# score_tally

$ cat src/rtl/score_tally.sv
// Per-frame hit/miss tally for the dropper lanes: BCD score, combo, max combo, hit/miss counts, game_over.
// Define COMBO_BONUS_EN to score hits that reach BONUS_TH in the running combo at 2 points instead of 1.
module score_tally #(
  parameter int NUM_LANES = 6,
  parameter int ARROW_H   = 40,
  parameter int Y_MAX     = 400,
  parameter int BONUS_TH  = 10
) (
  input  logic                    frame_clk,
  input  logic                    Reset,
  input  logic [7:0]              keycode,
  input  logic [NUM_LANES-1:0]    score_in,
  input  logic [NUM_LANES*10-1:0] drop_y,
  output logic [15:0]             score_bcd,
  output logic [7:0]              combo,
  output logic [7:0]              max_combo,
  output logic [7:0]              hit_cnt,
  output logic [7:0]              miss_cnt,
  output logic                    game_over
);

  localparam logic [7:0] KEY_START   = 8'h2C;
  localparam logic [7:0] KEY_RESTART = 8'h01;

  if (NUM_LANES < 1 || NUM_LANES > 8 || BONUS_TH < 1) begin : g_bad_params
    $error("score_tally: NUM_LANES must be 1..8 and BONUS_TH >= 1");
  end

  typedef enum logic [1:0] {
    IDLE,
    PLAY,
    DONE
  } state_t;

  state_t               state_q, state_d;
  logic [NUM_LANES-1:0] resolved_q, resolved_d;
  logic [NUM_LANES-1:0] prev_q, prev_d;
  logic [15:0]          score_q, score_d;
  logic [7:0]           combo_q, combo_d;
  logic [7:0]           max_q, max_d;
  logic [7:0]           hit_q, hit_d;
  logic [7:0]           miss_q, miss_d;
  logic                 over_q, over_d;

  logic [NUM_LANES-1:0] hit_v;
  logic [NUM_LANES-1:0] miss_v;
  logic [3:0]           h_cnt;
  logic [3:0]           m_cnt;
  logic [4:0]           pts;

  // Bottom edge is computed in 11 bits so a Y near 1023 cannot wrap below Y_MAX.
  for (genvar gi = 0; gi < NUM_LANES; gi++) begin : g_lane
    logic [10:0] bottom;
    logic        live;
    assign bottom      = {1'b0, drop_y[10*gi +: 10]} + 11'(ARROW_H);
    assign live        = (state_q == PLAY) && !resolved_q[gi];
    assign hit_v[gi]   = live && score_in[gi] && !prev_q[gi];
    assign miss_v[gi]  = live && !score_in[gi] && (bottom >= 11'(Y_MAX));
  end

  always_comb begin
    h_cnt = '0;
    m_cnt = '0;
    for (int i = 0; i < NUM_LANES; i++) begin
      h_cnt = h_cnt + 4'(hit_v[i]);
      m_cnt = m_cnt + 4'(miss_v[i]);
    end
  end

`ifdef COMBO_BONUS_EN
  logic [9:0] bonus_run;

  // Running combo ignores this frame's misses: bonus follows lane order of the hits alone.
  always_comb begin
    pts       = '0;
    bonus_run = {2'b00, combo_q};
    for (int i = 0; i < NUM_LANES; i++) begin
      if (hit_v[i]) begin
        bonus_run = bonus_run + 10'd1;
        pts       = pts + ((int'(bonus_run) >= BONUS_TH) ? 5'd2 : 5'd1);
      end
    end
  end
`else
  assign pts = {1'b0, h_cnt};
`endif

  // Ripple BCD adder; each digit's carry is 0..2 because the ones digit can take up to 16 points.
  logic [9:0]  bcd_cy;
  logic [15:0] bcd_sum;

  for (genvar gi = 0; gi < 4; gi++) begin : g_bcd
    logic [4:0] addend;
    logic [5:0] dsum;
    if (gi == 0) begin : g_ones
      assign addend = pts;
    end else begin : g_upper
      assign addend = {3'b000, bcd_cy[2*gi-1 -: 2]};
    end
    assign dsum = {2'b00, score_q[4*gi +: 4]} + {1'b0, addend};
    assign bcd_cy[2*gi +: 2] = (dsum >= 6'd20) ? 2'd2 : (dsum >= 6'd10) ? 2'd1 : 2'd0;
    // Subtracting 20 or 10 modulo 16 is -4 or +6 on the low nibble.
    assign bcd_sum[4*gi +: 4] = (dsum >= 6'd20) ? (dsum[3:0] - 4'd4) :
                                (dsum >= 6'd10) ? (dsum[3:0] + 4'd6) : dsum[3:0];
  end

  logic [8:0] hit_sum, miss_sum, combo_sum;
  logic [7:0] c1;

  assign hit_sum   = {1'b0, hit_q} + 9'(h_cnt);
  assign miss_sum  = {1'b0, miss_q} + 9'(m_cnt);
  assign combo_sum = {1'b0, combo_q} + 9'(h_cnt);
  assign c1        = combo_sum[8] ? 8'hFF : combo_sum[7:0];

  always_comb begin
    state_d    = state_q;
    resolved_d = resolved_q;
    prev_d     = prev_q;
    score_d    = score_q;
    combo_d    = combo_q;
    max_d      = max_q;
    hit_d      = hit_q;
    miss_d     = miss_q;
    over_d     = over_q;

    unique case (state_q)
      IDLE: begin
        resolved_d = '0;
        prev_d     = '0;
        score_d    = '0;
        combo_d    = '0;
        max_d      = '0;
        hit_d      = '0;
        miss_d     = '0;
        over_d     = 1'b0;
        if (keycode == KEY_START) begin
          state_d = PLAY;
        end
      end
      PLAY: begin
        resolved_d = resolved_q | hit_v | miss_v;
        prev_d     = score_in;
        hit_d      = hit_sum[8] ? 8'hFF : hit_sum[7:0];
        miss_d     = miss_sum[8] ? 8'hFF : miss_sum[7:0];
        max_d      = (c1 > max_q) ? c1 : max_q;
        combo_d    = (m_cnt != 4'd0) ? 8'd0 : c1;
        score_d    = (bcd_cy[7:6] != 2'd0) ? 16'h9999 : bcd_sum;
        if (&resolved_d) begin
          state_d = DONE;
          over_d  = 1'b1;
        end
      end
      DONE: begin
        if (keycode == KEY_RESTART) begin
          state_d    = IDLE;
          resolved_d = '0;
          prev_d     = '0;
          score_d    = '0;
          combo_d    = '0;
          max_d      = '0;
          hit_d      = '0;
          miss_d     = '0;
          over_d     = 1'b0;
        end
      end
      default: begin
        state_d = IDLE;
      end
    endcase
  end

  always_ff @(posedge frame_clk) begin
    if (Reset) begin
      state_q    <= IDLE;
      resolved_q <= '0;
      prev_q     <= '0;
      score_q    <= '0;
      combo_q    <= '0;
      max_q      <= '0;
      hit_q      <= '0;
      miss_q     <= '0;
      over_q     <= 1'b0;
    end else begin
      state_q    <= state_d;
      resolved_q <= resolved_d;
      prev_q     <= prev_d;
      score_q    <= score_d;
      combo_q    <= combo_d;
      max_q      <= max_d;
      hit_q      <= hit_d;
      miss_q     <= miss_d;
      over_q     <= over_d;
    end
  end

  assign score_bcd = score_q;
  assign combo     = combo_q;
  assign max_combo = max_q;
  assign hit_cnt   = hit_q;
  assign miss_cnt  = miss_q;
  assign game_over = over_q;

endmodule
$ cat config.mk
export PLATFORM = sky130hd
export DESIGN_NAME = score_tally
export DESIGN_NICKNAME = d
export VERILOG_FILES = /design/src/rtl/score_tally.sv
export SDC_FILE = /design/constraint.sdc
export NUM_CORES = 1
export LEC_CHECK = 0
export ABC_AREA = 1
export CAP_MARGIN = 10
export CORE_MARGIN = 1.5
export CORE_UTILIZATION = 40
export DETAILED_ROUTE_END_ITERATION = 8
export GPL_TIMING_DRIVEN = 0
export PLACE_DENSITY = 0.7
export SYNTH_ARGS = -nofsm -noshare
export SYNTH_HDL_FRONTEND = slang
export SYNTH_SLANG_ARGS = --single-unit
export TNS_END_PERCENT = 5
$ cat constraint.sdc
create_clock -name frame_clk -period 27.3 [get_ports frame_clk]
set_input_delay 5.46 -clock frame_clk [delete_from_list [all_inputs] [get_ports frame_clk]]
set_output_delay 5.46 -clock frame_clk [all_outputs]
set_load 0.02 [all_outputs]
score_tally/sizes.png
The bar under the picture is 20 µm long.
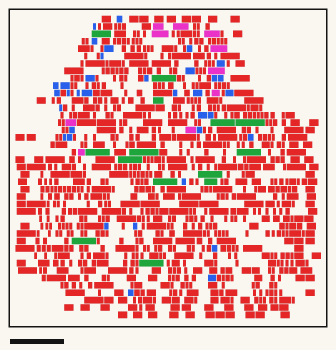
Key: blue = _2 cells [cells 35, share 3.9%, most used nand2_2]; magenta = _3 and _4 cells [cells 10, share 1.1%]; green = _6 and larger [cells 14, share 1.6%, most used clkbuf_16]; red = _0 and _1 cells [cells 842, share 93%, most used nand2_1]

==> flow_summary.ini <==
; generated from flow reports
[clock_network]
clockBufferDepth = 2
clock-root-buffer = clkbuf_16
cts-buffers-inserted = 9

[die]
core_um2 = 12570
rows = 41
fp_util_pct = 40.80
dieArea_um2 = 13510

[worst_setup_path]
path_class = input pin to flop
cp_slowest_cell = fa_1

[drt]
highest_layer = met4
drt_iter0_drc = 390
dr_wl_met2_um = 6364
viasPerCell = 5.010

[layout]
utilization_pct = 53.53

[power_and_ir_drop]
ir_drop_v = 0.00002740
power_uw = 237.9

[final_timing]
report.final.hold_viol_count = 0
fin_hold_ws_ps = 458.1
max_freq_ghz = 0.07159

[logic_synthesis]
ys_cells = 779
synth_top_area_share_pct = 24.60
syn_inst = 779
ys_types = 41

[status]
status = finished, final reports clean
score_tally/wires.png
The bar under the picture is 20 µm long.
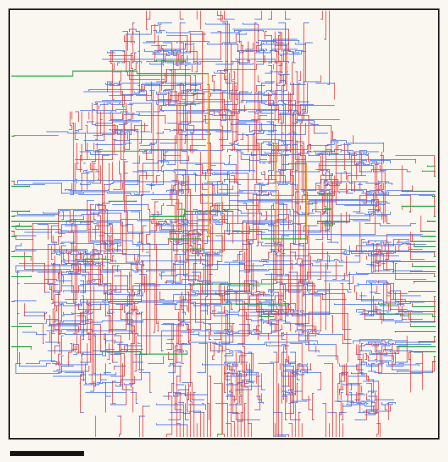
Key: orange = metal 4 [wire length 208 µm]; blue = metal 1 [wire length 6580 µm]; red = metal 2 [wire length 6360 µm]; green = metal 3 [wire length 559 µm]
WL/cell: 12.77 µm
via count: 5376
final WL: 13710 µm

layout make-up:
| class | count | area (µm²) | area share, % |
|---|---|---|---|
| Buffer | 19 | 83.83 | 1.246 |
| Inverter | 122 | 457.9 | 6.807 |
| Sequential cell | 63 | 1261 | 18.75 |
| Clock buffer | 11 | 242.7 | 3.608 |
| Clock inverter | 5 | 81.33 | 1.209 |
| Tap cell | 172 | 215.2 | 3.199 |
| Timing Repair Buffer | 106 | 1061 | 15.77 |
| Multi-Input combinational cell | 575 | 3324 | 49.41 |
power breakdown:
part | internal (mW) | switching (mW) | leakage (nW)
combinational | 0.0111 | 0.00930 | 2.29
sequential | 0.0920 | 0.0000213 | 0.507
clock | 0.0824 | 0.0431 | 0.156
final timing paths:
kind	start	endpoint	slack [ps]	cells after the start
setup / recovery	score_in[3]	score_bcd[5]	13330	59
hold / removal	prev_q[1]	prev_q[1]	460	2
setup reg to reg	state_q[0]	score_bcd[5]	17930	60
hold reg to reg	prev_q[1]	prev_q[1]	460	2
state kept, by name (all words and copies together), names as in the netlist:
name and count:
miss_cnt 8, max_combo 8, game_over 1, resolved_q 6, score_bcd 16, hit_cnt 8
state_q 2, combo 8, prev_q 6

# ex_stage

ex_stage/layer_met3.png
The bar under the picture is 50 µm long.
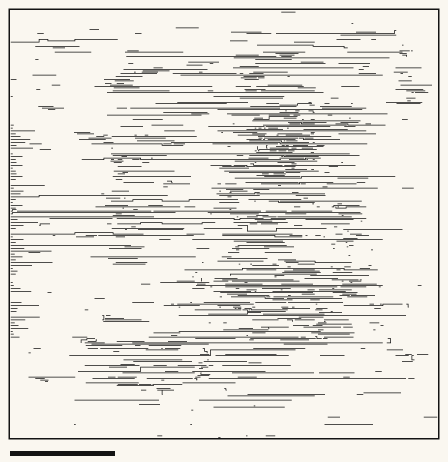
--- config.mk ---
export PLATFORM = sky130hd
export DESIGN_NAME = ex_stage
export DESIGN_NICKNAME = d
export VERILOG_FILES = /design/src/rtl/ex_stage.sv
export SDC_FILE = /design/constraint.sdc
export NUM_CORES = 1
export LEC_CHECK = 0
export ABC_AREA = 0
export CAP_MARGIN = 10
export CORE_MARGIN = 2
export CORE_UTILIZATION = 50
export CTS_CLUSTER_SIZE = 10
export DETAILED_ROUTE_END_ITERATION = 10
export PLACE_DENSITY = 0.74
export SLEW_MARGIN = 5
export SYNTH_ARGS = -nofsm -noshare
export SYNTH_HDL_FRONTEND = slang
export SYNTH_SLANG_ARGS = --single-unit
export TNS_END_PERCENT = 50
--- constraint.sdc ---
create_clock -name clk -period 9.5 [get_ports clk]
set_input_delay 2.85 -clock clk [delete_from_list [all_inputs] [get_ports clk]]
set_output_delay 2.85 -clock clk [all_outputs]
set_load 0.02 [all_outputs]
--- src/rtl/ex_stage.sv ---
// Execute stage: ID/EX register, single-cycle ALU and an iterative MUL (plus DIV
// when EX_MDIV_EN is defined) that stalls decode and bubbles the memory stage.
module ex_stage #(
    parameter int W         = 32,
    parameter int MC_CYCLES = 32
) (
    input  logic         clk,
    input  logic         clear,
    input  logic         turn_off,
    input  logic [W-1:0] bus_a,
    input  logic [W-1:0] bus_b,
    input  logic [W-1:0] imm,
    input  logic [3:0]   alu_op,
    input  logic         alu_src,
    input  logic [3:0]   rd_buf2,
    input  logic [7:0]   cu_flags2,
    output logic [W-1:0] alu_out,
    output logic [W-1:0] bus_b_buff,
    output logic [3:0]   rd_buf3,
    output logic [7:0]   cu_flags3,
    output logic         zero,
    output logic         stall
);

    localparam logic [3:0] OP_ADD = 4'd0;
    localparam logic [3:0] OP_SUB = 4'd1;
    localparam logic [3:0] OP_AND = 4'd2;
    localparam logic [3:0] OP_OR  = 4'd3;
    localparam logic [3:0] OP_XOR = 4'd4;
    localparam logic [3:0] OP_SLL = 4'd5;
    localparam logic [3:0] OP_SRL = 4'd6;
    localparam logic [3:0] OP_SRA = 4'd7;
    localparam logic [3:0] OP_SLT = 4'd8;
    localparam logic [3:0] OP_MUL = 4'd9;
`ifdef EX_MDIV_EN
    localparam logic [3:0] OP_DIV = 4'd10;
`endif
    localparam int CW = $clog2(MC_CYCLES + 1);

    typedef enum logic [1:0] {IDLE, BUSY, DONE} state_t;

    state_t        state_q, state_d;
    logic [CW-1:0] count_q;
    logic [W-1:0]  a_q, b_q, imm_q;
    logic [3:0]    op_q, rd_q;
    logic          src_q;
    logic [7:0]    flags_q;
    logic [W-1:0]  acc_q, mcand_q, mplier_q;

    logic [W-1:0]  op_b;
    logic [4:0]    shamt;
    logic [W-1:0]  sc_res;
    logic [W-1:0]  mc_res;
    logic          is_div;
    logic          is_mc;

    assign op_b  = src_q ? imm_q : b_q;
    assign shamt = op_b[4:0];

`ifdef EX_MDIV_EN
    // Restoring divider reuses the MUL registers: mcand holds the divisor,
    // mplier shifts the dividend out and the quotient in, acc is the remainder.
    logic [W:0]   r_sh, r_diff;
    logic         div_bit;
    logic [W-1:0] div_rem;

    assign is_div  = (op_q == OP_DIV);
    assign r_sh    = {acc_q, mplier_q[W-1]};
    assign r_diff  = r_sh - {1'b0, mcand_q};
    assign div_bit = ~r_diff[W];
    assign div_rem = div_bit ? r_diff[W-1:0] : r_sh[W-1:0];
    assign mc_res  = is_div ? mplier_q : acc_q;
`else
    assign is_div  = 1'b0;
    assign mc_res  = acc_q;
`endif

    assign is_mc = (op_q == OP_MUL) || is_div;

    always_comb begin
        sc_res = '0;
        case (op_q)
            OP_ADD: sc_res = a_q + op_b;
            OP_SUB: sc_res = a_q - op_b;
            OP_AND: sc_res = a_q & op_b;
            OP_OR:  sc_res = a_q | op_b;
            OP_XOR: sc_res = a_q ^ op_b;
            OP_SLL: sc_res = a_q << shamt;
            OP_SRL: sc_res = a_q >> shamt;
            OP_SRA: sc_res = $unsigned($signed(a_q) >>> shamt);
            OP_SLT: sc_res = {{(W-1){1'b0}}, ($signed(a_q) < $signed(op_b))};
            default: sc_res = '0;
        endcase
    end

    always_comb begin
        state_d = state_q;
        stall   = 1'b0;
        case (state_q)
            IDLE: begin
                if (is_mc) begin
                    stall   = 1'b1;
                    state_d = BUSY;
                end
            end
            BUSY: begin
                stall = 1'b1;
                if (count_q == CW'(MC_CYCLES - 1)) state_d = DONE;
            end
            DONE:    state_d = IDLE;
            default: state_d = IDLE;
        endcase
    end

    always_ff @(posedge clk or negedge clear) begin
        if (!clear) state_q <= IDLE;
        else if (!turn_off) state_q <= state_d;
    end

    always_ff @(posedge clk or negedge clear) begin
        if (!clear) begin
            a_q      <= '0;
            b_q      <= '0;
            imm_q    <= '0;
            op_q     <= '0;
            src_q    <= 1'b0;
            rd_q     <= '0;
            flags_q  <= '0;
            count_q  <= '0;
            acc_q    <= '0;
            mcand_q  <= '0;
            mplier_q <= '0;
        end else if (!turn_off) begin
            if (!stall) begin
                a_q     <= bus_a;
                b_q     <= bus_b;
                imm_q   <= imm;
                op_q    <= alu_op;
                src_q   <= alu_src;
                rd_q    <= rd_buf2;
                flags_q <= cu_flags2;
            end
            case (state_q)
                IDLE: begin
                    if (is_mc) begin
                        count_q  <= '0;
                        acc_q    <= '0;
                        mcand_q  <= is_div ? op_b : a_q;
                        mplier_q <= is_div ? a_q : op_b;
                    end
                end
                BUSY: begin
                    count_q <= count_q + CW'(1);
`ifdef EX_MDIV_EN
                    if (is_div) begin
                        acc_q    <= div_rem;
                        mplier_q <= {mplier_q[W-2:0], div_bit};
                    end else
`endif
                    begin
                        // Unsigned shift-add: low W bits of the product land in acc.
                        if (mplier_q[0]) acc_q <= acc_q + mcand_q;
                        mcand_q  <= mcand_q << 1;
                        mplier_q <= mplier_q >> 1;
                    end
                end
                default: ;
            endcase
        end
    end

    assign alu_out    = (state_q == DONE) ? mc_res : sc_res;
    assign zero       = (alu_out == '0);
    assign bus_b_buff = b_q;
    assign rd_buf3    = rd_q;
    assign cu_flags3  = stall ? 8'h00 : flags_q;

endmodule
==> flow_summary.ini <==
; generated from flow reports
[drt]
dr_wl_met3_um = 9998
drt_wl_total_um = 85390
viasPerCell = 6.829
dr_wl_met2_um = 37590
ant_nets = 0

[place]
io_buffer_count = 193
placed_area_um2 = 22370
routabilityCongestion = 1.052
post-place-ws_ps = 633.4

[flow_run]
warnings = 101

[final_timing]
final-max-slew-violation-count = 0
max_freq_ghz = 0.1069
setup_viol = 0

[clock_network]
ctsResizeCount = 0
cts_tree = yes
clock_sinks = 217
clk_pin_slew_ps = 60

[worst_setup_path]
setup.worst_path.start_class = flop
reg2reg_to = acc_q[31]
cp-end-kind = primary output
critPathLaunch = src_q

[global_routing]
grt_busiest_layer = met2
grt_pass1_wl_um = 127700
grt_antenna_before_repair = 6

[layout]
utilization_pct = 58.72
layout-drive-gt1-share_pct = 10.77
synthToLayoutAreaGrowth_pct = 16.64

[logic_synthesis]
synthXorXnorAreaFrac_pct = 2.117
area_leaders = dfrtp_1 27%, ha_1 8.2%, nand2_1 6.6%
synth.cell_area_um2 = 19860
synth_seq_share_pct = 27.34
synth-edff-count = 0
postSynth.asyncResetShare_pct = 100.0
aoi_share_pct = 24.98

[status]
status = finished, final reports clean

[hold_path]
hp-class = flop to flop

[die]
rows = 73
## Picture notes: ex_stage/layer_met3.png
444 nets have wire on it. The layer holds 12% of the routed length.

## cell type report
class / instances / area [µm²]
diodes: 2 / 5.005
inverters: 120 / 450.4
flip-flops and latches: 217 / 5431
repair buffers: 254 / 2449
well taps: 525 / 656.9
clock buffers: 38 / 747.0
fillers: 3522 / 16290
multi-input cells: 1888 / 13430
## kinds of logic after synthesis
family | count (synthesis)
buf+inv | 281
mux | 225
simple gates | 715
compound gates | 767
xor+xnor | 48
flops | 217
fa+ha+maj | 133
## cell usage in the layout, fill, tap and decap left out, types with 10 or more instances in the layout
cell / instances
nand4_1: 17
a21oi_1: 166
mux4_2: 57
ha_1: 129
a21o_1: 31
clkdlybuf4s50_1: 192
nand2_1: 348
a211oi_1: 32
nor3_1: 43
o221ai_1: 16
and2_1: 21
o31ai_1: 19
xor2_1: 17
and3_1: 11
o211ai_1: 33
a2111oi_0: 11
inv_1: 117
o21ai_0: 210
nand2b_1: 10
buf_4: 56
nor2b_1: 13
nor2_1: 160
xnor2_1: 31
a31oi_1: 49
mux2_2: 82
a22oi_1: 20
clkbuf_16: 27
nor4_1: 16
mux2i_1: 79
o22ai_1: 24
o21bai_1: 17
nand3_1: 25
dfrtp_1: 216
a221oi_1: 25

# uart_dump

--- config.mk ---
export PLATFORM = sky130hd
export DESIGN_NAME = uart_dump
export DESIGN_NICKNAME = d
export VERILOG_FILES = /design/src/rtl/uart_dump.sv
export SDC_FILE = /design/constraint.sdc
export NUM_CORES = 1
export LEC_CHECK = 0
export CORE_ASPECT_RATIO = 1.5
export CORE_MARGIN = 2
export CORE_UTILIZATION = 45
export CTS_CLUSTER_DIAMETER = 50
export DETAILED_ROUTE_END_ITERATION = 10
export PLACE_DENSITY = 0.74
export SYNTH_ARGS = -nofsm -noshare
export SYNTH_HDL_FRONTEND = slang
export SYNTH_SLANG_ARGS = --single-unit
--- constraint.sdc ---
create_clock -name clk -period 3.7 [get_ports clk]
set_input_delay 0.925 -clock clk [delete_from_list [all_inputs] [get_ports clk]]
set_output_delay 0.925 -clock clk [all_outputs]
set_load 0.02 [all_outputs]
--- src/rtl/uart_dump.sv ---
// rtl/uart_dump.sv - memory read-back transmitter for the UART bootloader link
//
// Reads word_count words from instruction or data memory, starting at
// start_addr. Each word goes out as a 7-byte packet through a byte-level UART
// transmitter: cmd, addr lo, addr hi, then data bytes LSB first.
//
// Ports:
//   clk, rst              system clock, synchronous active-high reset
//   start                 one-cycle dump request (only honoured in IDLE)
//   sel_im                1 = instruction memory, 0 = data memory
//   start_addr            first packet/memory address
//   word_count            number of words to dump (0 = immediate done)
//   abort                 finish the byte in flight, then stop
//   mem_rd_en             one-cycle read strobe
//   mem_sel_im            memory select, held for the whole dump
//   mem_addr              read address, also the packet address field
//   mem_rdata             read data, valid one cycle after mem_rd_en
//   tx_data, trmt         byte and one-cycle strobe to the UART transmitter
//   tx_done               byte-complete pulse from the transmitter
//   busy                  dump in progress
//   done                  one-cycle completion/abort pulse
module uart_dump #(
  parameter int          DATA_W  = 32,
  parameter int          ADDR_W  = 16,
  parameter logic [7:0]  DM_CMD  = 8'h02,
  parameter logic [7:0]  IM_CMD  = 8'h04,
  parameter int          DM_STEP = 4,
  parameter int          IM_STEP = 1
) (
  input  logic              clk,
  input  logic              rst,
  input  logic              start,
  input  logic              sel_im,
  input  logic [ADDR_W-1:0] start_addr,
  input  logic [ADDR_W-1:0] word_count,
  input  logic              abort,
  output logic              mem_rd_en,
  output logic              mem_sel_im,
  output logic [ADDR_W-1:0] mem_addr,
  input  logic [DATA_W-1:0] mem_rdata,
  output logic [7:0]        tx_data,
  output logic              trmt,
  input  logic              tx_done,
  output logic              busy,
  output logic              done
);

  typedef enum logic [2:0] {
    S_IDLE,
    S_READ,
    S_WAIT,
    S_LOAD,
    S_WAIT_TX,
    S_NEXT,
    S_DONE
  } state_t;

  localparam logic [ADDR_W-1:0] IM_INC    = ADDR_W'(IM_STEP);
  localparam logic [ADDR_W-1:0] DM_INC    = ADDR_W'(DM_STEP);
  localparam logic [2:0]        LAST_BYTE = 3'd6;

  state_t            state;
  logic [DATA_W-1:0] data_q;     // word being serialised
  logic [ADDR_W-1:0] remaining;  // words left, including the current one
  logic [2:0]        byte_idx;   // packet byte currently on tx_data
  logic              abort_q;    // sticky abort request for this dump

  // Packet byte selector. The address bytes come from mem_addr, which stays
  // on the current word's address until NEXT advances it.
  function automatic logic [7:0] pkt_byte(
    input logic [2:0]        idx,
    input logic              im,
    input logic [ADDR_W-1:0] addr,
    input logic [DATA_W-1:0] data
  );
    logic [7:0] b;
    case (idx)
      3'd0:    b = im ? IM_CMD : DM_CMD;
      3'd1:    b = addr[7:0];
      3'd2:    b = addr[15:8];
      3'd3:    b = data[7:0];
      3'd4:    b = data[15:8];
      3'd5:    b = data[23:16];
      default: b = data[31:24];
    endcase
    return b;
  endfunction

  always_ff @(posedge clk) begin
    if (rst) begin
      state      <= S_IDLE;
      mem_rd_en  <= 1'b0;
      mem_sel_im <= 1'b0;
      mem_addr   <= '0;
      tx_data    <= 8'h00;
      trmt       <= 1'b0;
      busy       <= 1'b0;
      done       <= 1'b0;
      data_q     <= '0;
      remaining  <= '0;
      byte_idx   <= '0;
      abort_q    <= 1'b0;
    end else begin
      // Strobes are single-cycle unless a state re-asserts them below.
      mem_rd_en <= 1'b0;
      trmt      <= 1'b0;
      done      <= 1'b0;
      abort_q   <= abort_q | abort;

      case (state)
        S_IDLE: begin
          abort_q <= 1'b0;
          if (start) begin
            if (word_count == '0) begin
              done <= 1'b1;
            end else begin
              mem_sel_im <= sel_im;
              mem_addr   <= start_addr;
              remaining  <= word_count;
              busy       <= 1'b1;
              mem_rd_en  <= 1'b1;
              state      <= S_READ;
            end
          end
        end

        S_READ: begin
          state <= S_WAIT;
        end

        S_WAIT: begin
          // Byte 0 is the tag, so the word being captured here is not needed
          // until byte 3.
          data_q   <= mem_rdata;
          byte_idx <= 3'd0;
          tx_data  <= pkt_byte(3'd0, mem_sel_im, mem_addr, mem_rdata);
          trmt     <= 1'b1;
          state    <= S_LOAD;
        end

        S_LOAD: begin
          // A tx_done coinciding with trmt belongs to no byte of ours and is
          // dropped simply by not looking at it here.
          state <= S_WAIT_TX;
        end

        S_WAIT_TX: begin
          if (tx_done) begin
            if (abort_q || abort) begin
              done  <= 1'b1;
              busy  <= 1'b0;
              state <= S_DONE;
            end else if (byte_idx < LAST_BYTE) begin
              byte_idx <= byte_idx + 3'd1;
              tx_data  <= pkt_byte(byte_idx + 3'd1, mem_sel_im, mem_addr, data_q);
              trmt     <= 1'b1;
              state    <= S_LOAD;
            end else begin
              state <= S_NEXT;
            end
          end
        end

        S_NEXT: begin
          remaining <= remaining - 1'b1;
          mem_addr  <= mem_addr + (mem_sel_im ? IM_INC : DM_INC);
          // An abort seen between packets stops before the next read.
          if (remaining == 1 || abort_q || abort) begin
            done  <= 1'b1;
            busy  <= 1'b0;
            state <= S_DONE;
          end else begin
            mem_rd_en <= 1'b1;
            state     <= S_READ;
          end
        end

        S_DONE: begin
          state <= S_IDLE;
        end

        default: begin
          busy  <= 1'b0;
          state <= S_IDLE;
        end
      endcase
    end
  end

endmodule
uart_dump/layer_met3.png
The bar under the picture is 20 µm long.
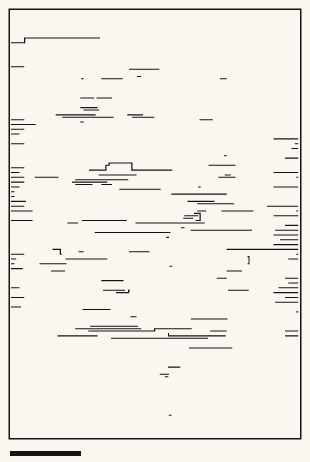
102 nets have wire on it. The layer carries 752 µm of wire. The layer holds 6.0% of the routed length.
via count: 4364
routing usage on met3: 3.423%
final WL: 12520 µm

uart_dump/layer_met4.png
Supply wires on this layer in grey.
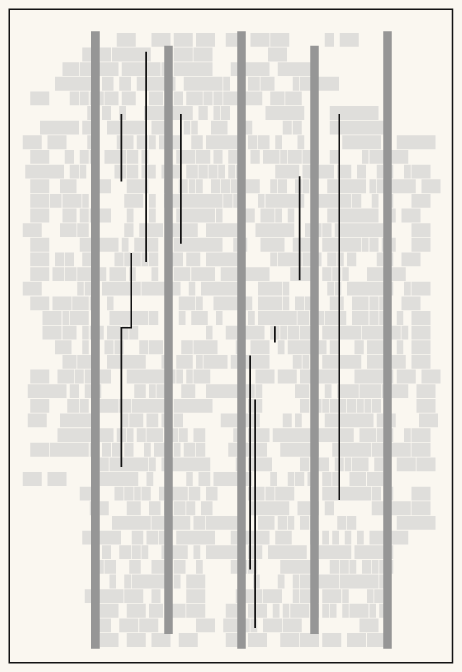
7 nets have wire on it. The longest straight run is 71.4 µm. The layer holds 2.3% of the routed length. The wires run mostly vertical. The layer carries 291 µm of wire.

==> flow_summary.ini <==
; generated from flow reports
[drt]
dr_wl_met3_um = 751
viasPerCell = 6.003
wire_per_inst_um = 17.22
ant_nets = 0

[clock_network]
clock-root-buffer = clkbuf_16
clock_sinks = 84
ctsHtreeMaxLevel = 3

[logic_synthesis]
ys_ff = 84
postSynth.asyncResetShare_pct = 0
top_area_cell = dfxtp_1
synth.cell_area_um2 = 4116
area_leaders = dfxtp_1 41%, nand2_1 9.7%, a21oi_1 7.8%
synthTopCellsByCount = 106 x nand2_1, 84 x dfxtp_1, 64 x a21oi_1

[global_routing]
grt_antenna_before_repair = 0
use_met1_pct = 29.69
grt_busiest_layer = met2

[worst_setup_path]
cpPeakStageDelay_ps = 710
cp_slowest_cell = or4b_2
path_class = input pin to flop
path_max_fanout = 9

[status]
status = finished, final reports clean

[layout]
seq_cells = 84
signal_buffers = 108

[flow_run]
cap_violations = 0

[die]
die_w_um = 82.09

[place]
routabilityCongestion = 0.9170

[final_timing]
rsz0062_at_grt = false

[power_and_ir_drop]
power_mw = 2.443
cells by family after synthesis:
| family | count (synthesis) |
|---|---|
| XOR/XNOR | 2 |
| buffers and inverters | 40 |
| AND/OR/NAND/NOR | 227 |
| flip-flops | 84 |
| adder cells (fa/ha/maj) | 10 |
| multiplexers | 5 |
| AND-OR/OR-AND | 160 |
state kept, by name, indices dropped and copies added (netlist names), 3 cells and up:
register / count
mem_addr: 16
remaining: 16
state: 3
data_q: 32
byte_idx: 3
tx_data: 8
path summary, 6_finish.rpt:
| kind | start | cells past startpoint | slack (ps) | end |
|---|---|---|---|---|
| setup / recovery | start | 6 | 670 | remaining[7] |
| hold / removal | tx_data[5] | 2 | 450 | tx_data[5] |
| setup reg to reg | byte_idx[1] | 6 | 1200 | tx_data[4] |
| hold reg to reg | tx_data[5] | 2 | 450 | tx_data[5] |
power breakdown:
group / internal (mW) / switching (mW)
Sequential: 0.969 / 0.0773
Clock: 0.606 / 0.354
Combinational: 0.214 / 0.224
Total: 1.79 / 0.655

# frame_load_ctrl_flat

===== config.mk =====
export PLATFORM = sky130hd
export DESIGN_NAME = frame_load_ctrl_flat
export DESIGN_NICKNAME = d
export VERILOG_FILES = /design/src/rtl/frame_load_ctrl_if.sv /design/src/rtl/frame_load_ctrl.sv /design/src/flat_wrapper.sv
export SDC_FILE = /design/constraint.sdc
export NUM_CORES = 1
export LEC_CHECK = 0
export ABC_CLOCK_PERIOD_IN_PS = 2300
export CAP_MARGIN = 10
export CORE_AREA = 10 10 93 95
export CTS_CLUSTER_SIZE = 28
export DETAILED_ROUTE_END_ITERATION = 10
export DIE_AREA = 0 0 103 105
export GPL_TIMING_DRIVEN = 1
export PLACE_DENSITY = 0.81
export SLEW_MARGIN = 10
export SYNTH_ARGS = -nofsm -noshare
export SYNTH_HDL_FRONTEND = slang
export SYNTH_SLANG_ARGS = --single-unit

===== constraint.sdc =====
create_clock -name CLK -period 2.3 [get_ports CLK]
set_clock_uncertainty 0.05 [all_clocks]
set_input_delay 0.345 -clock CLK [delete_from_list [all_inputs] [get_ports CLK]]
set_output_delay 0.345 -clock CLK [all_outputs]
set_load 0.005 [all_outputs]

===== src/rtl/frame_load_ctrl_if.sv =====
// Write-side handshake and frame-latch bus for frame_load_ctrl.
// master: the word source (drives WriteData/WriteValid, observes the rest).
// slave : the frame load controller.
interface frame_load_ctrl_if #(
  parameter int MaxFramesPerCol = 20,
  parameter int FrameBitsPerRow = 32
);
  logic [FrameBitsPerRow-1:0] WriteData;
  logic                       WriteValid;
  logic                       WriteReady;
  logic [FrameBitsPerRow-1:0] FrameData;
  logic [MaxFramesPerCol-1:0] FrameStrobe;
  logic                       Busy;
  logic                       Done;
  logic                       Error;
  logic [31:0]                Checksum;

  modport master (
    output WriteData, WriteValid,
    input  WriteReady, FrameData, FrameStrobe, Busy, Done, Error, Checksum
  );

  modport slave (
    input  WriteData, WriteValid,
    output WriteReady, FrameData, FrameStrobe, Busy, Done, Error, Checksum
  );
endinterface


===== src/rtl/frame_load_ctrl.sv =====
// frame_load_ctrl: parses a header word, then latches each following data word
// and pulses a one-hot strobe to the matching column config latch.
// Optional feature: define FRAME_LOAD_CHECKSUM_EN to build a running XOR of the
// strobed words on Checksum; otherwise Checksum is tied to 0.
module frame_load_ctrl #(
  parameter int MaxFramesPerCol = 20,
  parameter int FrameBitsPerRow = 32
) (
  input  logic                CLK,
  input  logic                resetn,
  frame_load_ctrl_if.slave    bus
);

  typedef enum logic [1:0] {IDLE = 2'd0, LOAD = 2'd1, STROBE = 2'd2} state_t;

  localparam logic [6:0] MaxFrames7 = 7'(MaxFramesPerCol);

  state_t                     state_q, state_d;
  logic [5:0]                 index_q, index_d;
  logic [5:0]                 remain_q, remain_d;
  logic [FrameBitsPerRow-1:0] frame_data_q, frame_data_d;
  logic                       error_q, error_d;
  logic                       done_q, done_d;
  logic                       ready;

  // Header fields: marker [31:24], count-1 [12:8], start [4:0]
  logic [7:0] hdr_marker;
  logic [5:0] hdr_start;
  logic [5:0] hdr_count;
  logic [6:0] hdr_end;
  logic       hdr_valid;
  logic       hdr_accept;
  logic       unused_hdr_bits;

  assign hdr_marker = bus.WriteData[31:24];
  assign hdr_start  = {1'b0, bus.WriteData[4:0]};
  assign hdr_count  = {1'b0, bus.WriteData[12:8]} + 6'd1;
  assign hdr_end    = {1'b0, hdr_start} + {1'b0, hdr_count};
  assign hdr_valid  = (hdr_marker == 8'hFA) && (hdr_end <= MaxFrames7);
  assign hdr_accept = (state_q == IDLE) && bus.WriteValid && hdr_valid;
  assign unused_hdr_bits = ^{bus.WriteData[23:13], bus.WriteData[7:5]};

  // Next-state, datapath updates and handshake for the three-state sequencer
  always_comb begin
    state_d      = state_q;
    index_d      = index_q;
    remain_d     = remain_q;
    frame_data_d = frame_data_q;
    error_d      = error_q;
    done_d       = 1'b0;
    ready        = 1'b0;
    unique case (state_q)
      IDLE: begin
        ready = 1'b1;
        if (bus.WriteValid) begin
          if (hdr_valid) begin
            index_d  = hdr_start;
            remain_d = hdr_count;
            error_d  = 1'b0;
            state_d  = LOAD;
          end else begin
            error_d = 1'b1;
          end
        end
      end
      LOAD: begin
        ready = 1'b1;
        if (bus.WriteValid) begin
          frame_data_d = bus.WriteData;
          state_d      = STROBE;
        end
      end
      STROBE: begin
        index_d  = index_q + 6'd1;
        remain_d = remain_q - 6'd1;
        if (remain_q == 6'd1) begin
          state_d = IDLE;
          done_d  = 1'b1;
        end else begin
          state_d = LOAD;
        end
      end
      default: state_d = IDLE;
    endcase
  end

  // State and datapath registers, cleared asynchronously by resetn
  always_ff @(posedge CLK or negedge resetn) begin
    if (!resetn) begin
      state_q      <= IDLE;
      index_q      <= '0;
      remain_q     <= '0;
      frame_data_q <= '0;
      error_q      <= 1'b0;
      done_q       <= 1'b0;
    end else begin
      state_q      <= state_d;
      index_q      <= index_d;
      remain_q     <= remain_d;
      frame_data_q <= frame_data_d;
      error_q      <= error_d;
      done_q       <= done_d;
    end
  end

  // One-hot strobe decode: only the addressed latch fires, and only in STROBE
  logic [MaxFramesPerCol-1:0] strobe;
  for (genvar gi = 0; gi < MaxFramesPerCol; gi++) begin : g_strobe
    assign strobe[gi] = (state_q == STROBE) && (index_q == 6'(gi));
  end

  assign bus.WriteReady  = ready;
  assign bus.FrameData   = frame_data_q;
  assign bus.FrameStrobe = strobe;
  assign bus.Busy        = (state_q != IDLE);
  assign bus.Done        = done_q;
  assign bus.Error       = error_q;

`ifdef FRAME_LOAD_CHECKSUM_EN
  logic [31:0] checksum_q, checksum_d;

  // Restart on an accepted header, fold in the word on every strobe cycle
  always_comb begin
    checksum_d = checksum_q;
    if (hdr_accept) begin
      checksum_d = '0;
    end else if (state_q == STROBE) begin
      checksum_d = checksum_q ^ 32'(frame_data_q);
    end
  end

  // Checksum register
  always_ff @(posedge CLK or negedge resetn) begin
    if (!resetn) begin
      checksum_q <= '0;
    end else begin
      checksum_q <= checksum_d;
    end
  end

  assign bus.Checksum = checksum_q;
`else
  logic unused_hdr_accept;
  assign unused_hdr_accept = hdr_accept;
  assign bus.Checksum      = 32'd0;
`endif

endmodule


===== src/flat_wrapper.sv =====
// flat-port wrapper written by rule: the top's interface ports become plain ports
module frame_load_ctrl_flat 
#(
  parameter int MaxFramesPerCol = 20,
  parameter int FrameBitsPerRow = 32
)
  (CLK, resetn, bus_WriteData, bus_WriteValid, bus_WriteReady, bus_FrameData, bus_FrameStrobe, bus_Busy, bus_Done, bus_Error, bus_Checksum);
  frame_load_ctrl_if #(.MaxFramesPerCol(MaxFramesPerCol), .FrameBitsPerRow(FrameBitsPerRow)) bus_i ();
  input  logic CLK;
  input  logic resetn;
  input wire logic [$bits(bus_i.WriteData)-1:0] bus_WriteData;
  input wire logic [$bits(bus_i.WriteValid)-1:0] bus_WriteValid;
  output wire logic [$bits(bus_i.WriteReady)-1:0] bus_WriteReady;
  output wire logic [$bits(bus_i.FrameData)-1:0] bus_FrameData;
  output wire logic [$bits(bus_i.FrameStrobe)-1:0] bus_FrameStrobe;
  output wire logic [$bits(bus_i.Busy)-1:0] bus_Busy;
  output wire logic [$bits(bus_i.Done)-1:0] bus_Done;
  output wire logic [$bits(bus_i.Error)-1:0] bus_Error;
  output wire logic [$bits(bus_i.Checksum)-1:0] bus_Checksum;
  assign bus_i.WriteData = bus_WriteData;
  assign bus_i.WriteValid = bus_WriteValid;
  assign bus_WriteReady = bus_i.WriteReady;
  assign bus_FrameData = bus_i.FrameData;
  assign bus_FrameStrobe = bus_i.FrameStrobe;
  assign bus_Busy = bus_i.Busy;
  assign bus_Done = bus_i.Done;
  assign bus_Error = bus_i.Error;
  assign bus_Checksum = bus_i.Checksum;
  frame_load_ctrl #(.MaxFramesPerCol(MaxFramesPerCol), .FrameBitsPerRow(FrameBitsPerRow)) u_core (.CLK(CLK), .resetn(resetn), .bus(bus_i));
endmodule

frame_load_ctrl_flat/placement.png
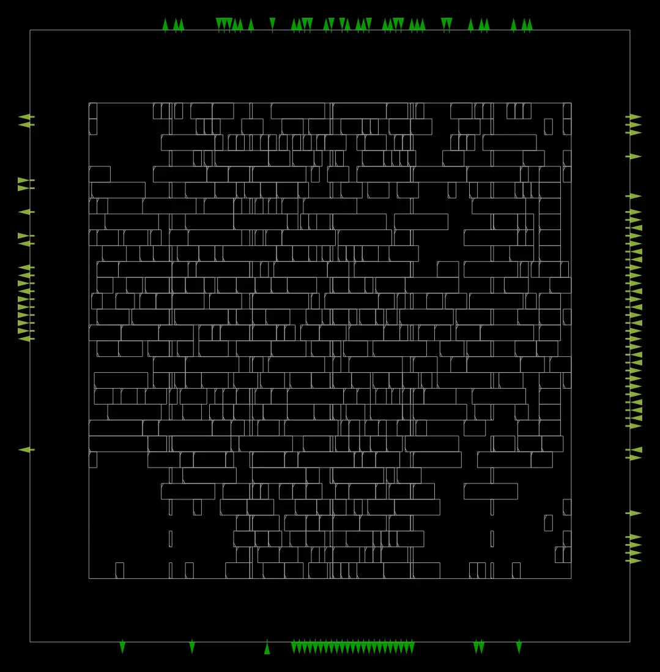
Core Util, Final: 66.91%
Layout fillers: 515
# Taps: 80

==> flow_summary.ini <==
; generated from flow reports
[status]
status = complete, but fails checks
violations = setup timing

[logic_synthesis]
syn_inst = 311
ys_sh_adder_pct = 5.908
synthXorXnorAreaFrac_pct = 2.129
aoi_share_pct = 7.602

[final_timing]
setup_slack_ps = -89.71
setup_viol = 8
worst_slew_pin_slew_ps = 578.4
rsz0062_at_grt = true

[drt]
dr_wl_met3_um = 611
ant_nets = 0

[layout]
largestClassByArea = multi-input combinational cells
postLayoutCellArea_um2 = 4521
layout-drive-gt1-share_pct = 28.57
logic_gate_count = 235
inverters = 17
clkCellAreaFrac_pct = 2.020
buffer_area_share_pct = 28.31

[global_routing]
grt_busiest_layer = met2
track_usage_pct = 15.30
grt_pass1_wl_um = 13570
overflow = 0

[power_and_ir_drop]
seq-power_mw = 1.51
comb_power_mw = 1.71
ir_drop_v = 0.0004919
power_frac_clock_pct = 13.9

[worst_setup_path]
worstPathRequired_ps = 2430
critical_path.top_delay_family = adder cells

[hold_path]
min_to = u_core.bus.FrameData[9]

[clock_network]
ctsHtreeMaxLevel = 2
clk_pin_slew_ps = 80

[place]
post-place-ws_ps = -1070
[cell usage after synthesis, types with 2 or more instances]
library cell | instances | area share [%]
o21ai_0 | 4 | 0.70
a21oi_1 | 5 | 0.87
and2_1 | 10 | 2.2
a21o_1 | 2 | 0.52
nand3_1 | 9 | 1.6
nand2_1 | 67 | 8.7
a31oi_1 | 2 | 0.43
a211oi_1 | 2 | 0.52
nand2b_1 | 2 | 0.43
buf_4 | 32 | 8.3
buf_6 | 2 | 0.78
mux2i_1 | 4 | 1.4
mux2_1 | 4 | 1.6
o21ai_1 | 3 | 0.52
ha_1 | 12 | 5.2
clkbuf_1 | 6 | 0.78
xor2_1 | 3 | 0.91
nor4_1 | 3 | 0.65
dfrtp_1 | 48 | 42
mux2_2 | 12 | 4.7
o311ai_1 | 2 | 0.61
inv_1 | 15 | 2.0
nor2_1 | 18 | 2.3
and3_1 | 8 | 1.7
xnor2_1 | 4 | 1.2
nor3_1 | 3 | 0.52
nand4_1 | 4 | 0.87
a221oi_2 | 2 | 1.0
buf_2 | 2 | 0.35

# tick_sched_ctrl

tick_sched_ctrl/sizes.png
The bar under the picture is 20 µm long.
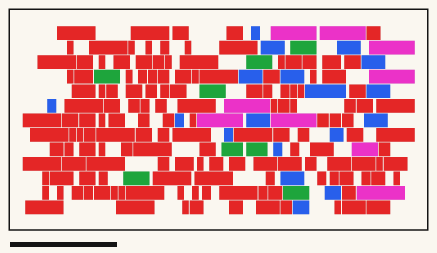
tick_sched_ctrl/wires.png
The bar under the picture is 20 µm long.
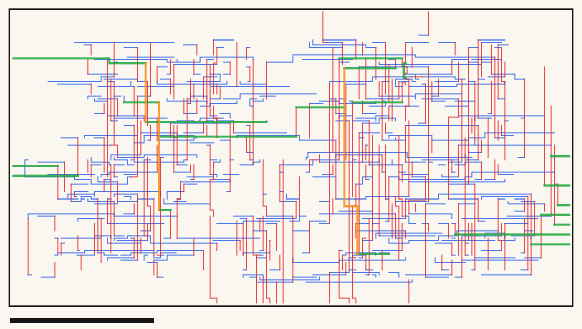
--- config.mk ---
export PLATFORM = sky130hd
export DESIGN_NAME = tick_sched_ctrl
export DESIGN_NICKNAME = d
export VERILOG_FILES = /design/src/rtl/tick_sched_ctrl.sv
export SDC_FILE = /design/constraint.sdc
export NUM_CORES = 1
export LEC_CHECK = 0
export CORE_ASPECT_RATIO = 0.5
export CORE_MARGIN = 2
export CORE_UTILIZATION = 62
export DETAILED_ROUTE_END_ITERATION = 8
export DONT_BUFFER_PORTS = 1
export GPL_ROUTABILITY_DRIVEN = 0
export GPL_TIMING_DRIVEN = 0
export PLACE_DENSITY = 0.78
export SLEW_MARGIN = 10
export SYNTH_ARGS = -nofsm -noshare
export SYNTH_HDL_FRONTEND = slang
export SYNTH_SLANG_ARGS = --single-unit
--- constraint.sdc ---
create_clock -name clk_50mhz -period 1.8 [get_ports clk_50mhz]
set_input_delay 0.18 -clock clk_50mhz [delete_from_list [all_inputs] [get_ports clk_50mhz]]
set_output_delay 0.18 -clock clk_50mhz [all_outputs]
set_load 0.02 [all_outputs]
--- src/rtl/tick_sched_ctrl.sv ---
// Tick scheduler: free-running us/ms prescalers plus a STOP/RUN/HOLD controlled
// millisecond phase counter that produces the second strobe and set-mode blink.
module tick_sched_ctrl #(
  parameter int CLK_PER_US = 50,
  parameter int US_PER_MS  = 1000,
  parameter int MS_PER_S   = 1000
) (
  input  logic                          clk_50mhz,
  input  logic                          rst_n,
  input  logic                          start,
  input  logic                          pause,
  input  logic                          stop,
  input  logic                          fast,
  output logic                          tick_1us,
  output logic                          tick_1ms,
  output logic                          tick_1s,
  output logic                          blink,
  output logic [1:0]                    state,
  output logic [$clog2(MS_PER_S)-1:0]   ms_cnt
);

  localparam int PRE_W = (CLK_PER_US > 1) ? $clog2(CLK_PER_US) : 1;
  localparam int US_W  = (US_PER_MS > 1) ? $clog2(US_PER_MS) : 1;
  localparam int MS_W  = $clog2(MS_PER_S);

  localparam logic [PRE_W-1:0] PRE_LAST     = PRE_W'(CLK_PER_US - 1);
  localparam logic [PRE_W-1:0] PRE_ONE      = PRE_W'(1);
  localparam logic [US_W-1:0]  US_LAST      = US_W'(US_PER_MS - 1);
  localparam logic [US_W-1:0]  US_ONE       = US_W'(1);
  localparam logic [MS_W-1:0]  MS_LAST      = MS_W'(MS_PER_S - 1);
  localparam logic [MS_W-1:0]  MS_LAST_FAST = MS_W'(MS_PER_S / 8 - 1);
  localparam logic [MS_W-1:0]  MS_ONE       = MS_W'(1);

  typedef enum logic [1:0] {
    ST_STOP = 2'b00,
    ST_RUN  = 2'b01,
    ST_HOLD = 2'b10
  } state_t;

  state_t            state_r;
  state_t            nxt_state_s;
  logic [PRE_W-1:0]  pre_cnt;
  logic [US_W-1:0]   us_cnt;
  logic [MS_W-1:0]   terminal_s;
  logic [MS_W-1:0]   nxt_ms_s;
  logic              nxt_tick_1s_s;

  // Free-running prescalers; they never stop so the display scan keeps going.
  always_ff @(posedge clk_50mhz) begin
    if (!rst_n) begin
      pre_cnt  <= '0;
      us_cnt   <= '0;
      tick_1us <= 1'b0;
      tick_1ms <= 1'b0;
    end else begin
      pre_cnt  <= (pre_cnt == PRE_LAST) ? '0 : pre_cnt + PRE_ONE;
      tick_1us <= (pre_cnt == PRE_LAST);
      tick_1ms <= tick_1us && (us_cnt == US_LAST);
      if (tick_1us) begin
        us_cnt <= (us_cnt == US_LAST) ? '0 : us_cnt + US_ONE;
      end else begin
        us_cnt <= us_cnt;
      end
    end
  end

  // Control FSM: stop dominates, then pause (RUN only), then start.
  always_comb begin
    nxt_state_s = state_r;
    if (stop) begin
      nxt_state_s = ST_STOP;
    end else begin
      case (state_r)
        ST_STOP: nxt_state_s = start ? ST_RUN : ST_STOP;
        ST_RUN:  nxt_state_s = pause ? ST_HOLD : ST_RUN;
        ST_HOLD: nxt_state_s = start ? ST_RUN : ST_HOLD;
        default: nxt_state_s = ST_STOP;
      endcase
    end
  end

  assign terminal_s = fast ? MS_LAST_FAST : MS_LAST;

  // Millisecond phase; a wrap coinciding with stop is swallowed by the clear.
  always_comb begin
    nxt_ms_s      = ms_cnt;
    nxt_tick_1s_s = 1'b0;
    if (stop || (state_r == ST_STOP)) begin
      nxt_ms_s = '0;
    end else if ((state_r == ST_RUN) && tick_1ms) begin
      if (ms_cnt >= terminal_s) begin
        nxt_ms_s      = '0;
        nxt_tick_1s_s = 1'b1;
      end else begin
        nxt_ms_s = ms_cnt + MS_ONE;
      end
    end else begin
      nxt_ms_s = ms_cnt;
    end
  end

  // State, phase and second-strobe registers.
  always_ff @(posedge clk_50mhz) begin
    if (!rst_n) begin
      state_r <= ST_STOP;
      ms_cnt  <= '0;
      tick_1s <= 1'b0;
    end else begin
      state_r <= nxt_state_s;
      ms_cnt  <= nxt_ms_s;
      tick_1s <= nxt_tick_1s_s;
    end
  end

  assign state = state_r;

  // Blink is a pure decode of registered phase; steady on outside RUN.
  always_comb begin
    blink = 1'b1;
    if (state_r == ST_RUN) begin
      blink = (ms_cnt < ((terminal_s >> 1) + MS_ONE));
    end else begin
      blink = 1'b1;
    end
  end

endmodule

==> flow_summary.ini <==
; generated from flow reports
[status]
status = finished, final reports clean

[power_and_ir_drop]
comb_power_uw = 44.6
power_mw = 1.273
share_comb_of_total_power_pct = 3.5
seq-power_uw = 695
power.group.top = sequential cells

[final_timing]
fin_crit_sh_pct = 99.61
rsz0062_at_grt = true

[hold_path]
min_to = us_cnt[2]
hp-class = input pin to flop

[logic_synthesis]
avgSynthCellArea_um2 = 9.675
postSynth.asyncResetShare_pct = 0
ys_sh_mux_pct = 1.763
synth_seq_share_pct = 36.44

[layout]
clkbuf_count = 7
most-common-layout-cells = 25 x dfxtp_1, 20 x nor2_1, 13 x xnor2_1, 13 x ha_1, 9 x xor2_1
largestClassByArea = multi-input combinational cells

[die]
fp_util_pct = 65.43

[clock_network]
ctsHtreeMaxLevel = 2
clock_latency_ps = 290
clock_sinks = 31
post_cts_buffers = 0

[worst_setup_path]
path_max_fanout = 7
worstPathRequired_ps = 1620
setup.worst_path.start_class = flop
crit_end = blink

[drt]
viasPerCell = 5.606

[place]
dp_hpwl_um = 2024

[global_routing]
grt_pass1_vias = 1070
overflow = 0
track_usage_pct = 20.87
Notes on tick_sched_ctrl/sizes.png above:
Key: magenta = _3 and _4 cells [cells 9, share 4.9%, most used dfxtp_4]; blue = _2 cells [cells 18, share 9.8%, most used a211oi_2]; red = _0 and _1 cells [cells 149, share 81%, most used dfxtp_1]; green = _6 and larger [cells 8, share 4.3%, most used clkbuf_8]

Notes on tick_sched_ctrl/wires.png above:
Key: green = metal 3 [wire length 148 µm]; red = metal 2 [wire length 1330 µm]; orange = metal 4 [wire length 50.8 µm]; blue = metal 1 [wire length 1450 µm]

[synth_stat cells, types with 2 or more instances]
master,n,area share [%]
nand2b_1,3,1.1
nor2_1,20,4.4
o21ai_0,2,0.59
nand2_1,7,1.5
xnor2_1,13,6.7
mux2i_1,3,1.8
xor2_1,9,4.6
inv_1,4,0.88
nor3b_1,2,0.88
buf_2,4,1.2
a21oi_1,4,1.2
a21o_1,2,0.88
a211oi_1,3,1.3
and2_1,3,1.1
dfxtp_1,31,36
a211oi_2,7,5.1
and3_1,5,1.8
nand4_1,8,2.9
and3b_1,2,1.0
nor3_1,6,1.8
buf_6,2,1.3
nand3_1,6,1.8
nor2b_1,2,0.73
ha_1,14,10
[critical path, stage by stage, from the launching register on]
cell and delay, ps:
dfxtp_4 430, ha_4 220, nor2b_4 120, o211ai_1 210, a21oi_2 90, o21ai_2 260
[per-layer routing]
layer  vias to the layer above  track usage (%)  part of all wire, %
li1                        642                -                    -
met1                       566            26.47                   49
met2                        23            33.62                   45
met3                         8            7.048                  4.9
met4                         0            9.211                  1.7
met5                         -                0                    0

# word_serializer

word_serializer/placement.png
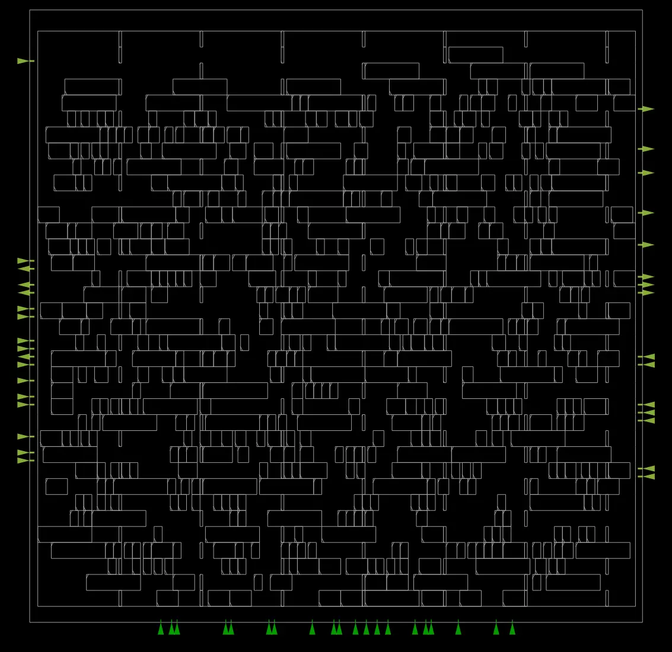
word_serializer/sizes.png
The bar under the picture is 20 µm long.
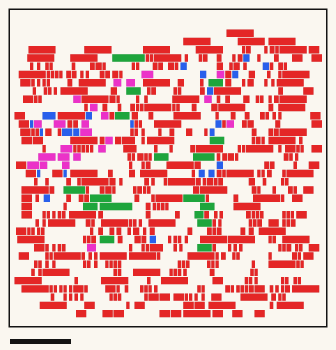
word_serializer/layer_met4.png
Supply wires on this layer in grey.
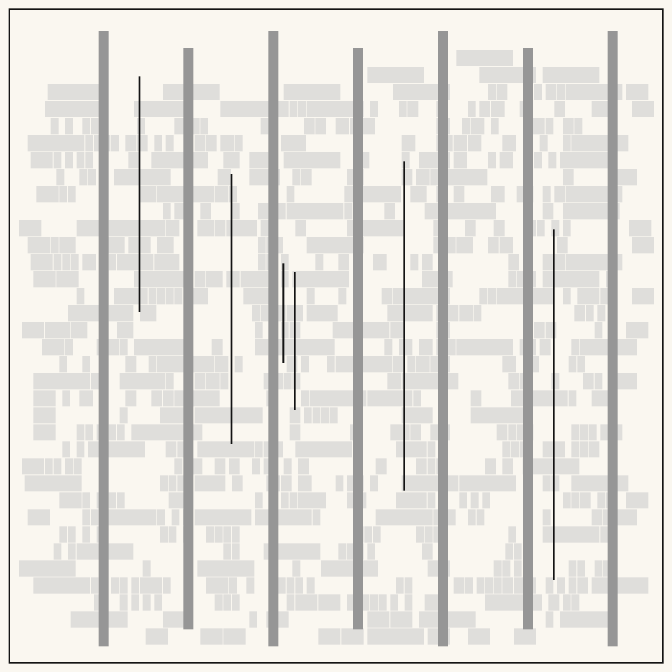
`src/rtl/word_serializer.sv`:
```
// Word-to-lane serializer: a one-word holding stage feeds a shifting active stage
// that emits WORD_W-bit words as LANE_W-bit lanes over valid/ready handshakes.
module word_serializer #(
    parameter int WORD_W    = 32,
    parameter int LANE_W    = 8,
    parameter int MSB_FIRST = 0,
    localparam int NLANES   = WORD_W / LANE_W,
    localparam int CNT_W    = $clog2(NLANES) + 1
) (
    input  logic              clk,
    input  logic              reset,
    input  logic              flush,
    input  logic [WORD_W-1:0] in_data,
    input  logic [CNT_W-1:0]  in_lanes,
    input  logic              in_valid,
    output logic              in_ready,
    output logic [LANE_W-1:0] out_data,
    output logic              out_valid,
    input  logic              out_ready,
    output logic              out_last,
    output logic              busy
);

    localparam logic [CNT_W-1:0] LANES_MAX = CNT_W'(NLANES);
    localparam logic [CNT_W-1:0] LANE_ONE  = CNT_W'(1);

    // A request of 0 or more than NLANES lanes means a full word.
    function automatic logic [CNT_W-1:0] sat_lanes(input logic [CNT_W-1:0] req);
        if (req == '0 || req > LANES_MAX) return LANES_MAX;
        return req;
    endfunction

    function automatic logic [WORD_W-1:0] shift_lane(input logic [WORD_W-1:0] w);
        if (MSB_FIRST != 0) return w << LANE_W;
        return w >> LANE_W;
    endfunction

    logic [WORD_W-1:0] hold_data_p0, hold_data_n;
    logic [CNT_W-1:0]  hold_lanes_p0, hold_lanes_n;
    logic              vld_p0, vld_p0_n;

    logic [WORD_W-1:0] sh_p1, sh_n;
    logic [CNT_W-1:0]  rem_p1, rem_n;
    logic              vld_p1, vld_p1_n;

    logic in_fire;
    logic out_fire;
    logic act_free;

    assign in_ready = !reset && !vld_p0;
    assign in_fire  = in_valid && in_ready && !flush;
    assign out_fire = vld_p1 && out_ready;
    assign act_free = !vld_p1 || (out_fire && rem_p1 == LANE_ONE);

    always_comb begin
        hold_data_n  = hold_data_p0;
        hold_lanes_n = hold_lanes_p0;
        vld_p0_n     = vld_p0;
        sh_n         = sh_p1;
        rem_n        = rem_p1;
        vld_p1_n     = vld_p1;
        if (flush) begin
            hold_data_n  = '0;
            hold_lanes_n = '0;
            vld_p0_n     = 1'b0;
            sh_n         = '0;
            rem_n        = '0;
            vld_p1_n     = 1'b0;
        end else if (act_free) begin
            // in_fire cannot coincide with a held word: in_ready is low while vld_p0 is set.
            if (vld_p0) begin
                sh_n     = hold_data_p0;
                rem_n    = hold_lanes_p0;
                vld_p1_n = 1'b1;
                vld_p0_n = 1'b0;
            end else if (in_fire) begin
                sh_n     = in_data;
                rem_n    = sat_lanes(in_lanes);
                vld_p1_n = 1'b1;
            end else begin
                vld_p1_n = 1'b0;
            end
        end else begin
            if (out_fire) begin
                sh_n  = shift_lane(sh_p1);
                rem_n = rem_p1 - LANE_ONE;
            end
            if (in_fire) begin
                hold_data_n  = in_data;
                hold_lanes_n = sat_lanes(in_lanes);
                vld_p0_n     = 1'b1;
            end
        end
    end

    // Holding stage (p0)
    always_ff @(posedge clk or posedge reset) begin
        if (reset) begin
            hold_data_p0  <= '0;
            hold_lanes_p0 <= '0;
            vld_p0        <= 1'b0;
        end else begin
            hold_data_p0  <= hold_data_n;
            hold_lanes_p0 <= hold_lanes_n;
            vld_p0        <= vld_p0_n;
        end
    end

    // Active stage (p1)
    always_ff @(posedge clk or posedge reset) begin
        if (reset) begin
            sh_p1  <= '0;
            rem_p1 <= '0;
            vld_p1 <= 1'b0;
        end else begin
            sh_p1  <= sh_n;
            rem_p1 <= rem_n;
            vld_p1 <= vld_p1_n;
        end
    end

    assign out_valid = vld_p1;
    assign out_last  = vld_p1 && (rem_p1 == LANE_ONE);
    assign busy      = vld_p1 || vld_p0;

    generate
        if (MSB_FIRST != 0) begin : g_msb
            assign out_data = sh_p1[WORD_W-1 -: LANE_W];
        end else begin : g_lsb
            assign out_data = sh_p1[LANE_W-1:0];
        end
    endgenerate

endmodule
```
`config.mk`:
```
export PLATFORM = sky130hd
export DESIGN_NAME = word_serializer
export DESIGN_NICKNAME = d
export VERILOG_FILES = /design/src/rtl/word_serializer.sv
export SDC_FILE = /design/constraint.sdc
export NUM_CORES = 1
export LEC_CHECK = 0
export ABC_AREA = 1
export CORE_UTILIZATION = 39
export CTS_CLUSTER_SIZE = 10
export DETAILED_ROUTE_END_ITERATION = 12
export PLACE_DENSITY_LB_ADDON = 0.05
export SYNTH_ARGS = -nofsm -noshare
export SYNTH_HDL_FRONTEND = slang
export SYNTH_SLANG_ARGS = --single-unit
```
`constraint.sdc`:
```
create_clock -name clk -period 2.7 [get_ports clk]
set_clock_uncertainty 0.2 [all_clocks]
set_input_delay 0.405 -clock clk [delete_from_list [all_inputs] [get_ports clk]]
set_output_delay 0.405 -clock clk [all_outputs]
set_load 0.01 [all_outputs]
```
==> flow_summary.ini <==
; generated from flow reports
[status]
status = finished, final reports clean

[layout]
comb_share_pct = 39.25
most-common-layout-cells = 270 x nand2_1, 86 x nand3_1, 72 x dfrtp_1, 51 x clkdlybuf4s50_1, 29 x nand4_1
signal_buffers = 69
sh_seq_area_pct = 37.16
logic_gate_count = 421
synthToLayoutAreaGrowth_pct = 18.94

[drt]
drc = 0
drt_iter0_drc = 189
wire_per_inst_um = 14.75

[clock_network]
holdBufCountCts = 0
post_cts_buffers = 0
clock_sinks = 72

[die]
dieArea_um2 = 10860
io_pins = 52
die_y_um = 104.2

[logic_synthesis]
ys_types = 24
ys_cells = 554
ys_sh_mux_pct = 0
synth_top_area_share_pct = 44.20
simple_gate_share_pct = 44.87
ys_ff = 72
synthesis.nets = 597
area_leaders = dfrtp_1 44%, nand2_1 25%, nand3_1 11%
postSynth.asyncResetShare_pct = 100.0

[final_timing]
final-max-slew-violation-count = 0
min_period_ps = 2339
fin_hold_ws_ps = 273.3

[worst_setup_path]
crit_end = out_last
rr_startpoint = rem_p1[1]
critPathLaunch = rem_p1[1]
path_cells = inv_1 > ha_1 > nand2_1 > nor2_1 > clkdlybuf4s50_1
arrival_ps = 1730

[flow_run]
warnings = 27

[power_and_ir_drop]
power_leakage_nw = 2.608
netSwitchingFraction_pct = 29.16
power.switching_uw = 777.1
share_comb_of_total_power_pct = 17.9
p_int_mw = 1.888

[global_routing]
grt_busiest_layer = met2
track_usage_pct = 21.63
About word_serializer/placement.png:
Seq cells: 72
# Taps: 133
Placeable Area: 9955 µm²
Core Util, Final: 48.71%
Layout fillers: 1007

About word_serializer/sizes.png:
Key: red = _0 and _1 cells [cells 530, share 90%, most used nand2_1]; green = _6 and larger [cells 17, share 2.9%, most used clkbuf_8]; magenta = _3 and _4 cells [cells 23, share 3.9%, most used buf_4]; blue = _2 cells [cells 22, share 3.7%, most used nand2_2]

About word_serializer/layer_met4.png:
The longest straight run is 55.8 µm. The layer holds 2.1% of the routed length.
final WL: 10690 µm
via count: 3632

-- worst max-delay path: cells and delay by family (launching register included) --
family / cells / cell delay [ps]
buffers and inverters: 2 / 630
flip-flops: 1 / 390
adder cells (fa/ha/maj): 1 / 200
AND/OR/NAND/NOR: 2 / 160
-- layer usage --
metal | up-vias | wire [µm]
li1 | 1839 | -
met5 | - | 0
met1 | 1699 | 4752
met3 | 17 | 377
met4 | 0 | 225
met2 | 77 | 5338
-- power by group through the flow --
stage	logic, mW	registers (mW)	clock network, mW
floorplan	0.320	1.19	0
global placement	0.481	1.21	0
detailed placement	0.482	1.21	0
CTS	0.483	1.18	1.03
global route	0.537	1.19	1.08
finish	0.476	1.19	1.00
-- per-stage QoR --
stage | area [µm²] | setup slack, ps | std cells | power (mW)
after global placement | 4619 | 340.1 | 709 | 1.686
final | 4848 | 360.8 | 725 | 2.665
after floorplan | 4076 | 493.0 | 554 | 1.515
after CTS | 4848 | 340.7 | 725 | 2.694
after global routing | 4848 | 278.9 | 725 | 2.807
after detailed placement | 4619 | 325.0 | 709 | 1.687
-- state kept, by name (all words and copies together) (netlist names) --
name,count
hold_data_p0,32
sh_p1,32
hold_lanes_p0,3
rem_p1,3
out_valid,1
vld_p0,1

# pipe_hazard_ctrl_flat

### src/rtl/pipe_pkg.sv
// Shared types and constants for the pipeline hazard controller.
package pipe_pkg;

  localparam int REG_IDX_W          = 3;
  localparam int WORD_W             = 16;
  localparam logic [WORD_W-1:0] NOP = 16'h0000;
  localparam int BR_PENALTY_DEFAULT = 2;

  typedef enum logic [1:0] {
    RUN      = 2'd0,
    FLUSH    = 2'd1,
    MEM_WAIT = 2'd2
  } state_t;

  // Increment that sticks at all-ones instead of wrapping.
  function automatic logic [WORD_W-1:0] sat_inc(input logic [WORD_W-1:0] v);
    return (&v) ? v : v + 1'b1;
  endfunction

endpackage

### src/rtl/pipe_hazard_ctrl_if.sv
// Hazard-detection inputs from ID/EX/MEM and pipeline load/flush commands back to them.
interface pipe_hazard_ctrl_if;
  import pipe_pkg::*;

  logic [REG_IDX_W-1:0] id_rs1;
  logic [REG_IDX_W-1:0] id_rs2;
  logic                 id_use_rs1;
  logic                 id_use_rs2;
  logic [REG_IDX_W-1:0] ex_rd;
  logic                 ex_is_load;
  logic                 ex_valid;
  logic                 br_taken;
  logic                 mem_busy;
  logic                 pc_load;
  logic                 ifid_load;
  logic                 ifid_flush;
  logic                 idex_flush;
  logic [WORD_W-1:0]    stall_cnt;
  logic [WORD_W-1:0]    flush_cnt;

  modport master (
    output id_rs1, id_rs2, id_use_rs1, id_use_rs2, ex_rd, ex_is_load, ex_valid,
           br_taken, mem_busy,
    input  pc_load, ifid_load, ifid_flush, idex_flush, stall_cnt, flush_cnt
  );

  modport slave (
    input  id_rs1, id_rs2, id_use_rs1, id_use_rs2, ex_rd, ex_is_load, ex_valid,
           br_taken, mem_busy,
    output pc_load, ifid_load, ifid_flush, idex_flush, stall_cnt, flush_cnt
  );

endinterface

### src/rtl/pipe_hazard_ctrl_sat_cnt16.sv
// 16-bit performance counter with enable and clear that saturates at all-ones.
module sat_cnt16
  import pipe_pkg::*;
(
  input  logic              CLK,
  input  logic              RSTN,
  input  logic              en,
  input  logic              clr,
  output logic [WORD_W-1:0] cnt
);

  logic [WORD_W-1:0] cnt_reg;

  always_ff @(posedge CLK or negedge RSTN) begin
    if (!RSTN)      cnt_reg <= '0;
    else if (clr)   cnt_reg <= '0;
    else if (en)    cnt_reg <= sat_inc(cnt_reg);
  end

  assign cnt = cnt_reg;

endmodule

### src/rtl/pipe_hazard_ctrl.sv
// Pipeline hazard controller: load-use stalls, taken-branch flushes and memory-wait holds,
// with saturating stall/flush performance counters.
module pipe_hazard_ctrl
  import pipe_pkg::*;
#(
  parameter int BR_PENALTY = BR_PENALTY_DEFAULT
) (
  input  logic             CLK,
  input  logic             RSTN,
  pipe_hazard_ctrl_if.slave hz
);

  localparam logic [2:0] FCNT_INIT = 3'(BR_PENALTY - 1);

  state_t     state_reg, state_next;
  state_t     ret_state_reg, ret_state_next;
  state_t     eff_state;
  logic [2:0] fcnt_reg, fcnt_next;
  logic       lu;

  logic pc_ld, ifid_ld, ifid_fl, idex_fl;
  logic [1:0]        cnt_en;
  logic [WORD_W-1:0] cnt_val [2];

  assign lu = hz.ex_valid && hz.ex_is_load && (hz.ex_rd != '0) &&
              ((hz.id_use_rs1 && (hz.id_rs1 == hz.ex_rd)) ||
               (hz.id_use_rs2 && (hz.id_rs2 == hz.ex_rd)));

  // Leaving MEM_WAIT behaves exactly like the state that was interrupted.
  assign eff_state = (state_reg == MEM_WAIT) ? ret_state_reg : state_reg;

  always_ff @(posedge CLK or negedge RSTN) begin
    if (!RSTN) begin
      state_reg     <= RUN;
      ret_state_reg <= RUN;
      fcnt_reg      <= '0;
    end else begin
      state_reg     <= state_next;
      ret_state_reg <= ret_state_next;
      fcnt_reg      <= fcnt_next;
    end
  end

  always_comb begin
    state_next     = state_reg;
    ret_state_next = ret_state_reg;
    fcnt_next      = fcnt_reg;
    if (hz.mem_busy) begin
      state_next = MEM_WAIT;
      if (state_reg != MEM_WAIT) ret_state_next = state_reg;
    end else if (hz.br_taken) begin
      state_next = (BR_PENALTY > 1) ? FLUSH : RUN;
      fcnt_next  = FCNT_INIT;
    end else if (eff_state == FLUSH) begin
      // fcnt counts the FLUSH cycles still to issue, including this one.
      fcnt_next  = (fcnt_reg != 3'd0) ? fcnt_reg - 3'd1 : 3'd0;
      state_next = (fcnt_reg <= 3'd1) ? RUN : FLUSH;
    end else begin
      state_next = RUN;
    end
  end

  always_comb begin
    pc_ld   = 1'b1;
    ifid_ld = 1'b1;
    ifid_fl = 1'b0;
    idex_fl = 1'b0;
    if (RSTN) begin
      if (hz.mem_busy) begin
        pc_ld   = 1'b0;
        ifid_ld = 1'b0;
      end else if (hz.br_taken) begin
        ifid_fl = 1'b1;
        idex_fl = 1'b1;
      end else if (eff_state == FLUSH) begin
        ifid_fl = 1'b1;
      end else if (lu) begin
        pc_ld   = 1'b0;
        ifid_ld = 1'b0;
        idex_fl = 1'b1;
      end
    end
  end

  assign cnt_en[0] = hz.mem_busy || (eff_state == RUN && !hz.br_taken && lu);
  assign cnt_en[1] = !hz.mem_busy && (hz.br_taken || eff_state == FLUSH);

  // Index 0 counts stall cycles, index 1 counts flush cycles.
  generate
    for (genvar gi = 0; gi < 2; gi++) begin : g_cnt
      sat_cnt16 u_cnt (
        .CLK  (CLK),
        .RSTN (RSTN),
        .en   (cnt_en[gi]),
        .clr  (1'b0),
        .cnt  (cnt_val[gi])
      );
    end
  endgenerate

  assign hz.pc_load    = pc_ld;
  assign hz.ifid_load  = ifid_ld;
  assign hz.ifid_flush = ifid_fl;
  assign hz.idex_flush = idex_fl;
  assign hz.stall_cnt  = cnt_val[0];
  assign hz.flush_cnt  = cnt_val[1];

endmodule
### src/flat_wrapper.sv
// flat-port wrapper written by rule: the top's interface ports become plain ports
module pipe_hazard_ctrl_flat import pipe_pkg::*;
#(
  parameter int BR_PENALTY = BR_PENALTY_DEFAULT
)
  (CLK, RSTN, hz_id_rs1, hz_id_rs2, hz_id_use_rs1, hz_id_use_rs2, hz_ex_rd, hz_ex_is_load, hz_ex_valid, hz_br_taken, hz_mem_busy, hz_pc_load, hz_ifid_load, hz_ifid_flush, hz_idex_flush, hz_stall_cnt, hz_flush_cnt);
  pipe_hazard_ctrl_if hz_i ();
  input  logic CLK;
  input  logic RSTN;
  input wire logic [$bits(hz_i.id_rs1)-1:0] hz_id_rs1;
  input wire logic [$bits(hz_i.id_rs2)-1:0] hz_id_rs2;
  input wire logic [$bits(hz_i.id_use_rs1)-1:0] hz_id_use_rs1;
  input wire logic [$bits(hz_i.id_use_rs2)-1:0] hz_id_use_rs2;
  input wire logic [$bits(hz_i.ex_rd)-1:0] hz_ex_rd;
  input wire logic [$bits(hz_i.ex_is_load)-1:0] hz_ex_is_load;
  input wire logic [$bits(hz_i.ex_valid)-1:0] hz_ex_valid;
  input wire logic [$bits(hz_i.br_taken)-1:0] hz_br_taken;
  input wire logic [$bits(hz_i.mem_busy)-1:0] hz_mem_busy;
  output wire logic [$bits(hz_i.pc_load)-1:0] hz_pc_load;
  output wire logic [$bits(hz_i.ifid_load)-1:0] hz_ifid_load;
  output wire logic [$bits(hz_i.ifid_flush)-1:0] hz_ifid_flush;
  output wire logic [$bits(hz_i.idex_flush)-1:0] hz_idex_flush;
  output wire logic [$bits(hz_i.stall_cnt)-1:0] hz_stall_cnt;
  output wire logic [$bits(hz_i.flush_cnt)-1:0] hz_flush_cnt;
  assign hz_i.id_rs1 = hz_id_rs1;
  assign hz_i.id_rs2 = hz_id_rs2;
  assign hz_i.id_use_rs1 = hz_id_use_rs1;
  assign hz_i.id_use_rs2 = hz_id_use_rs2;
  assign hz_i.ex_rd = hz_ex_rd;
  assign hz_i.ex_is_load = hz_ex_is_load;
  assign hz_i.ex_valid = hz_ex_valid;
  assign hz_i.br_taken = hz_br_taken;
  assign hz_i.mem_busy = hz_mem_busy;
  assign hz_pc_load = hz_i.pc_load;
  assign hz_ifid_load = hz_i.ifid_load;
  assign hz_ifid_flush = hz_i.ifid_flush;
  assign hz_idex_flush = hz_i.idex_flush;
  assign hz_stall_cnt = hz_i.stall_cnt;
  assign hz_flush_cnt = hz_i.flush_cnt;
  pipe_hazard_ctrl #(.BR_PENALTY(BR_PENALTY)) u_core (.CLK(CLK), .RSTN(RSTN), .hz(hz_i));
endmodule
### config.mk
export PLATFORM = sky130hd
export DESIGN_NAME = pipe_hazard_ctrl_flat
export DESIGN_NICKNAME = d
export VERILOG_FILES = /design/src/rtl/pipe_pkg.sv /design/src/rtl/pipe_hazard_ctrl_if.sv /design/src/rtl/pipe_hazard_ctrl_sat_cnt16.sv /design/src/rtl/pipe_hazard_ctrl.sv /design/src/flat_wrapper.sv
export SDC_FILE = /design/constraint.sdc
export NUM_CORES = 1
export LEC_CHECK = 0
export ABC_CLOCK_PERIOD_IN_PS = 3600
export CAP_MARGIN = 20
export CELL_PAD_IN_SITES_DETAIL_PLACEMENT = 0
export CELL_PAD_IN_SITES_GLOBAL_PLACEMENT = 1
export CORE_MARGIN = 5
export CORE_UTILIZATION = 51
export CTS_CLUSTER_DIAMETER = 100
export CTS_CLUSTER_SIZE = 12
export DETAILED_ROUTE_END_ITERATION = 8
export DONT_BUFFER_PORTS = 1
export PLACE_DENSITY_LB_ADDON = 0.1
export SLEW_MARGIN = 25
export SYNTH_ARGS = -nofsm -noshare
export SYNTH_HDL_FRONTEND = slang
export SYNTH_SLANG_ARGS = --single-unit
### constraint.sdc
create_clock -name CLK -period 3.6 [get_ports CLK]
set_input_delay 0.72 -clock CLK [delete_from_list [all_inputs] [get_ports CLK]]
set_output_delay 0.72 -clock CLK [all_outputs]
set_load 0.02 [all_outputs]
pipe_hazard_ctrl_flat/sizes.png
The bar under the picture is 20 µm long.
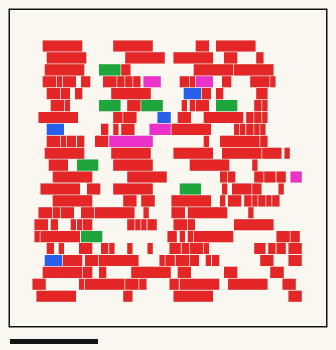
Key: green = _6 and larger [cells 7, share 3.6%, most used clkbuf_8]; blue = _2 cells [cells 4, share 2.1%, most used mux2_2]; red = _0 and _1 cells [cells 176, share 92%, most used dfrtp_1]; magenta = _3 and _4 cells [cells 5, share 2.6%]

pipe_hazard_ctrl_flat/io_placement.png
The bar under the picture is 20 µm long. Pins as bars across the die edge, other pins in grey.
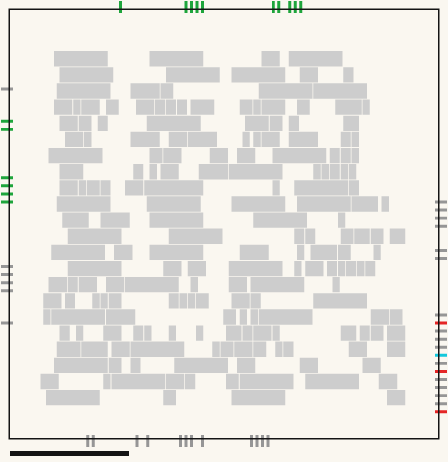
Key: green = hz_flush_cnt [pins 16, direction output, edge 10 north, 6 west]; cyan = hz_id_use_rs2 [pins 1, direction input, edge east]; red = hz_ex_rd [pins 3, direction input, edge east]
All pins by edge: 19 east, 12 west, 12 south, 10 north.
IO buf count: 0
Die Y: 72.14 µm
Die W: 72.14 µm

pipe_hazard_ctrl_flat/layer_met3.png
The bar under the picture is 20 µm long.
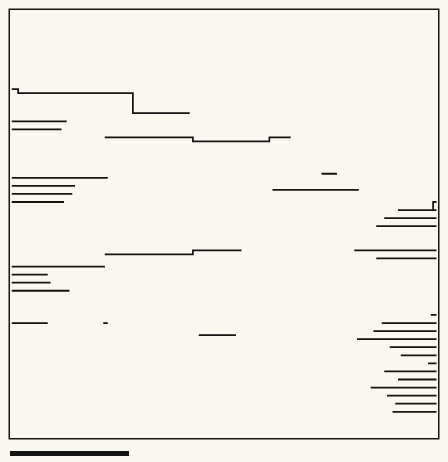
The wires run mostly horizontal. The longest straight run is 19.3 µm. 34 nets have wire on it. The layer carries 361 µm of wire.
final WL: 3901 µm
via count: 1362

## worst max-delay path, stage by stage (launching register included)
cell	delay, ps
dfrtp_1	410
and4bb_1	220
nor3_1	300
or2_1	370
o211ai_1	150
buf_4	200
## cells in the mapped netlist, types with 2 or more instances
| library cell | count |
|---|---|
| a21oi_1 | 5 |
| and3_1 | 4 |
| buf_4 | 2 |
| clkbuf_1 | 2 |
| dfrtp_1 | 39 |
| ha_1 | 4 |
| inv_1 | 5 |
| mux2_2 | 3 |
| nand2_1 | 19 |
| nand3_1 | 10 |
| nand3b_1 | 2 |
| nand4_1 | 10 |
| nor2_1 | 14 |
| nor3_1 | 9 |
| nor4_1 | 2 |
| o21ai_0 | 4 |
| xnor2_1 | 21 |
| xor2_1 | 14 |
## cell families after synthesis
family / after synthesis / share of synthesized area, %
flops: 39 / 49.56
mux: 3 / 1.715
simple gates: 81 / 21.92
buf+inv: 10 / 2.668
xor+xnor: 35 / 15.57
compound gates: 16 / 6.036
fa+ha+maj: 4 / 2.541
## metal layers
layer	up-vias	wire length (µm)	GRT usage (%)
met5	-	0	0
met4	0	31	3.967
met3	3	361	7.064
met2	42	1861	25.18
met1	664	1647	20.28
li1	653	-	-
==> flow_summary.ini <==
; generated from flow reports
[layout]
inverters = 5
seq_cells = 39
comb_share_pct = 44.74
most-common-layout-cells = 39 x dfrtp_1, 21 x xnor2_1, 19 x nand2_1, 14 x nor2_1, 14 x xor2_1
final_cell_count_no_fill = 240
clkCellAreaFrac_pct = 4.759
layout-drive-gt1-share_pct = 8.333
regArea_um2 = 975.9
buffer_area_share_pct = 0.3569
postLayoutCellArea_um2 = 2103
layout.area.comb_um2 = 940.9
largestClassByArea = registers

[logic_synthesis]
area_leaders = dfrtp_1 50%, xnor2_1 9.3%, xor2_1 6.2%
avgSynthCellArea_um2 = 10.48
postSynth.asyncResetShare_pct = 100.0
synth_seq_share_pct = 49.56
yosysWarnings = 0

[power_and_ir_drop]
p_int_uw = 797.0
seqPwrFrac_pct = 58.3
ir_drop_v = 0.0003767
power_leakage_nw = 0.9230

[worst_setup_path]
crit_end = hz_pc_load
rr_worst_depth = 6
critPathLaunch = u_core.state_reg[1]
cp-end-kind = primary output

[status]
status = finished, final reports clean

[drt]
ant_nets = 0
viasPerCell = 5.675

[clock_network]
clk_pin_slew_ps = 70
holdBufCountCts = 0
clock_latency_ps = 290

[place]
placed_area_um2 = 2003

[flow_run]
warnings = 28

[final_timing]
setup_viol = 0
skew_ps = 4.617
report.final.hold_viol_count = 0
tns_ps = 0
min_period_ps = 2662
maxSlewHeadroom_pct = 37.88

# icache_fetch

icache_fetch/wires.png
The bar under the picture is 100 µm long.
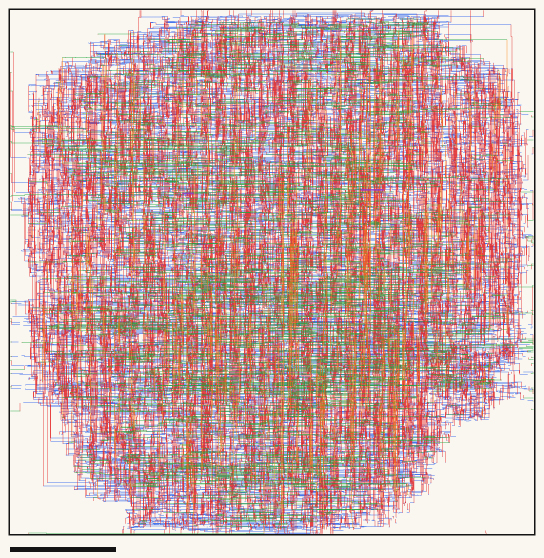
icache_fetch/layer_met3.png
The bar under the picture is 100 µm long.
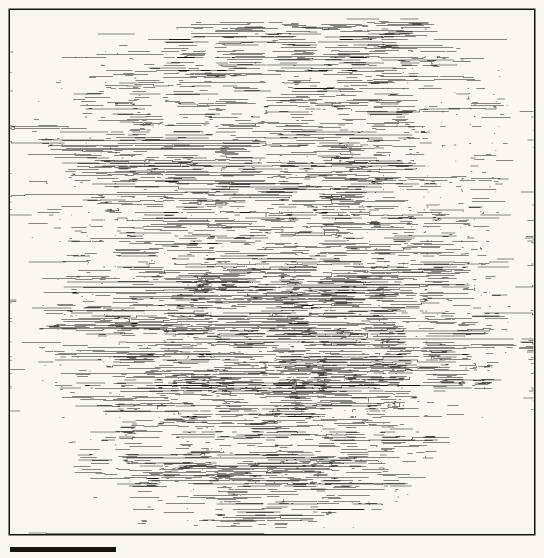
--- config.mk ---
export PLATFORM = sky130hd
export DESIGN_NAME = icache_fetch
export DESIGN_NICKNAME = d
export VERILOG_FILES = /design/src/rtl/icache_fetch.sv
export SDC_FILE = /design/constraint.sdc
export NUM_CORES = 2
export LEC_CHECK = 0
export CAP_MARGIN = 10
export CORE_MARGIN = 2
export CORE_UTILIZATION = 60
export DETAILED_ROUTE_END_ITERATION = 10
export HOLD_SLACK_MARGIN = 0.15
export PLACE_DENSITY = 0.75
export SLEW_MARGIN = 30
export SYNTH_ARGS = -nofsm -noshare
export SYNTH_HDL_FRONTEND = slang
export SYNTH_SLANG_ARGS = --single-unit
--- constraint.sdc ---
create_clock -name clk_in -period 7.65 [get_ports clk_in]
set_clock_uncertainty 0.2 [all_clocks]
set_input_delay 1.53 -clock clk_in [delete_from_list [all_inputs] [get_ports clk_in]]
set_output_delay 1.53 -clock clk_in [all_outputs]
set_load 0.02 [all_outputs]
--- src/rtl/icache_fetch.sv ---
// Direct-mapped, one-word-per-line instruction cache between IF and memory-controller port 0.
// Optional hit/miss counters are compiled in with ICACHE_STATS_EN.
module icache_fetch #(
    parameter int INDEX_BITS = 6
) (
    input  logic        clk_in,
    input  logic        rst_in,
    input  logic        rdy_in,
    input  logic        if_req,
    input  logic [31:0] if_pc,
    output logic        if_ready,
    output logic        if_valid,
    output logic [31:0] if_inst,
    input  logic        flush,
    output logic        mc_re,
    output logic [31:0] mc_addr,
    output logic [2:0]  mc_len,
    input  logic        mc_busy,
    input  logic        mc_done,
    input  logic [31:0] mc_rdata
`ifdef ICACHE_STATS_EN
    ,
    output logic [31:0] hit_cnt,
    output logic [31:0] miss_cnt
`endif
);

    localparam int TAG_W = 30 - INDEX_BITS;
    localparam int LINES = 1 << INDEX_BITS;

    localparam logic [1:0] S_IDLE      = 2'd0;
    localparam logic [1:0] S_MISS_REQ  = 2'd1;
    localparam logic [1:0] S_MISS_WAIT = 2'd2;

    logic [1:0]            state;
    logic [29:0]           word_q;
    logic                  discard_q;
    logic [LINES-1:0]      valid_q;
    logic [TAG_W-1:0]      tag_mem  [LINES];
    logic [31:0]           data_mem [LINES];

    logic [INDEX_BITS-1:0] req_idx;
    logic [TAG_W-1:0]      req_tag;
    logic [INDEX_BITS-1:0] lat_idx;
    logic [TAG_W-1:0]      lat_tag;
    logic                  hit;
    logic                  accept;
    logic                  fill;
    logic                  unused_pc_bits;

    assign req_idx        = if_pc[INDEX_BITS+1:2];
    assign req_tag        = if_pc[31:INDEX_BITS+2];
    assign lat_idx        = word_q[INDEX_BITS-1:0];
    assign lat_tag        = word_q[29:INDEX_BITS];
    assign unused_pc_bits = ^if_pc[1:0];

    assign hit    = valid_q[req_idx] && (tag_mem[req_idx] == req_tag);
    assign accept = rdy_in && (state == S_IDLE) && if_req && !flush;
    // A flush seen at any point of the miss, including the mc_done cycle, suppresses the fill.
    assign fill   = rdy_in && (state == S_MISS_WAIT) && mc_done && !discard_q && !flush;

    assign if_ready = (state == S_IDLE);
    assign mc_len   = 3'd4;

    always_ff @(posedge clk_in) begin
        if (fill) begin
            tag_mem[lat_idx]  <= lat_tag;
            data_mem[lat_idx] <= mc_rdata;
        end
    end

    always_ff @(posedge clk_in or posedge rst_in) begin
        if (rst_in) begin
            state     <= S_IDLE;
            word_q    <= '0;
            discard_q <= 1'b0;
            valid_q   <= '0;
            if_valid  <= 1'b0;
            if_inst   <= '0;
            mc_re     <= 1'b0;
            mc_addr   <= '0;
        end else if (rdy_in) begin
            if_valid <= 1'b0;
            mc_re    <= 1'b0;
            if (flush) begin
                valid_q <= '0;
            end else if (fill) begin
                valid_q[lat_idx] <= 1'b1;
            end
            case (state)
                S_IDLE: begin
                    if (accept) begin
                        word_q <= if_pc[31:2];
                        if (hit) begin
                            if_valid <= 1'b1;
                            if_inst  <= data_mem[req_idx];
                        end else begin
                            state <= S_MISS_REQ;
                        end
                    end
                end
                S_MISS_REQ: begin
                    if (flush) begin
                        state <= S_IDLE;
                    end else if (!mc_busy) begin
                        mc_re     <= 1'b1;
                        mc_addr   <= {word_q, 2'b00};
                        discard_q <= 1'b0;
                        state     <= S_MISS_WAIT;
                    end
                end
                S_MISS_WAIT: begin
                    if (flush) begin
                        discard_q <= 1'b1;
                    end
                    if (mc_done) begin
                        if (fill) begin
                            if_valid <= 1'b1;
                            if_inst  <= mc_rdata;
                        end
                        discard_q <= 1'b0;
                        state     <= S_IDLE;
                    end
                end
                default: state <= S_IDLE;
            endcase
        end
    end

`ifdef ICACHE_STATS_EN
    always_ff @(posedge clk_in or posedge rst_in) begin
        if (rst_in) begin
            hit_cnt  <= '0;
            miss_cnt <= '0;
        end else if (accept) begin
            if (hit) begin
                hit_cnt <= hit_cnt + 32'd1;
            end else begin
                miss_cnt <= miss_cnt + 32'd1;
            end
        end
    end
`endif

endmodule

==> flow_summary.ini <==
; generated from flow reports
[power_and_ir_drop]
comb_power_mw = 2.80
power.group.top = sequential cells
p_per_area_nw_per_um2 = 270.9

[logic_synthesis]
yosys_area_um2 = 144200
area_leaders = edfxtp_1 75%, mux4_2 15%, dfrtp_1 2.8%
synth_seq_share_pct = 77.41
synth.cell_area_um2 = 144200

[final_timing]
rsz0062_at_grt = false

[layout]
synthToLayoutAreaGrowth_pct = 12.93

[place]
placed_area_um2 = 151100

[worst_setup_path]
r2r_slack_ps = 2850
worstPathRequired_ps = 8300
rr_worst_depth = 6
reg2reg_to = tag_mem[62][16]

[status]
status = finished, final reports clean

[global_routing]
grtUsageMet3_pct = 9.298
overflow = 0

[clock_network]
clock-root-buffer = clkbuf_16
## Picture notes: icache_fetch/wires.png
Key: blue = metal 1 [wire length 138 mm]; purple = metal 5 [wire length 29.4 µm]; orange = metal 4 [wire length 19900 µm]; red = metal 2 [wire length 194 mm]; green = metal 3 [wire length 60.6 mm]
final WL: 412000 µm
via count: 74594
GRT Total Usage: 33.93%
WL/cell: 39.84 µm

## Picture notes: icache_fetch/layer_met3.png
The layer carries 60.6 mm of wire. The longest straight run is 205 µm. The layer holds 15% of the routed length.

-- registers in the layout, summed over array words and instances, names as in the netlist --
signal,count
if_valid,1
state,2
valid_q,64
data_mem,2048
discard_q,1
if_inst,32
tag_mem,1536
word_q,30
mc_re,1
mc_addr,30
-- logic make-up (layout without fill, tap and decap cells) --
kind of cell / after synthesis / after routing / share of synthesized area [%]
other: 2 / 14 / 0.005207
AND/OR/NAND/NOR: 640 / 640 / 1.985
AND-OR/OR-AND: 402 / 402 / 1.889
XOR/XNOR: 12 / 12 / 0.07287
multiplexers: 1313 / 1313 / 17.36
buffers and inverters: 365 / 1050 / 1.273
flip-flops: 3745 / 3745 / 77.41
-- final cells by class --
| class | instances | area share, % |
|---|---|---|
| timing repair buffer | 389 | 2.637 |
| multi-input combinational | 2372 | 19.21 |
| antenna | 9 | 0.01383 |
| tap | 3167 | 2.433 |
| clock inverter | 151 | 0.7950 |
| clock buffer | 500 | 6.307 |
| sequential | 3745 | 68.57 |
| inverter | 10 | 0.03687 |

# l1_fill_arbiter

==> src/rtl/l1_fill_arbiter.sv <==
// l1_fill_arbiter: shares one L1-to-memory request/return port between NUM_REQ
// requesters. Grants one transaction at a time with round-robin fairness,
// drives the memory request handshake and routes returned burst words to the
// owning requester with a last-word marker.
// Optional feature: define L1_FILL_ARB_ERR_EN to add a sticky protocol_error
// output that flags return data outside FILL or mem_ack outside REQUEST.

module l1_fill_arbiter #(
   parameter int unsigned NUM_REQ = 2,
   parameter int unsigned SIZE_W  = 5
) (
   input  logic                           clk,
   input  logic                           rst,
   input  logic [NUM_REQ-1:0]             req_valid,
   input  logic [NUM_REQ-1:0][31:0]       req_addr,
   input  logic [NUM_REQ-1:0]             req_rnw,
   input  logic [NUM_REQ-1:0][SIZE_W-1:0] req_size,
   input  logic [NUM_REQ-1:0][31:0]       req_wdata,
   output logic [NUM_REQ-1:0]             req_ack,
   output logic                           mem_request,
   output logic [31:0]                    mem_addr,
   output logic                           mem_rnw,
   output logic [SIZE_W-1:0]              mem_size,
   output logic [31:0]                    mem_wdata,
   input  logic                           mem_ack,
   input  logic                           mem_data_valid,
   input  logic [31:0]                    mem_data,
   output logic [NUM_REQ-1:0]             rsp_data_valid,
   output logic [NUM_REQ-1:0]             rsp_last,
   output logic [31:0]                    rsp_data,
   output logic                           busy
`ifdef L1_FILL_ARB_ERR_EN
   ,
   output logic                           protocol_error
`endif
);

   localparam int unsigned OwnW = (NUM_REQ > 1) ? $clog2(NUM_REQ) : 1;

   typedef enum logic [1:0] {StIdle, StRequest, StFill} state_e;

   state_e            state_q;
   logic [OwnW-1:0]   owner_q;
   logic [OwnW-1:0]   rr_ptr_q;
   logic [SIZE_W-1:0] word_count_q;

   logic [OwnW-1:0]   pick_idx;
   logic              pick_found;
   logic [OwnW-1:0]   owner_inc;
   logic              ack_fire;
   logic              word_fire;
   logic              last_word;

   assign ack_fire    = (state_q == StRequest) && mem_ack;
   assign word_fire   = (state_q == StFill) && mem_data_valid;
   assign last_word   = (word_count_q == mem_size);
   assign owner_inc   = (owner_q == OwnW'(NUM_REQ - 1)) ? '0 : owner_q + OwnW'(1);
   assign mem_request = (state_q == StRequest);
   assign busy        = (state_q != StIdle);
   // Gated so the shared data bus reads zero whenever no burst is in flight.
   assign rsp_data    = (state_q == StFill) ? mem_data : '0;

   // Round-robin pick: first pending requester at or above rr_ptr, wrapping.
   always_comb begin
      int unsigned     idx;
      logic [OwnW-1:0] cand;
      pick_found = 1'b0;
      pick_idx   = '0;
      idx        = 0;
      cand       = '0;
      for (int unsigned k = 0; k < NUM_REQ; k++) begin
         idx  = (32'(rr_ptr_q) + k) % NUM_REQ;
         cand = OwnW'(idx);
         if (!pick_found && req_valid[cand]) begin
            pick_found = 1'b1;
            pick_idx   = cand;
         end
      end
   end

   // Steer ack and return-word strobes to the current owner only.
   always_comb begin
      req_ack        = '0;
      rsp_data_valid = '0;
      rsp_last       = '0;
      for (int unsigned i = 0; i < NUM_REQ; i++) begin
         if (owner_q == OwnW'(i)) begin
            req_ack[i]        = ack_fire;
            rsp_data_valid[i] = word_fire;
            rsp_last[i]       = word_fire && last_word;
         end
      end
   end

   // Transaction FSM with latched request fields and burst word counter.
   always_ff @(posedge clk or negedge rst) begin
      if (!rst) begin
         state_q      <= StIdle;
         owner_q      <= '0;
         rr_ptr_q     <= '0;
         word_count_q <= '0;
         mem_addr     <= '0;
         mem_rnw      <= 1'b0;
         mem_size     <= '0;
         mem_wdata    <= '0;
      end else begin
         unique case (state_q)
            StIdle: begin
               if (pick_found) begin
                  owner_q   <= pick_idx;
                  mem_addr  <= req_addr[pick_idx];
                  mem_rnw   <= req_rnw[pick_idx];
                  mem_size  <= req_size[pick_idx];
                  mem_wdata <= req_wdata[pick_idx];
                  state_q   <= StRequest;
               end
            end
            StRequest: begin
               // Return data arriving alongside the ack is dropped here.
               if (mem_ack) begin
                  rr_ptr_q <= owner_inc;
                  if (mem_rnw) begin
                     word_count_q <= '0;
                     state_q      <= StFill;
                  end else begin
                     state_q <= StIdle;
                  end
               end
            end
            StFill: begin
               if (mem_data_valid) begin
                  // Compare before increment so size 2^SIZE_W-1 never wraps.
                  if (last_word) begin
                     word_count_q <= '0;
                     state_q      <= StIdle;
                  end else begin
                     word_count_q <= word_count_q + SIZE_W'(1);
                  end
               end
            end
            default: state_q <= StIdle;
         endcase
      end
   end

`ifdef L1_FILL_ARB_ERR_EN
   // Sticky flag for handshake events that arrive in the wrong state.
   always_ff @(posedge clk or negedge rst) begin
      if (!rst) begin
         protocol_error <= 1'b0;
      end else if ((mem_data_valid && state_q != StFill) ||
                   (mem_ack && state_q != StRequest)) begin
         protocol_error <= 1'b1;
      end
   end
`endif

endmodule

==> config.mk <==
export PLATFORM = sky130hd
export DESIGN_NAME = l1_fill_arbiter
export DESIGN_NICKNAME = d
export VERILOG_FILES = /design/src/rtl/l1_fill_arbiter.sv
export SDC_FILE = /design/constraint.sdc
export NUM_CORES = 1
export LEC_CHECK = 0
export ABC_AREA = 1
export CAP_MARGIN = 10
export CORE_ASPECT_RATIO = 2
export CORE_UTILIZATION = 30
export DETAILED_ROUTE_END_ITERATION = 10
export HOLD_SLACK_MARGIN = 0.1
export PLACE_DENSITY_LB_ADDON = 0.2
export SYNTH_ARGS = -nofsm -noshare
export SYNTH_HDL_FRONTEND = slang
export SYNTH_SLANG_ARGS = --single-unit
==> constraint.sdc <==
create_clock -name clk -period 3.2 [get_ports clk]
set_clock_uncertainty 0.2 [all_clocks]
set_input_delay 0.48 -clock clk [delete_from_list [all_inputs] [get_ports clk]]
set_output_delay 0.48 -clock clk [all_outputs]
set_load 0.02 [all_outputs]
l1_fill_arbiter/placement.png
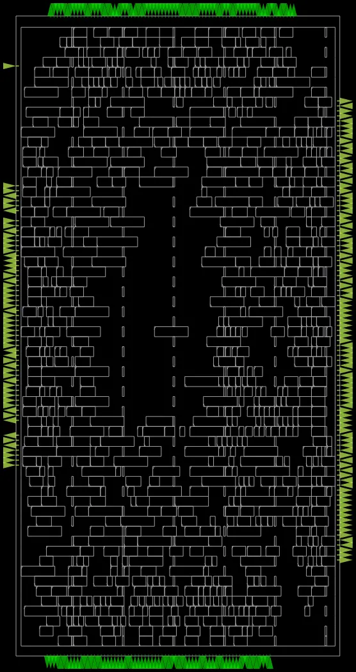
Core Util, Final: 53.87%
Seq cells: 79
# Taps: 192

==> flow_summary.ini <==
; generated from flow reports
[global_routing]
grt_max_degree = 95
grt_pass1_vias = 4513
track_usage_pct = 17.90
grt_busiest_layer = met2
grt_pass1_wl_um = 21100
grtUsageMet3_pct = 4.606

[layout]
postLayoutCellArea_um2 = 7772
diodes = 0
final_cell_count_no_fill = 1020

[power_and_ir_drop]
power.switching_mw = 2.488
ir_drop_v = 0.0004334
power_leakage_nw = 3.707
netSwitchingFraction_pct = 38.52
power_mw = 6.458
p_per_area_nw_per_um2 = 830.9

[drt]
firstDrtPassIters = 4
viasPerCell = 4.390

[clock_network]
post_cts_buffers = 0
clk_pin_slew_ps = 60
cts_tree = yes
clockBufferDepth = 2
clock_sinks = 79
clock-root-buffer = clkbuf_16
clock_latency_ps = 320

[final_timing]
tns_ps = 0
final-max-slew-violation-count = 0
maxSlewHeadroom_pct = 33.11

[worst_setup_path]
arrival_ps = 2280
critPathLaunch = state_q[1]
cp.depth = 5
crit_top_cell = inv_1
cp-end-kind = primary output

[status]
status = finished, final reports clean

[die]
dieArea_um2 = 15390
die_w_um = 88.22

[place]
dp.cells = 1004

[flow_run]
warnings = 26
cap_violations = 0

[logic_synthesis]
aoi_share_pct = 9.425
ys_sh_mux_pct = 16.66
avgSynthCellArea_um2 = 8.140
top_area_cell = dfrtp_1
ys_cells = 548
synthXorXnorAreaFrac_pct = 0.3927
## cell usage after synthesis, types with 2 or more instances
master	count
buf_4	2
buf_2	12
nor3_1	2
buf_6	5
clkbuf_1	8
nand4_1	5
nor2_1	49
dfrtp_1	79
nand2_1	106
a21oi_1	5
inv_1	123
mux2_2	65
nand3_1	3
o21ai_0	74
## flip-flops by register name, summed over array words and instances (netlist names)
signal and count:
state_q 2, rr_ptr_q 1, mem_size 5, mem_wdata 32
owner_q 1, mem_rnw 1, mem_addr 32, word_count_q 5
## cell type report
cell class              instances  area (µm²)
clock buffers                  12       246.5
flip-flops and latches         79        1977
well taps                     192       240.2
multi-input cells             318        1864
clock inverters                 4       53.80
inverters                     124       465.4
repair buffers                291        2925
fillers                      1346        6656
## metal layers
layer | vias up | share of wire, %
met5 | - | 0
met4 | 0 | 3.6
met3 | 29 | 7.3
met2 | 179 | 58
met1 | 2047 | 31
li1 | 2223 | -
## power groups by stage
stage	Sequential (mW)	Combinational, mW	Clock [mW]
floorplan	2.31	1.45	0
detailed placement	1.79	3.73	0
CTS	1.77	3.74	1.05
global placement	1.76	3.69	0
finish	1.77	3.68	1.01
global route	1.84	3.94	1.09

# conv_window_sched

--- src/rtl/conv_pkg.sv ---
// Shared types and defaults for the 3x3 convolution window scheduler.
package conv_pkg;

    localparam int unsigned SIZE_DEF      = 3;
    localparam int unsigned WIDTH_BIT_DEF = 8;

    typedef enum logic [1:0] {
        IDLE  = 2'd0,
        LOAD  = 2'd1,
        DRAIN = 2'd2
    } state_t;

    typedef logic [WIDTH_BIT_DEF-1:0] pix_t;

    // Row-major window, [0][0] is the top-left pixel.
    typedef pix_t [SIZE_DEF-1:0][SIZE_DEF-1:0] window_t;

endpackage

--- src/rtl/conv_line_buffer.sv ---
// One image line of pixel storage; the read at addr returns the old contents
// in the same cycle the new pixel is written there.
module conv_line_buffer #(
    parameter int unsigned DEPTH     = 8,
    parameter int unsigned WIDTH_BIT = 8
) (
    input  logic                     clock,
    input  logic                     we,
    input  logic [$clog2(DEPTH)-1:0] addr,
    input  logic [WIDTH_BIT-1:0]     wdata,
    output logic [WIDTH_BIT-1:0]     rdata
);

    logic [WIDTH_BIT-1:0] mem [DEPTH];

    assign rdata = mem[addr];

    always_ff @(posedge clock) begin
        if (we) begin
            mem[addr] <= wdata;
        end
    end

endmodule

--- src/rtl/conv_window_sched.sv ---
// Raster-scan window scheduler: builds SIZExSIZE windows from a pixel stream,
// hands each one to the external conv unit and streams out tagged results.
module conv_window_sched
    import conv_pkg::*;
#(
    parameter int unsigned SIZE      = SIZE_DEF,
    parameter int unsigned WIDTH_BIT = WIDTH_BIT_DEF,
    parameter int unsigned IMG_W     = 8,
    parameter int unsigned IMG_H     = 8
) (
    input  logic                                     clock,
    input  logic                                     nreset,
    input  logic                                     start_i,
    input  logic [WIDTH_BIT-1:0]                     pix_i,
    input  logic                                     pix_valid_i,
    output logic                                     pix_ready_o,
    output logic [SIZE-1:0][SIZE-1:0][WIDTH_BIT-1:0] win_o,
    input  logic [WIDTH_BIT-1:0]                     conv_i,
    output logic [WIDTH_BIT-1:0]                     res_o,
    output logic [$clog2(IMG_H)-1:0]                 res_row_o,
    output logic [$clog2(IMG_W)-1:0]                 res_col_o,
    output logic                                     res_valid_o,
    input  logic                                     res_ready_i,
    output logic                                     busy_o,
    output logic                                     done_o
);

    localparam int unsigned RW = $clog2(IMG_H);
    localparam int unsigned CW = $clog2(IMG_W);

    state_t               state, state_n;
    logic [RW-1:0]        row, row_l;
    logic [CW-1:0]        col, col_l;
    logic                 win_vld, win_vld_n, res_valid_n, done_n;
    logic                 acc, slot_free, flag, last_pix;
    logic [WIDTH_BIT-1:0] lb_rd  [SIZE-1];
    logic [WIDTH_BIT-1:0] newcol [SIZE];

    // Hold off new pixels while a flagged window is waiting on a blocked output.
    assign pix_ready_o = (state == LOAD) && !(win_vld && res_valid_o && !res_ready_i);
    assign acc         = pix_valid_i && pix_ready_o;
    assign slot_free   = !res_valid_o || res_ready_i;
    assign flag        = acc && (row >= RW'(SIZE-1)) && (col >= CW'(SIZE-1));
    assign last_pix    = acc && (row == RW'(IMG_H-1)) && (col == CW'(IMG_W-1));

    // Incoming column, top (oldest line) to bottom (current pixel).
    always_comb begin
        for (int i = 0; i < SIZE-1; i++) begin
            newcol[i] = lb_rd[i];
        end
        newcol[SIZE-1] = pix_i;
    end

    for (genvar i = 0; i < SIZE-1; i++) begin : g_lb
        conv_line_buffer #(
            .DEPTH    (IMG_W),
            .WIDTH_BIT(WIDTH_BIT)
        ) u_lb (
            .clock(clock),
            .we   (acc),
            .addr (col),
            .wdata(newcol[i+1]),
            .rdata(lb_rd[i])
        );
    end

    // Next-state and next-flag logic.
    always_comb begin
        state_n     = state;
        win_vld_n   = win_vld;
        res_valid_n = res_valid_o;

        if (flag) begin
            win_vld_n = 1'b1;
        end else if (slot_free) begin
            win_vld_n = 1'b0;
        end

        if (win_vld && slot_free) begin
            res_valid_n = 1'b1;
        end else if (res_ready_i) begin
            res_valid_n = 1'b0;
        end

        case (state)
            IDLE:    if (start_i) state_n = LOAD;
            LOAD:    if (last_pix) state_n = DRAIN;
            DRAIN:   if (!win_vld && !res_valid_o) state_n = IDLE;
            default: state_n = IDLE;
        endcase

        // High during the final DRAIN cycle, i.e. the one that returns to IDLE.
        done_n = (state_n == DRAIN) && !win_vld_n && !res_valid_n;
    end

    always_ff @(posedge clock or negedge nreset) begin
        if (!nreset) begin
            state       <= IDLE;
            row         <= '0;
            col         <= '0;
            row_l       <= '0;
            col_l       <= '0;
            win_vld     <= 1'b0;
            win_o       <= '0;
            res_o       <= '0;
            res_row_o   <= '0;
            res_col_o   <= '0;
            res_valid_o <= 1'b0;
            busy_o      <= 1'b0;
            done_o      <= 1'b0;
        end else begin
            state       <= state_n;
            win_vld     <= win_vld_n;
            res_valid_o <= res_valid_n;
            busy_o      <= (state_n != IDLE);
            done_o      <= done_n;

            if ((state == IDLE) && start_i) begin
                row <= '0;
                col <= '0;
            end else if (acc) begin
                if (col == CW'(IMG_W-1)) begin
                    col <= '0;
                    row <= (row == RW'(IMG_H-1)) ? '0 : row + RW'(1);
                end else begin
                    col <= col + CW'(1);
                end
            end

            if (acc) begin
                for (int r = 0; r < SIZE; r++) begin
                    for (int c = 0; c < SIZE-1; c++) begin
                        win_o[r][c] <= win_o[r][c+1];
                    end
                    win_o[r][SIZE-1] <= newcol[r];
                end
            end

            if (flag) begin
                row_l <= row;
                col_l <= col;
            end

            // Latched position is the bottom-right pixel; report the top-left.
            if (win_vld && slot_free) begin
                res_o     <= conv_i;
                res_row_o <= row_l - RW'(SIZE-1);
                res_col_o <= col_l - CW'(SIZE-1);
            end
        end
    end

endmodule

--- config.mk ---
export PLATFORM = sky130hd
export DESIGN_NAME = conv_window_sched
export DESIGN_NICKNAME = d
export VERILOG_FILES = /design/src/rtl/conv_pkg.sv /design/src/rtl/conv_line_buffer.sv /design/src/rtl/conv_window_sched.sv
export SDC_FILE = /design/constraint.sdc
export NUM_CORES = 1
export LEC_CHECK = 0
export CORE_ASPECT_RATIO = 0.9
export CORE_MARGIN = 2
export CORE_UTILIZATION = 35
export DETAILED_ROUTE_END_ITERATION = 16
export HOLD_SLACK_MARGIN = 0.1
export PLACE_DENSITY = 0.55
export RECOVER_POWER = 25
export SLEW_MARGIN = 40
export SYNTH_ARGS = -nofsm -noshare
export SYNTH_HDL_FRONTEND = slang
export SYNTH_SLANG_ARGS = --single-unit
--- constraint.sdc ---
create_clock -name clock -period 3.38 [get_ports clock]
set_input_delay 0.507 -clock clock [delete_from_list [all_inputs] [get_ports clock]]
set_output_delay 0.507 -clock clock [all_outputs]
set_load 0.01 [all_outputs]
==> flow_summary.ini <==
; generated from flow reports
[status]
status = finished, final reports clean

[hold_path]
hp-start = win_o[3]

[power_and_ir_drop]
power_leakage_nw = 4.551
share_comb_of_total_power_pct = 27.2
netSwitchingFraction_pct = 30.18
p_per_area_nw_per_um2 = 824.0
seq-power_mw = 4.24
powerClk_mw = 2.56
power.group.top = sequential cells
p_int_mw = 6.523

[layout]
synthToLayoutAreaGrowth_pct = 25.97
inverters = 8
utilization_pct = 45.01
largestClassByArea = registers
comb_share_pct = 20.96

[flow_run]
warnings = 27

[clock_network]
post_cts_buffers = 0
ctsResizeCount = 0
cts_tree = yes

[logic_synthesis]
postSynth.asyncResetShare_pct = 44.83
ys_sh_mux_pct = 9.634
synth_seq_share_pct = 71.63
avgSynthCellArea_um2 = 13.85
aoi_share_pct = 3.392
top_area_cell = edfxtp_1
synthXorXnorAreaFrac_pct = 0.1946

[place]
routabilityCongestion = 0.7836
io_buffer_count = 110

[die]
core_um2 = 25190
die_w_um = 173.0
die_y_um = 156.1

[worst_setup_path]
cp_slowest_cell = dlygate4sd3_1
path_class = input pin to primary output
arrival_ps = 2030
cpPeakStageDelay_ps = 540

[final_timing]
worst_slew_pin_slew_ps = 1295
maxSlewHeadroom_pct = 13.64
final-max-slew-violation-count = 0
max_freq_ghz = 0.3943
rsz0062_at_grt = false

[drt]
firstDrtPassIters = 4
dr_wl_met2_um = 8999
ant_nets = 0

[global_routing]
use_met1_pct = 20.42
[path summary, 6_finish.rpt]
path / slack (ps) / depth (start not counted) / end
max: 840 / 4 / pix_ready_o
min: 480 / 2 / win_o[3]
max reg2reg: 1030 / 3 / g_lb[0].u_lb.mem[1][0]
min reg2reg: 480 / 2 / win_o[3]
max in group asynchronous: 1480 / 3 / win_o[70]
min in group asynchronous: 820 / 2 / done_o
[cells in the final DEF, fill, tap and decap left out, drive strengths merged, types with 3 or more instances in the layout]
master / n
nand2: 204
edfxtp: 128
dfrtp: 104
clkdlybuf4s50: 100
clkbuf: 42
mux2: 25
buf: 19
mux4: 18
mux2i: 18
nor2: 13
a21oi: 12
o21ai: 12
dlygate4sd3: 10
inv: 8
nand3b: 7
nand3: 6
a31oi: 6
nor3: 6
ha: 5
and3: 4
nand2b: 4
nand4: 4
o32a: 3
clkinv: 3
nor3b: 3
[registers in the layout, indices dropped and copies added, names as in the netlist]
register,count
busy_o,1
col,3
col_l,3
done_o,1
g_lb.u_lb.mem,128
res_col_o,3
res_o,8
res_row_o,3
res_valid_o,1
row,3
row_l,3
state,2
win_o,72
win_vld,1
conv_window_sched/layer_met3.png
The bar under the picture is 50 µm long.
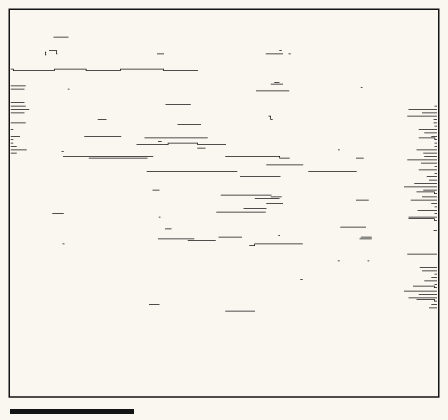
90 nets have wire on it. The layer carries 919 µm of wire. The longest straight run is 36.3 µm.

conv_window_sched/placement.png
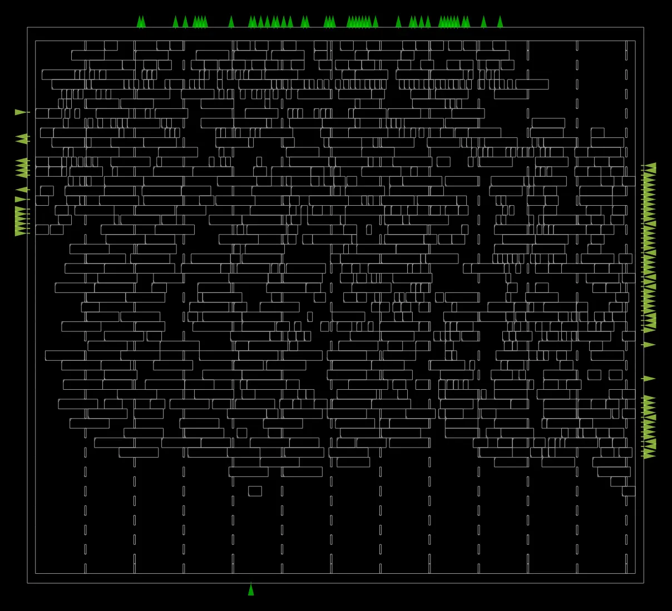
Layout fillers: 2269
FP Rows: 55
fin cells: 1132
sequential cell area share: 56.88%


# edge_byte_packer

edge_byte_packer/placement.png
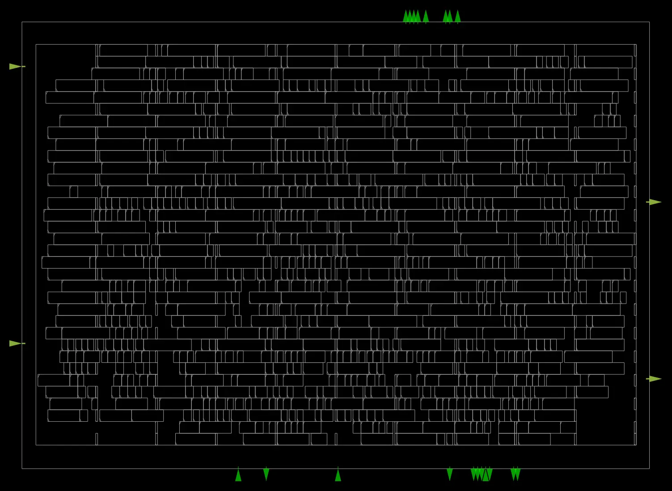
==> src/rtl/edge_byte_packer.sv <==
// Packs a 1-bit edge pixel stream MSB-first into bytes, zero-padding each line's
// final byte. Bytes are buffered in a small FIFO behind a valid/ready interface.
module edge_byte_packer #(
    parameter int IMG_W      = 640,
    parameter int IMG_H      = 480,
    parameter int FIFO_DEPTH = 16
) (
    input  logic                          clk,
    input  logic                          rst,
    input  logic                          edge_bin,
    input  logic                          valid_in,
    output logic [7:0]                    out_data,
    output logic                          out_valid,
    input  logic                          out_ready,
    output logic                          out_eol,
    output logic                          out_last,
    output logic                          frame_done,
    output logic                          overflow,
    output logic [$clog2(FIFO_DEPTH):0]   fifo_level
);

    localparam int COL_W = (IMG_W > 1) ? $clog2(IMG_W) : 1;
    localparam int ROW_W = (IMG_H > 1) ? $clog2(IMG_H) : 1;
    localparam int AW    = $clog2(FIFO_DEPTH);
    localparam int LW    = AW + 1;

    localparam logic [COL_W-1:0] COL_LAST   = COL_W'(IMG_W - 1);
    localparam logic [ROW_W-1:0] ROW_LAST   = ROW_W'(IMG_H - 1);
    localparam logic [LW-1:0]    LEVEL_FULL = LW'(FIFO_DEPTH);

    // Pixel packing state
    logic [6:0]       sr_r;
    logic [2:0]       bit_cnt_r;
    logic [COL_W-1:0] col_r;
    logic [ROW_W-1:0] row_r;

    // FIFO state; entries are {last, eol, data}
    logic [9:0]       mem_r [FIFO_DEPTH];
    logic [AW-1:0]    wr_ptr_r;
    logic [AW-1:0]    rd_ptr_r;
    logic [LW-1:0]    level_r;
    logic             overflow_r;
    logic             frame_done_r;

    logic             line_end_s;
    logic             push_s;
    logic [7:0]       push_data_s;
    logic             push_last_s;
    logic [9:0]       head_s;
    logic             empty_s;
    logic             full_s;
    logic             pop_s;
    logic             wr_en_s;
    logic             drop_s;

    // Byte completion and FIFO handshake decode
    always_comb begin
        line_end_s  = (col_r == COL_LAST);
        push_s      = valid_in & ((bit_cnt_r == 3'd7) | line_end_s);
        // Left-justify a short final group so the unused LSBs are zero
        push_data_s = {sr_r, edge_bin} << (3'd7 - bit_cnt_r);
        push_last_s = line_end_s & (row_r == ROW_LAST);
        head_s      = mem_r[rd_ptr_r];
        empty_s     = (level_r == {LW{1'b0}});
        full_s      = (level_r == LEVEL_FULL);
        pop_s       = ~empty_s & out_ready;
        // A pop in the same cycle frees the slot, so a full FIFO still accepts
        wr_en_s     = push_s & (~full_s | pop_s);
        drop_s      = push_s & full_s & ~pop_s;
    end

    // Shift register, group bit counter and raster position
    always_ff @(posedge clk) begin
        if (rst) begin
            sr_r      <= 7'd0;
            bit_cnt_r <= 3'd0;
            col_r     <= {COL_W{1'b0}};
            row_r     <= {ROW_W{1'b0}};
        end else if (valid_in) begin
            sr_r      <= {sr_r[5:0], edge_bin};
            bit_cnt_r <= push_s ? 3'd0 : (bit_cnt_r + 3'd1);
            if (line_end_s) begin
                col_r <= {COL_W{1'b0}};
                row_r <= (row_r == ROW_LAST) ? {ROW_W{1'b0}} : (row_r + ROW_W'(1));
            end else begin
                col_r <= col_r + COL_W'(1);
            end
        end else begin
            sr_r      <= sr_r;
            bit_cnt_r <= bit_cnt_r;
        end
    end

    // FIFO storage array; contents are don't-care while the level says empty
    always_ff @(posedge clk) begin
        if (wr_en_s) begin
            mem_r[wr_ptr_r] <= {push_last_s, line_end_s, push_data_s};
        end
    end

    // FIFO pointers, occupancy, sticky overflow and frame completion pulse
    always_ff @(posedge clk) begin
        if (rst) begin
            wr_ptr_r     <= {AW{1'b0}};
            rd_ptr_r     <= {AW{1'b0}};
            level_r      <= {LW{1'b0}};
            overflow_r   <= 1'b0;
            frame_done_r <= 1'b0;
        end else begin
            if (wr_en_s) begin
                wr_ptr_r <= wr_ptr_r + AW'(1);
            end
            if (pop_s) begin
                rd_ptr_r <= rd_ptr_r + AW'(1);
            end
            case ({wr_en_s, pop_s})
                2'b10:   level_r <= level_r + LW'(1);
                2'b01:   level_r <= level_r - LW'(1);
                default: level_r <= level_r;
            endcase
            overflow_r   <= overflow_r | drop_s;
            frame_done_r <= pop_s & head_s[9];
        end
    end

    assign out_valid  = ~empty_s;
    assign out_data   = empty_s ? 8'd0 : head_s[7:0];
    assign out_eol    = ~empty_s & head_s[8];
    assign out_last   = ~empty_s & head_s[9];
    assign frame_done = frame_done_r;
    assign overflow   = overflow_r;
    assign fifo_level = level_r;

endmodule

==> config.mk <==
export PLATFORM = sky130hd
export DESIGN_NAME = edge_byte_packer
export DESIGN_NICKNAME = d
export VERILOG_FILES = /design/src/rtl/edge_byte_packer.sv
export SDC_FILE = /design/constraint.sdc
export NUM_CORES = 1
export LEC_CHECK = 0
export ABC_AREA = 1
export CAP_MARGIN = 15
export CORE_ASPECT_RATIO = 0.7
export CORE_MARGIN = 3
export CORE_UTILIZATION = 66
export CTS_CLUSTER_SIZE = 16
export DETAILED_ROUTE_END_ITERATION = 10
export HOLD_SLACK_MARGIN = 0.05
export PLACE_DENSITY = 0.84
export SYNTH_ARGS = -nofsm -noshare
export SYNTH_HDL_FRONTEND = slang
export SYNTH_SLANG_ARGS = --single-unit
export TNS_END_PERCENT = 100
==> constraint.sdc <==
create_clock -name clk -period 3.3 [get_ports clk]
set_input_delay 0.495 -clock clk [delete_from_list [all_inputs] [get_ports clk]]
set_output_delay 0.495 -clock clk [all_outputs]
set_load 0.1 [all_outputs]
==> flow_summary.ini <==
; generated from flow reports
[clock_network]
clockBufferDepth = 3
clock_sinks = 208

[global_routing]
grt_pass1_wl_um = 32610

[status]
status = finished, final reports clean

[worst_setup_path]
path_class = flop to primary output
setup.worst_path.start_class = flop
path_max_fanout = 32

[die]
fp_util_pct = 69.44

[layout]
largest_register_ffs = 160
regArea_um2 = 5768
nFillCells = 724
buffer_area_share_pct = 5.762

[place]
placed_area_um2 = 9554

[final_timing]
skew_ps = 12.62

[drt]
wire_per_inst_um = 18.86

[hold_path]
hp-start = overflow

[logic_synthesis]
aoi_share_pct = 9.751
About edge_byte_packer/placement.png:
sequential cell area share: 56.27%
fin cells: 1091
Seq cells: 208
Core Util, Final: 80.05%

[metrics by stage]
stage	setup TNS, ps	hold slack [ps]	instances	setup WS (ps)
3_3_place_gp	0	448.5	1055	568.2
2_1_floorplan	-2540	437.3	856	-257.8
3_5_place_dp	0	455.3	1055	460.2
4_1_cts	0	476.7	1091	168.5
6_report	0	475.2	1091	74.75
5_1_grt	-6.857	504.7	1091	-6.857
[logic make-up after synthesis]
logic type,after synthesis
flops,208
fa+ha+maj,13
compound gates,160
simple gates,380
mux,1
buf+inv,87
xor+xnor,7
[power groups by stage]
stage | Clock, mW | Sequential, mW | Combinational (mW)
floorplan | 0 | 3.19 | 2.10
global placement | 0 | 3.04 | 3.13
detailed placement | 0 | 3.05 | 3.20
CTS | 2.40 | 2.99 | 3.23
global route | 2.51 | 3.00 | 3.42
finish | 2.38 | 2.99 | 3.24
[metal layers]
metal	vias to the layer above	GRT usage, %
met3	51	4.961
met4	0	8.459
li1	3036	-
met2	389	46.00
met5	-	0
met1	3089	39.86
[critical path, cell delays in order, from the launching register on]
cell and delay, ps:
dfxtp_2 750, inv_2 350, nand3_1 220, nand2_1 90
a21oi_1 210, o31ai_1 170, a21oi_2 220, buf_12 210

# and_cosim_sched

[src/rtl/and_cosim_sched.sv]
// Round-robin scheduler sharing one co-simulated AND-gate evaluation port
// among NREQ requesters. One transaction in flight: accept, issue, wait for
// completion or timeout, then pulse the response to the granted requester.
module and_cosim_sched #(
  parameter int unsigned NREQ    = 4,
  parameter int unsigned TIMEOUT = 15
) (
  input  logic            clk,
  input  logic            rst_n,
  input  logic [NREQ-1:0] req_valid,
  input  logic [NREQ-1:0] req_a,
  input  logic [NREQ-1:0] req_b,
  output logic [NREQ-1:0] req_ready,
  output logic [NREQ-1:0] rsp_valid,
  output logic            rsp_y,
  output logic            rsp_err,
  output logic            eval_start,
  output logic            eval_a,
  output logic            eval_b,
  input  logic            eval_done,
  input  logic            eval_y,
  output logic            busy
);

  localparam int unsigned IW = (NREQ > 1) ? $clog2(NREQ) : 1;
  localparam int unsigned WW = $clog2(TIMEOUT + 1);

  typedef enum logic [1:0] {StIdle, StIssue, StWait, StResp} state_e;

  state_e          state_q;
  logic [IW-1:0]   ptr_q;
  logic [IW-1:0]   idx_q;
  logic [WW-1:0]   wcnt_q;
  logic            res_q;
  logic            err_q;
  logic            a_q;
  logic            b_q;

  logic [NREQ-1:0] grant;
  logic [IW-1:0]   grant_idx;
  logic            grant_any;
  logic [IW-1:0]   ptr_next;
  int unsigned     scan_j;

  // Round-robin pick: first valid requester at or above ptr, wrapping to 0.
  always_comb begin
    grant     = '0;
    grant_idx = '0;
    grant_any = 1'b0;
    scan_j    = 0;
    for (int unsigned o = 0; o < NREQ; o++) begin
      scan_j = 32'(ptr_q) + o;
      if (scan_j >= NREQ) begin
        scan_j = scan_j - NREQ;
      end
      if (!grant_any && req_valid[scan_j]) begin
        grant_any = 1'b1;
        grant_idx = IW'(scan_j);
      end
    end
    if (grant_any) begin
      grant[grant_idx] = 1'b1;
    end
  end

  // Pointer advances past the requester just served.
  always_comb begin
    ptr_next = (idx_q == IW'(NREQ - 1)) ? '0 : idx_q + 1'b1;
  end

  // Outputs: req_ready is the only combinational path; the rest decode state.
  always_comb begin
    req_ready  = (state_q == StIdle) ? grant : '0;
    rsp_valid  = '0;
    if (state_q == StResp) begin
      rsp_valid[idx_q] = 1'b1;
    end
    rsp_y      = res_q;
    rsp_err    = err_q;
    eval_start = (state_q == StIssue);
    eval_a     = a_q;
    eval_b     = b_q;
    busy       = (state_q != StIdle);
  end

  // Transaction FSM with its datapath registers.
  always_ff @(posedge clk or negedge rst_n) begin
    if (!rst_n) begin
      state_q <= StIdle;
      ptr_q   <= '0;
      idx_q   <= '0;
      wcnt_q  <= '0;
      res_q   <= 1'b0;
      err_q   <= 1'b0;
      a_q     <= 1'b0;
      b_q     <= 1'b0;
    end else begin
      unique case (state_q)
        StIdle: begin
          if (grant_any) begin
            idx_q   <= grant_idx;
            a_q     <= req_a[grant_idx];
            b_q     <= req_b[grant_idx];
            state_q <= StIssue;
          end
        end
        StIssue: begin
          wcnt_q  <= '0;
          state_q <= StWait;
        end
        StWait: begin
          // A completion on the final wait cycle still beats the timeout.
          if (eval_done) begin
            res_q   <= eval_y;
            err_q   <= 1'b0;
            state_q <= StResp;
          end else if (wcnt_q == WW'(TIMEOUT - 1)) begin
            res_q   <= 1'b0;
            err_q   <= 1'b1;
            state_q <= StResp;
          end else begin
            wcnt_q <= wcnt_q + 1'b1;
          end
        end
        StResp: begin
          ptr_q   <= ptr_next;
          state_q <= StIdle;
        end
        default: state_q <= StIdle;
      endcase
    end
  end

endmodule

[config.mk]
export PLATFORM = sky130hd
export DESIGN_NAME = and_cosim_sched
export DESIGN_NICKNAME = d
export VERILOG_FILES = /design/src/rtl/and_cosim_sched.sv
export SDC_FILE = /design/constraint.sdc
export NUM_CORES = 1
export LEC_CHECK = 0
export ABC_AREA = 0
export CELL_PAD_IN_SITES_DETAIL_PLACEMENT = 1
export CELL_PAD_IN_SITES_GLOBAL_PLACEMENT = 2
export CORE_ASPECT_RATIO = 0.75
export CORE_MARGIN = 2
export CORE_UTILIZATION = 29
export CTS_BUF_LIST = sky130_fd_sc_hd__clkbuf_4 sky130_fd_sc_hd__clkbuf_8 sky130_fd_sc_hd__clkbuf_16
export DETAILED_ROUTE_END_ITERATION = 8
export PLACE_DENSITY_LB_ADDON = 0.1
export SYNTH_ARGS = -nofsm -noshare
export SYNTH_HDL_FRONTEND = slang
export SYNTH_SLANG_ARGS = --single-unit
[constraint.sdc]
create_clock -name clk -period 2.8 [get_ports clk]
set_input_delay 0.28 -clock clk [delete_from_list [all_inputs] [get_ports clk]]
set_output_delay 0.28 -clock clk [all_outputs]
set_load 0.01 [all_outputs]
and_cosim_sched/layer_met3.png
The bar under the picture is 20 µm long.
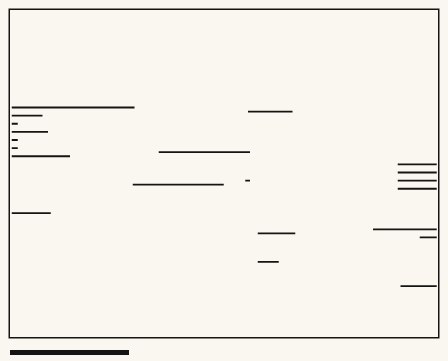
The longest straight run is 20.2 µm. 18 nets have wire on it. The layer carries 139 µm of wire. The wires run mostly horizontal. The layer holds 5.1% of the routed length.
routing usage on met3: 4.788%
via count: 900
final WL: 2710 µm

and_cosim_sched/wires.png
The bar under the picture is 20 µm long.
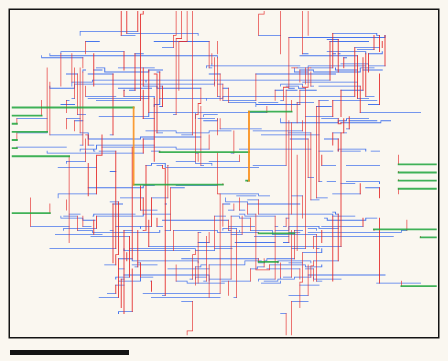
Key: orange = metal 4 [wire length 24.5 µm]; red = metal 2 [wire length 1090 µm]; green = metal 3 [wire length 139 µm]; blue = metal 1 [wire length 1460 µm]

==> kinds of logic after synthesis <==
family,Yosys count
compound gates,28
fa+ha+maj,10
buf+inv,14
flops,14
mux,5
simple gates,39
==> path summary, 6_finish.rpt <==
check / start / end / slack (ps)
min in group clk: rsp_y / rsp_y / 530
max in group asynchronous: rst_n / ptr_q[0] / 1920
worst max-delay path: ptr_q[1] / req_ready[3] / 130
worst min-delay path: rst_n / rsp_err / 450
worst min register to register: rsp_y / rsp_y / 530
worst max register to register: ptr_q[1] / eval_b / 720
==> sequential cells by signal, summed over array words and instances (netlist names) <==
register	cells
idx_q	2
eval_b	1
wcnt_q	4
state_q	2
rsp_y	1
eval_a	1
ptr_q	2
rsp_err	1
==> critical path: stages (launching register included) <==
cell             delay, ps
dfrtp_1                500
mux2i_1                220
nor2_1                  80
or3_1                  500
nor3_1                 250
clkdlybuf4s50_1        580
==> layer usage <==
layer  up-vias  GRT usage (%)
met1       420          21.71
met4         0          3.774
li1        453              -
met2        22          19.14
met5         -              0
met3         5          4.788
==> cell type report <==
type                       instances  share of cell area [%]
sequential                        14                   25.34
tap                               40                   3.620
clock buffer                       4                   3.982
timing repair buffer              32                   22.62
multi-input combinational         82                   41.72
inverter                          10                   2.715
==> flow_summary.ini <==
; generated from flow reports
[logic_synthesis]
synth-edff-count = 0
ys_sh_mux_pct = 5.151
ys_ff = 14
ys_types = 33
simple_gate_share_pct = 18.59

[drt]
dr_wl_met2_um = 1084
drt_iter0_drc = 44
drc = 0
firstDrtPassIters = 4
m1WireLength_um = 1462

[worst_setup_path]
cp-end-kind = primary output
arrival_ps = 2390
path_class = flop to primary output

[final_timing]
rsz0062_at_grt = false
skew_ps = 2.033
final-max-slew-violation-count = 0
min_period_ps = 2665
setup_viol = 0

[clock_network]
post_cts_buffers = 0
holdBufCountCts = 0

[place]
dp.cells = 178
post-place-ws_ps = 157.6
io_buffer_count = 29

[power_and_ir_drop]
ir_drop_v = 0.0003510
power.group.top = combinational cells
netSwitchingFraction_pct = 42.49

[die]
rows = 18
core_um2 = 3288

[status]
status = finished, final reports clean


==> screenshots <==
Metal 3.
image #1
The bar under the picture is 20 µm long.
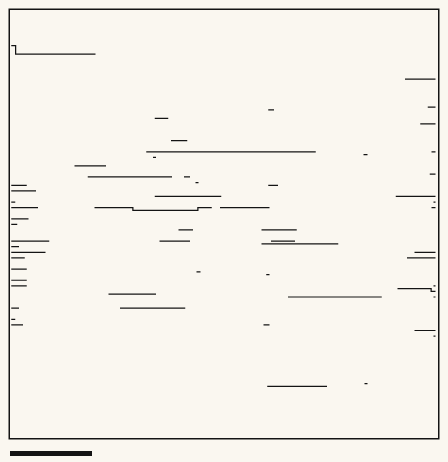
image #2
The bar under the picture is 50 µm long.
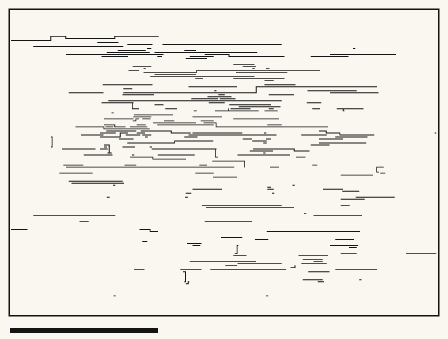
image #3
The bar under the picture is 20 µm long.
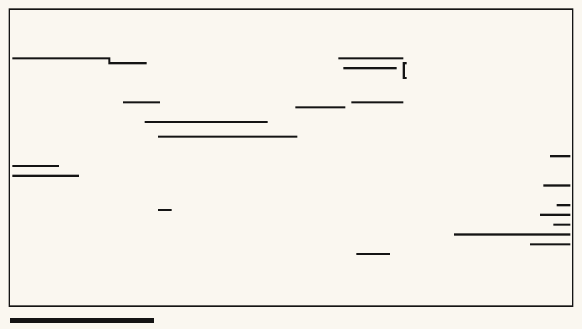
image #4
The bar under the picture is 20 µm long.
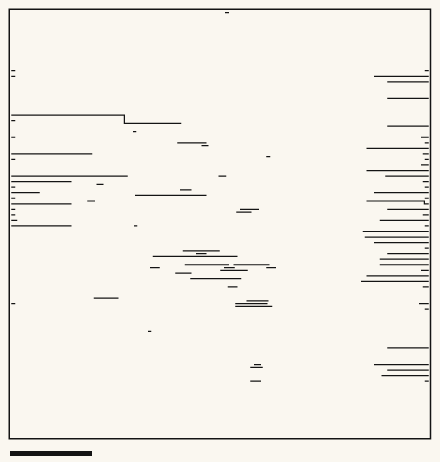
image #5
The bar under the picture is 20 µm long.
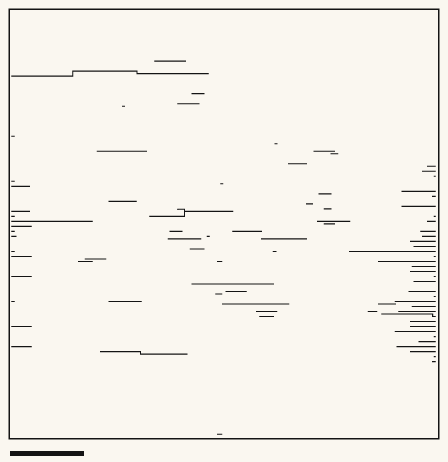
image #6
The bar under the picture is 20 µm long.
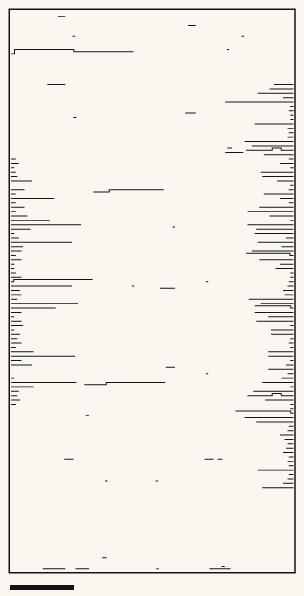
image #1 -> word_serializer
image #6 -> l1_fill_arbiter
image #5 -> score_tally
image #3 -> tick_sched_ctrl
image #2 -> edge_byte_packer
image #4 -> frame_load_ctrl_flat
- smallest die: image #3


==> gallery <==
Placement view.
shot_01.png
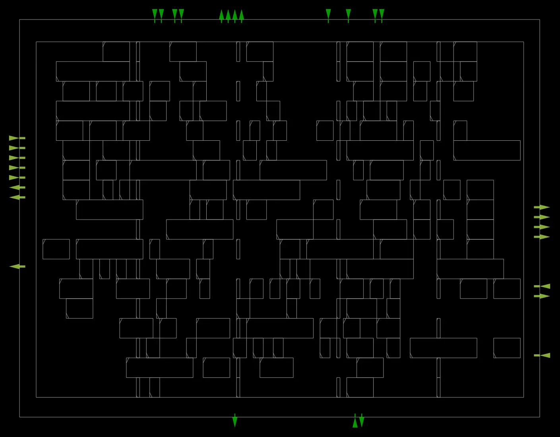
shot_02.png
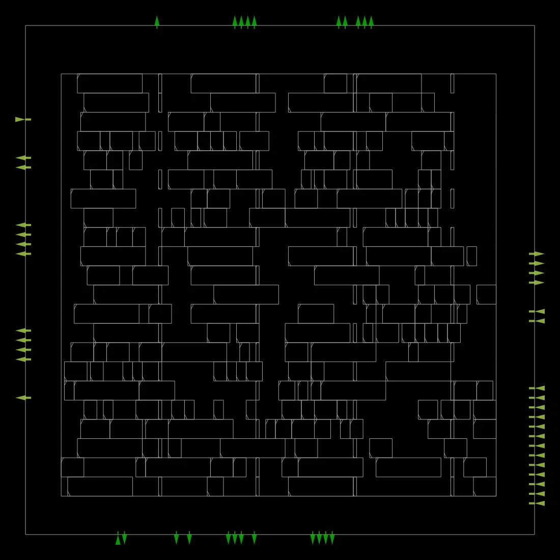
shot_03.png
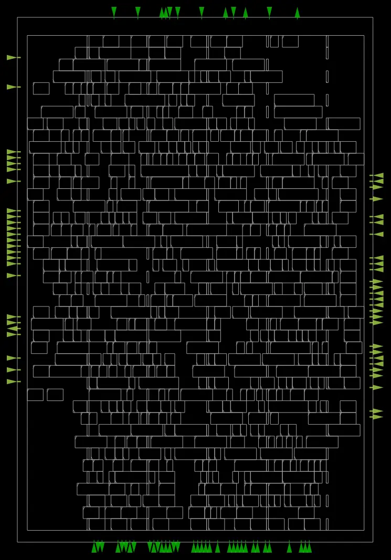
shot_04.png
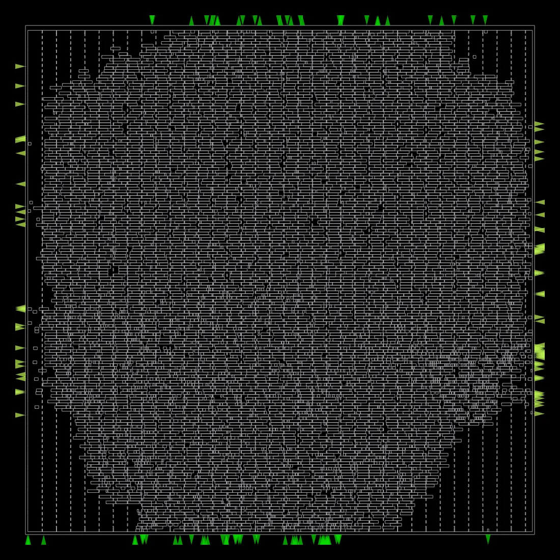
shot_05.png
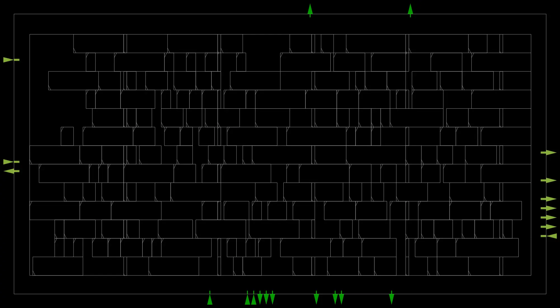
shot_06.png
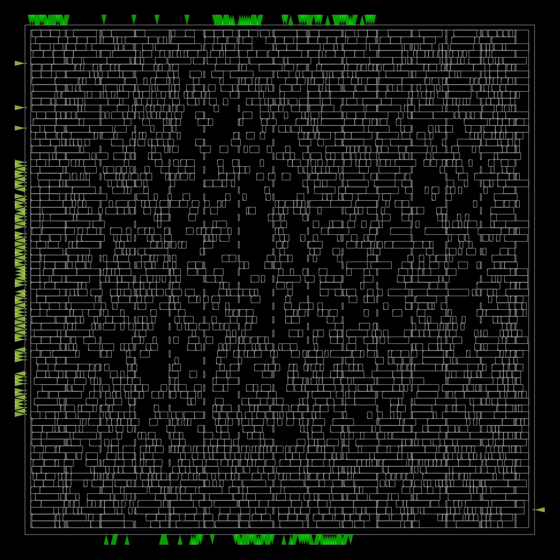
Of these, lowest utilization: shot_01.png
Of these, most sequential cells: shot_04.png
shot_03.png comes from uart_dump.
shot_05.png comes from tick_sched_ctrl.
shot_02.png comes from pipe_hazard_ctrl_flat.
shot_06.png comes from ex_stage.
shot_01.png comes from and_cosim_sched.
shot_04.png comes from icache_fetch.

Power is estimated from default activity; no workload was simulated.
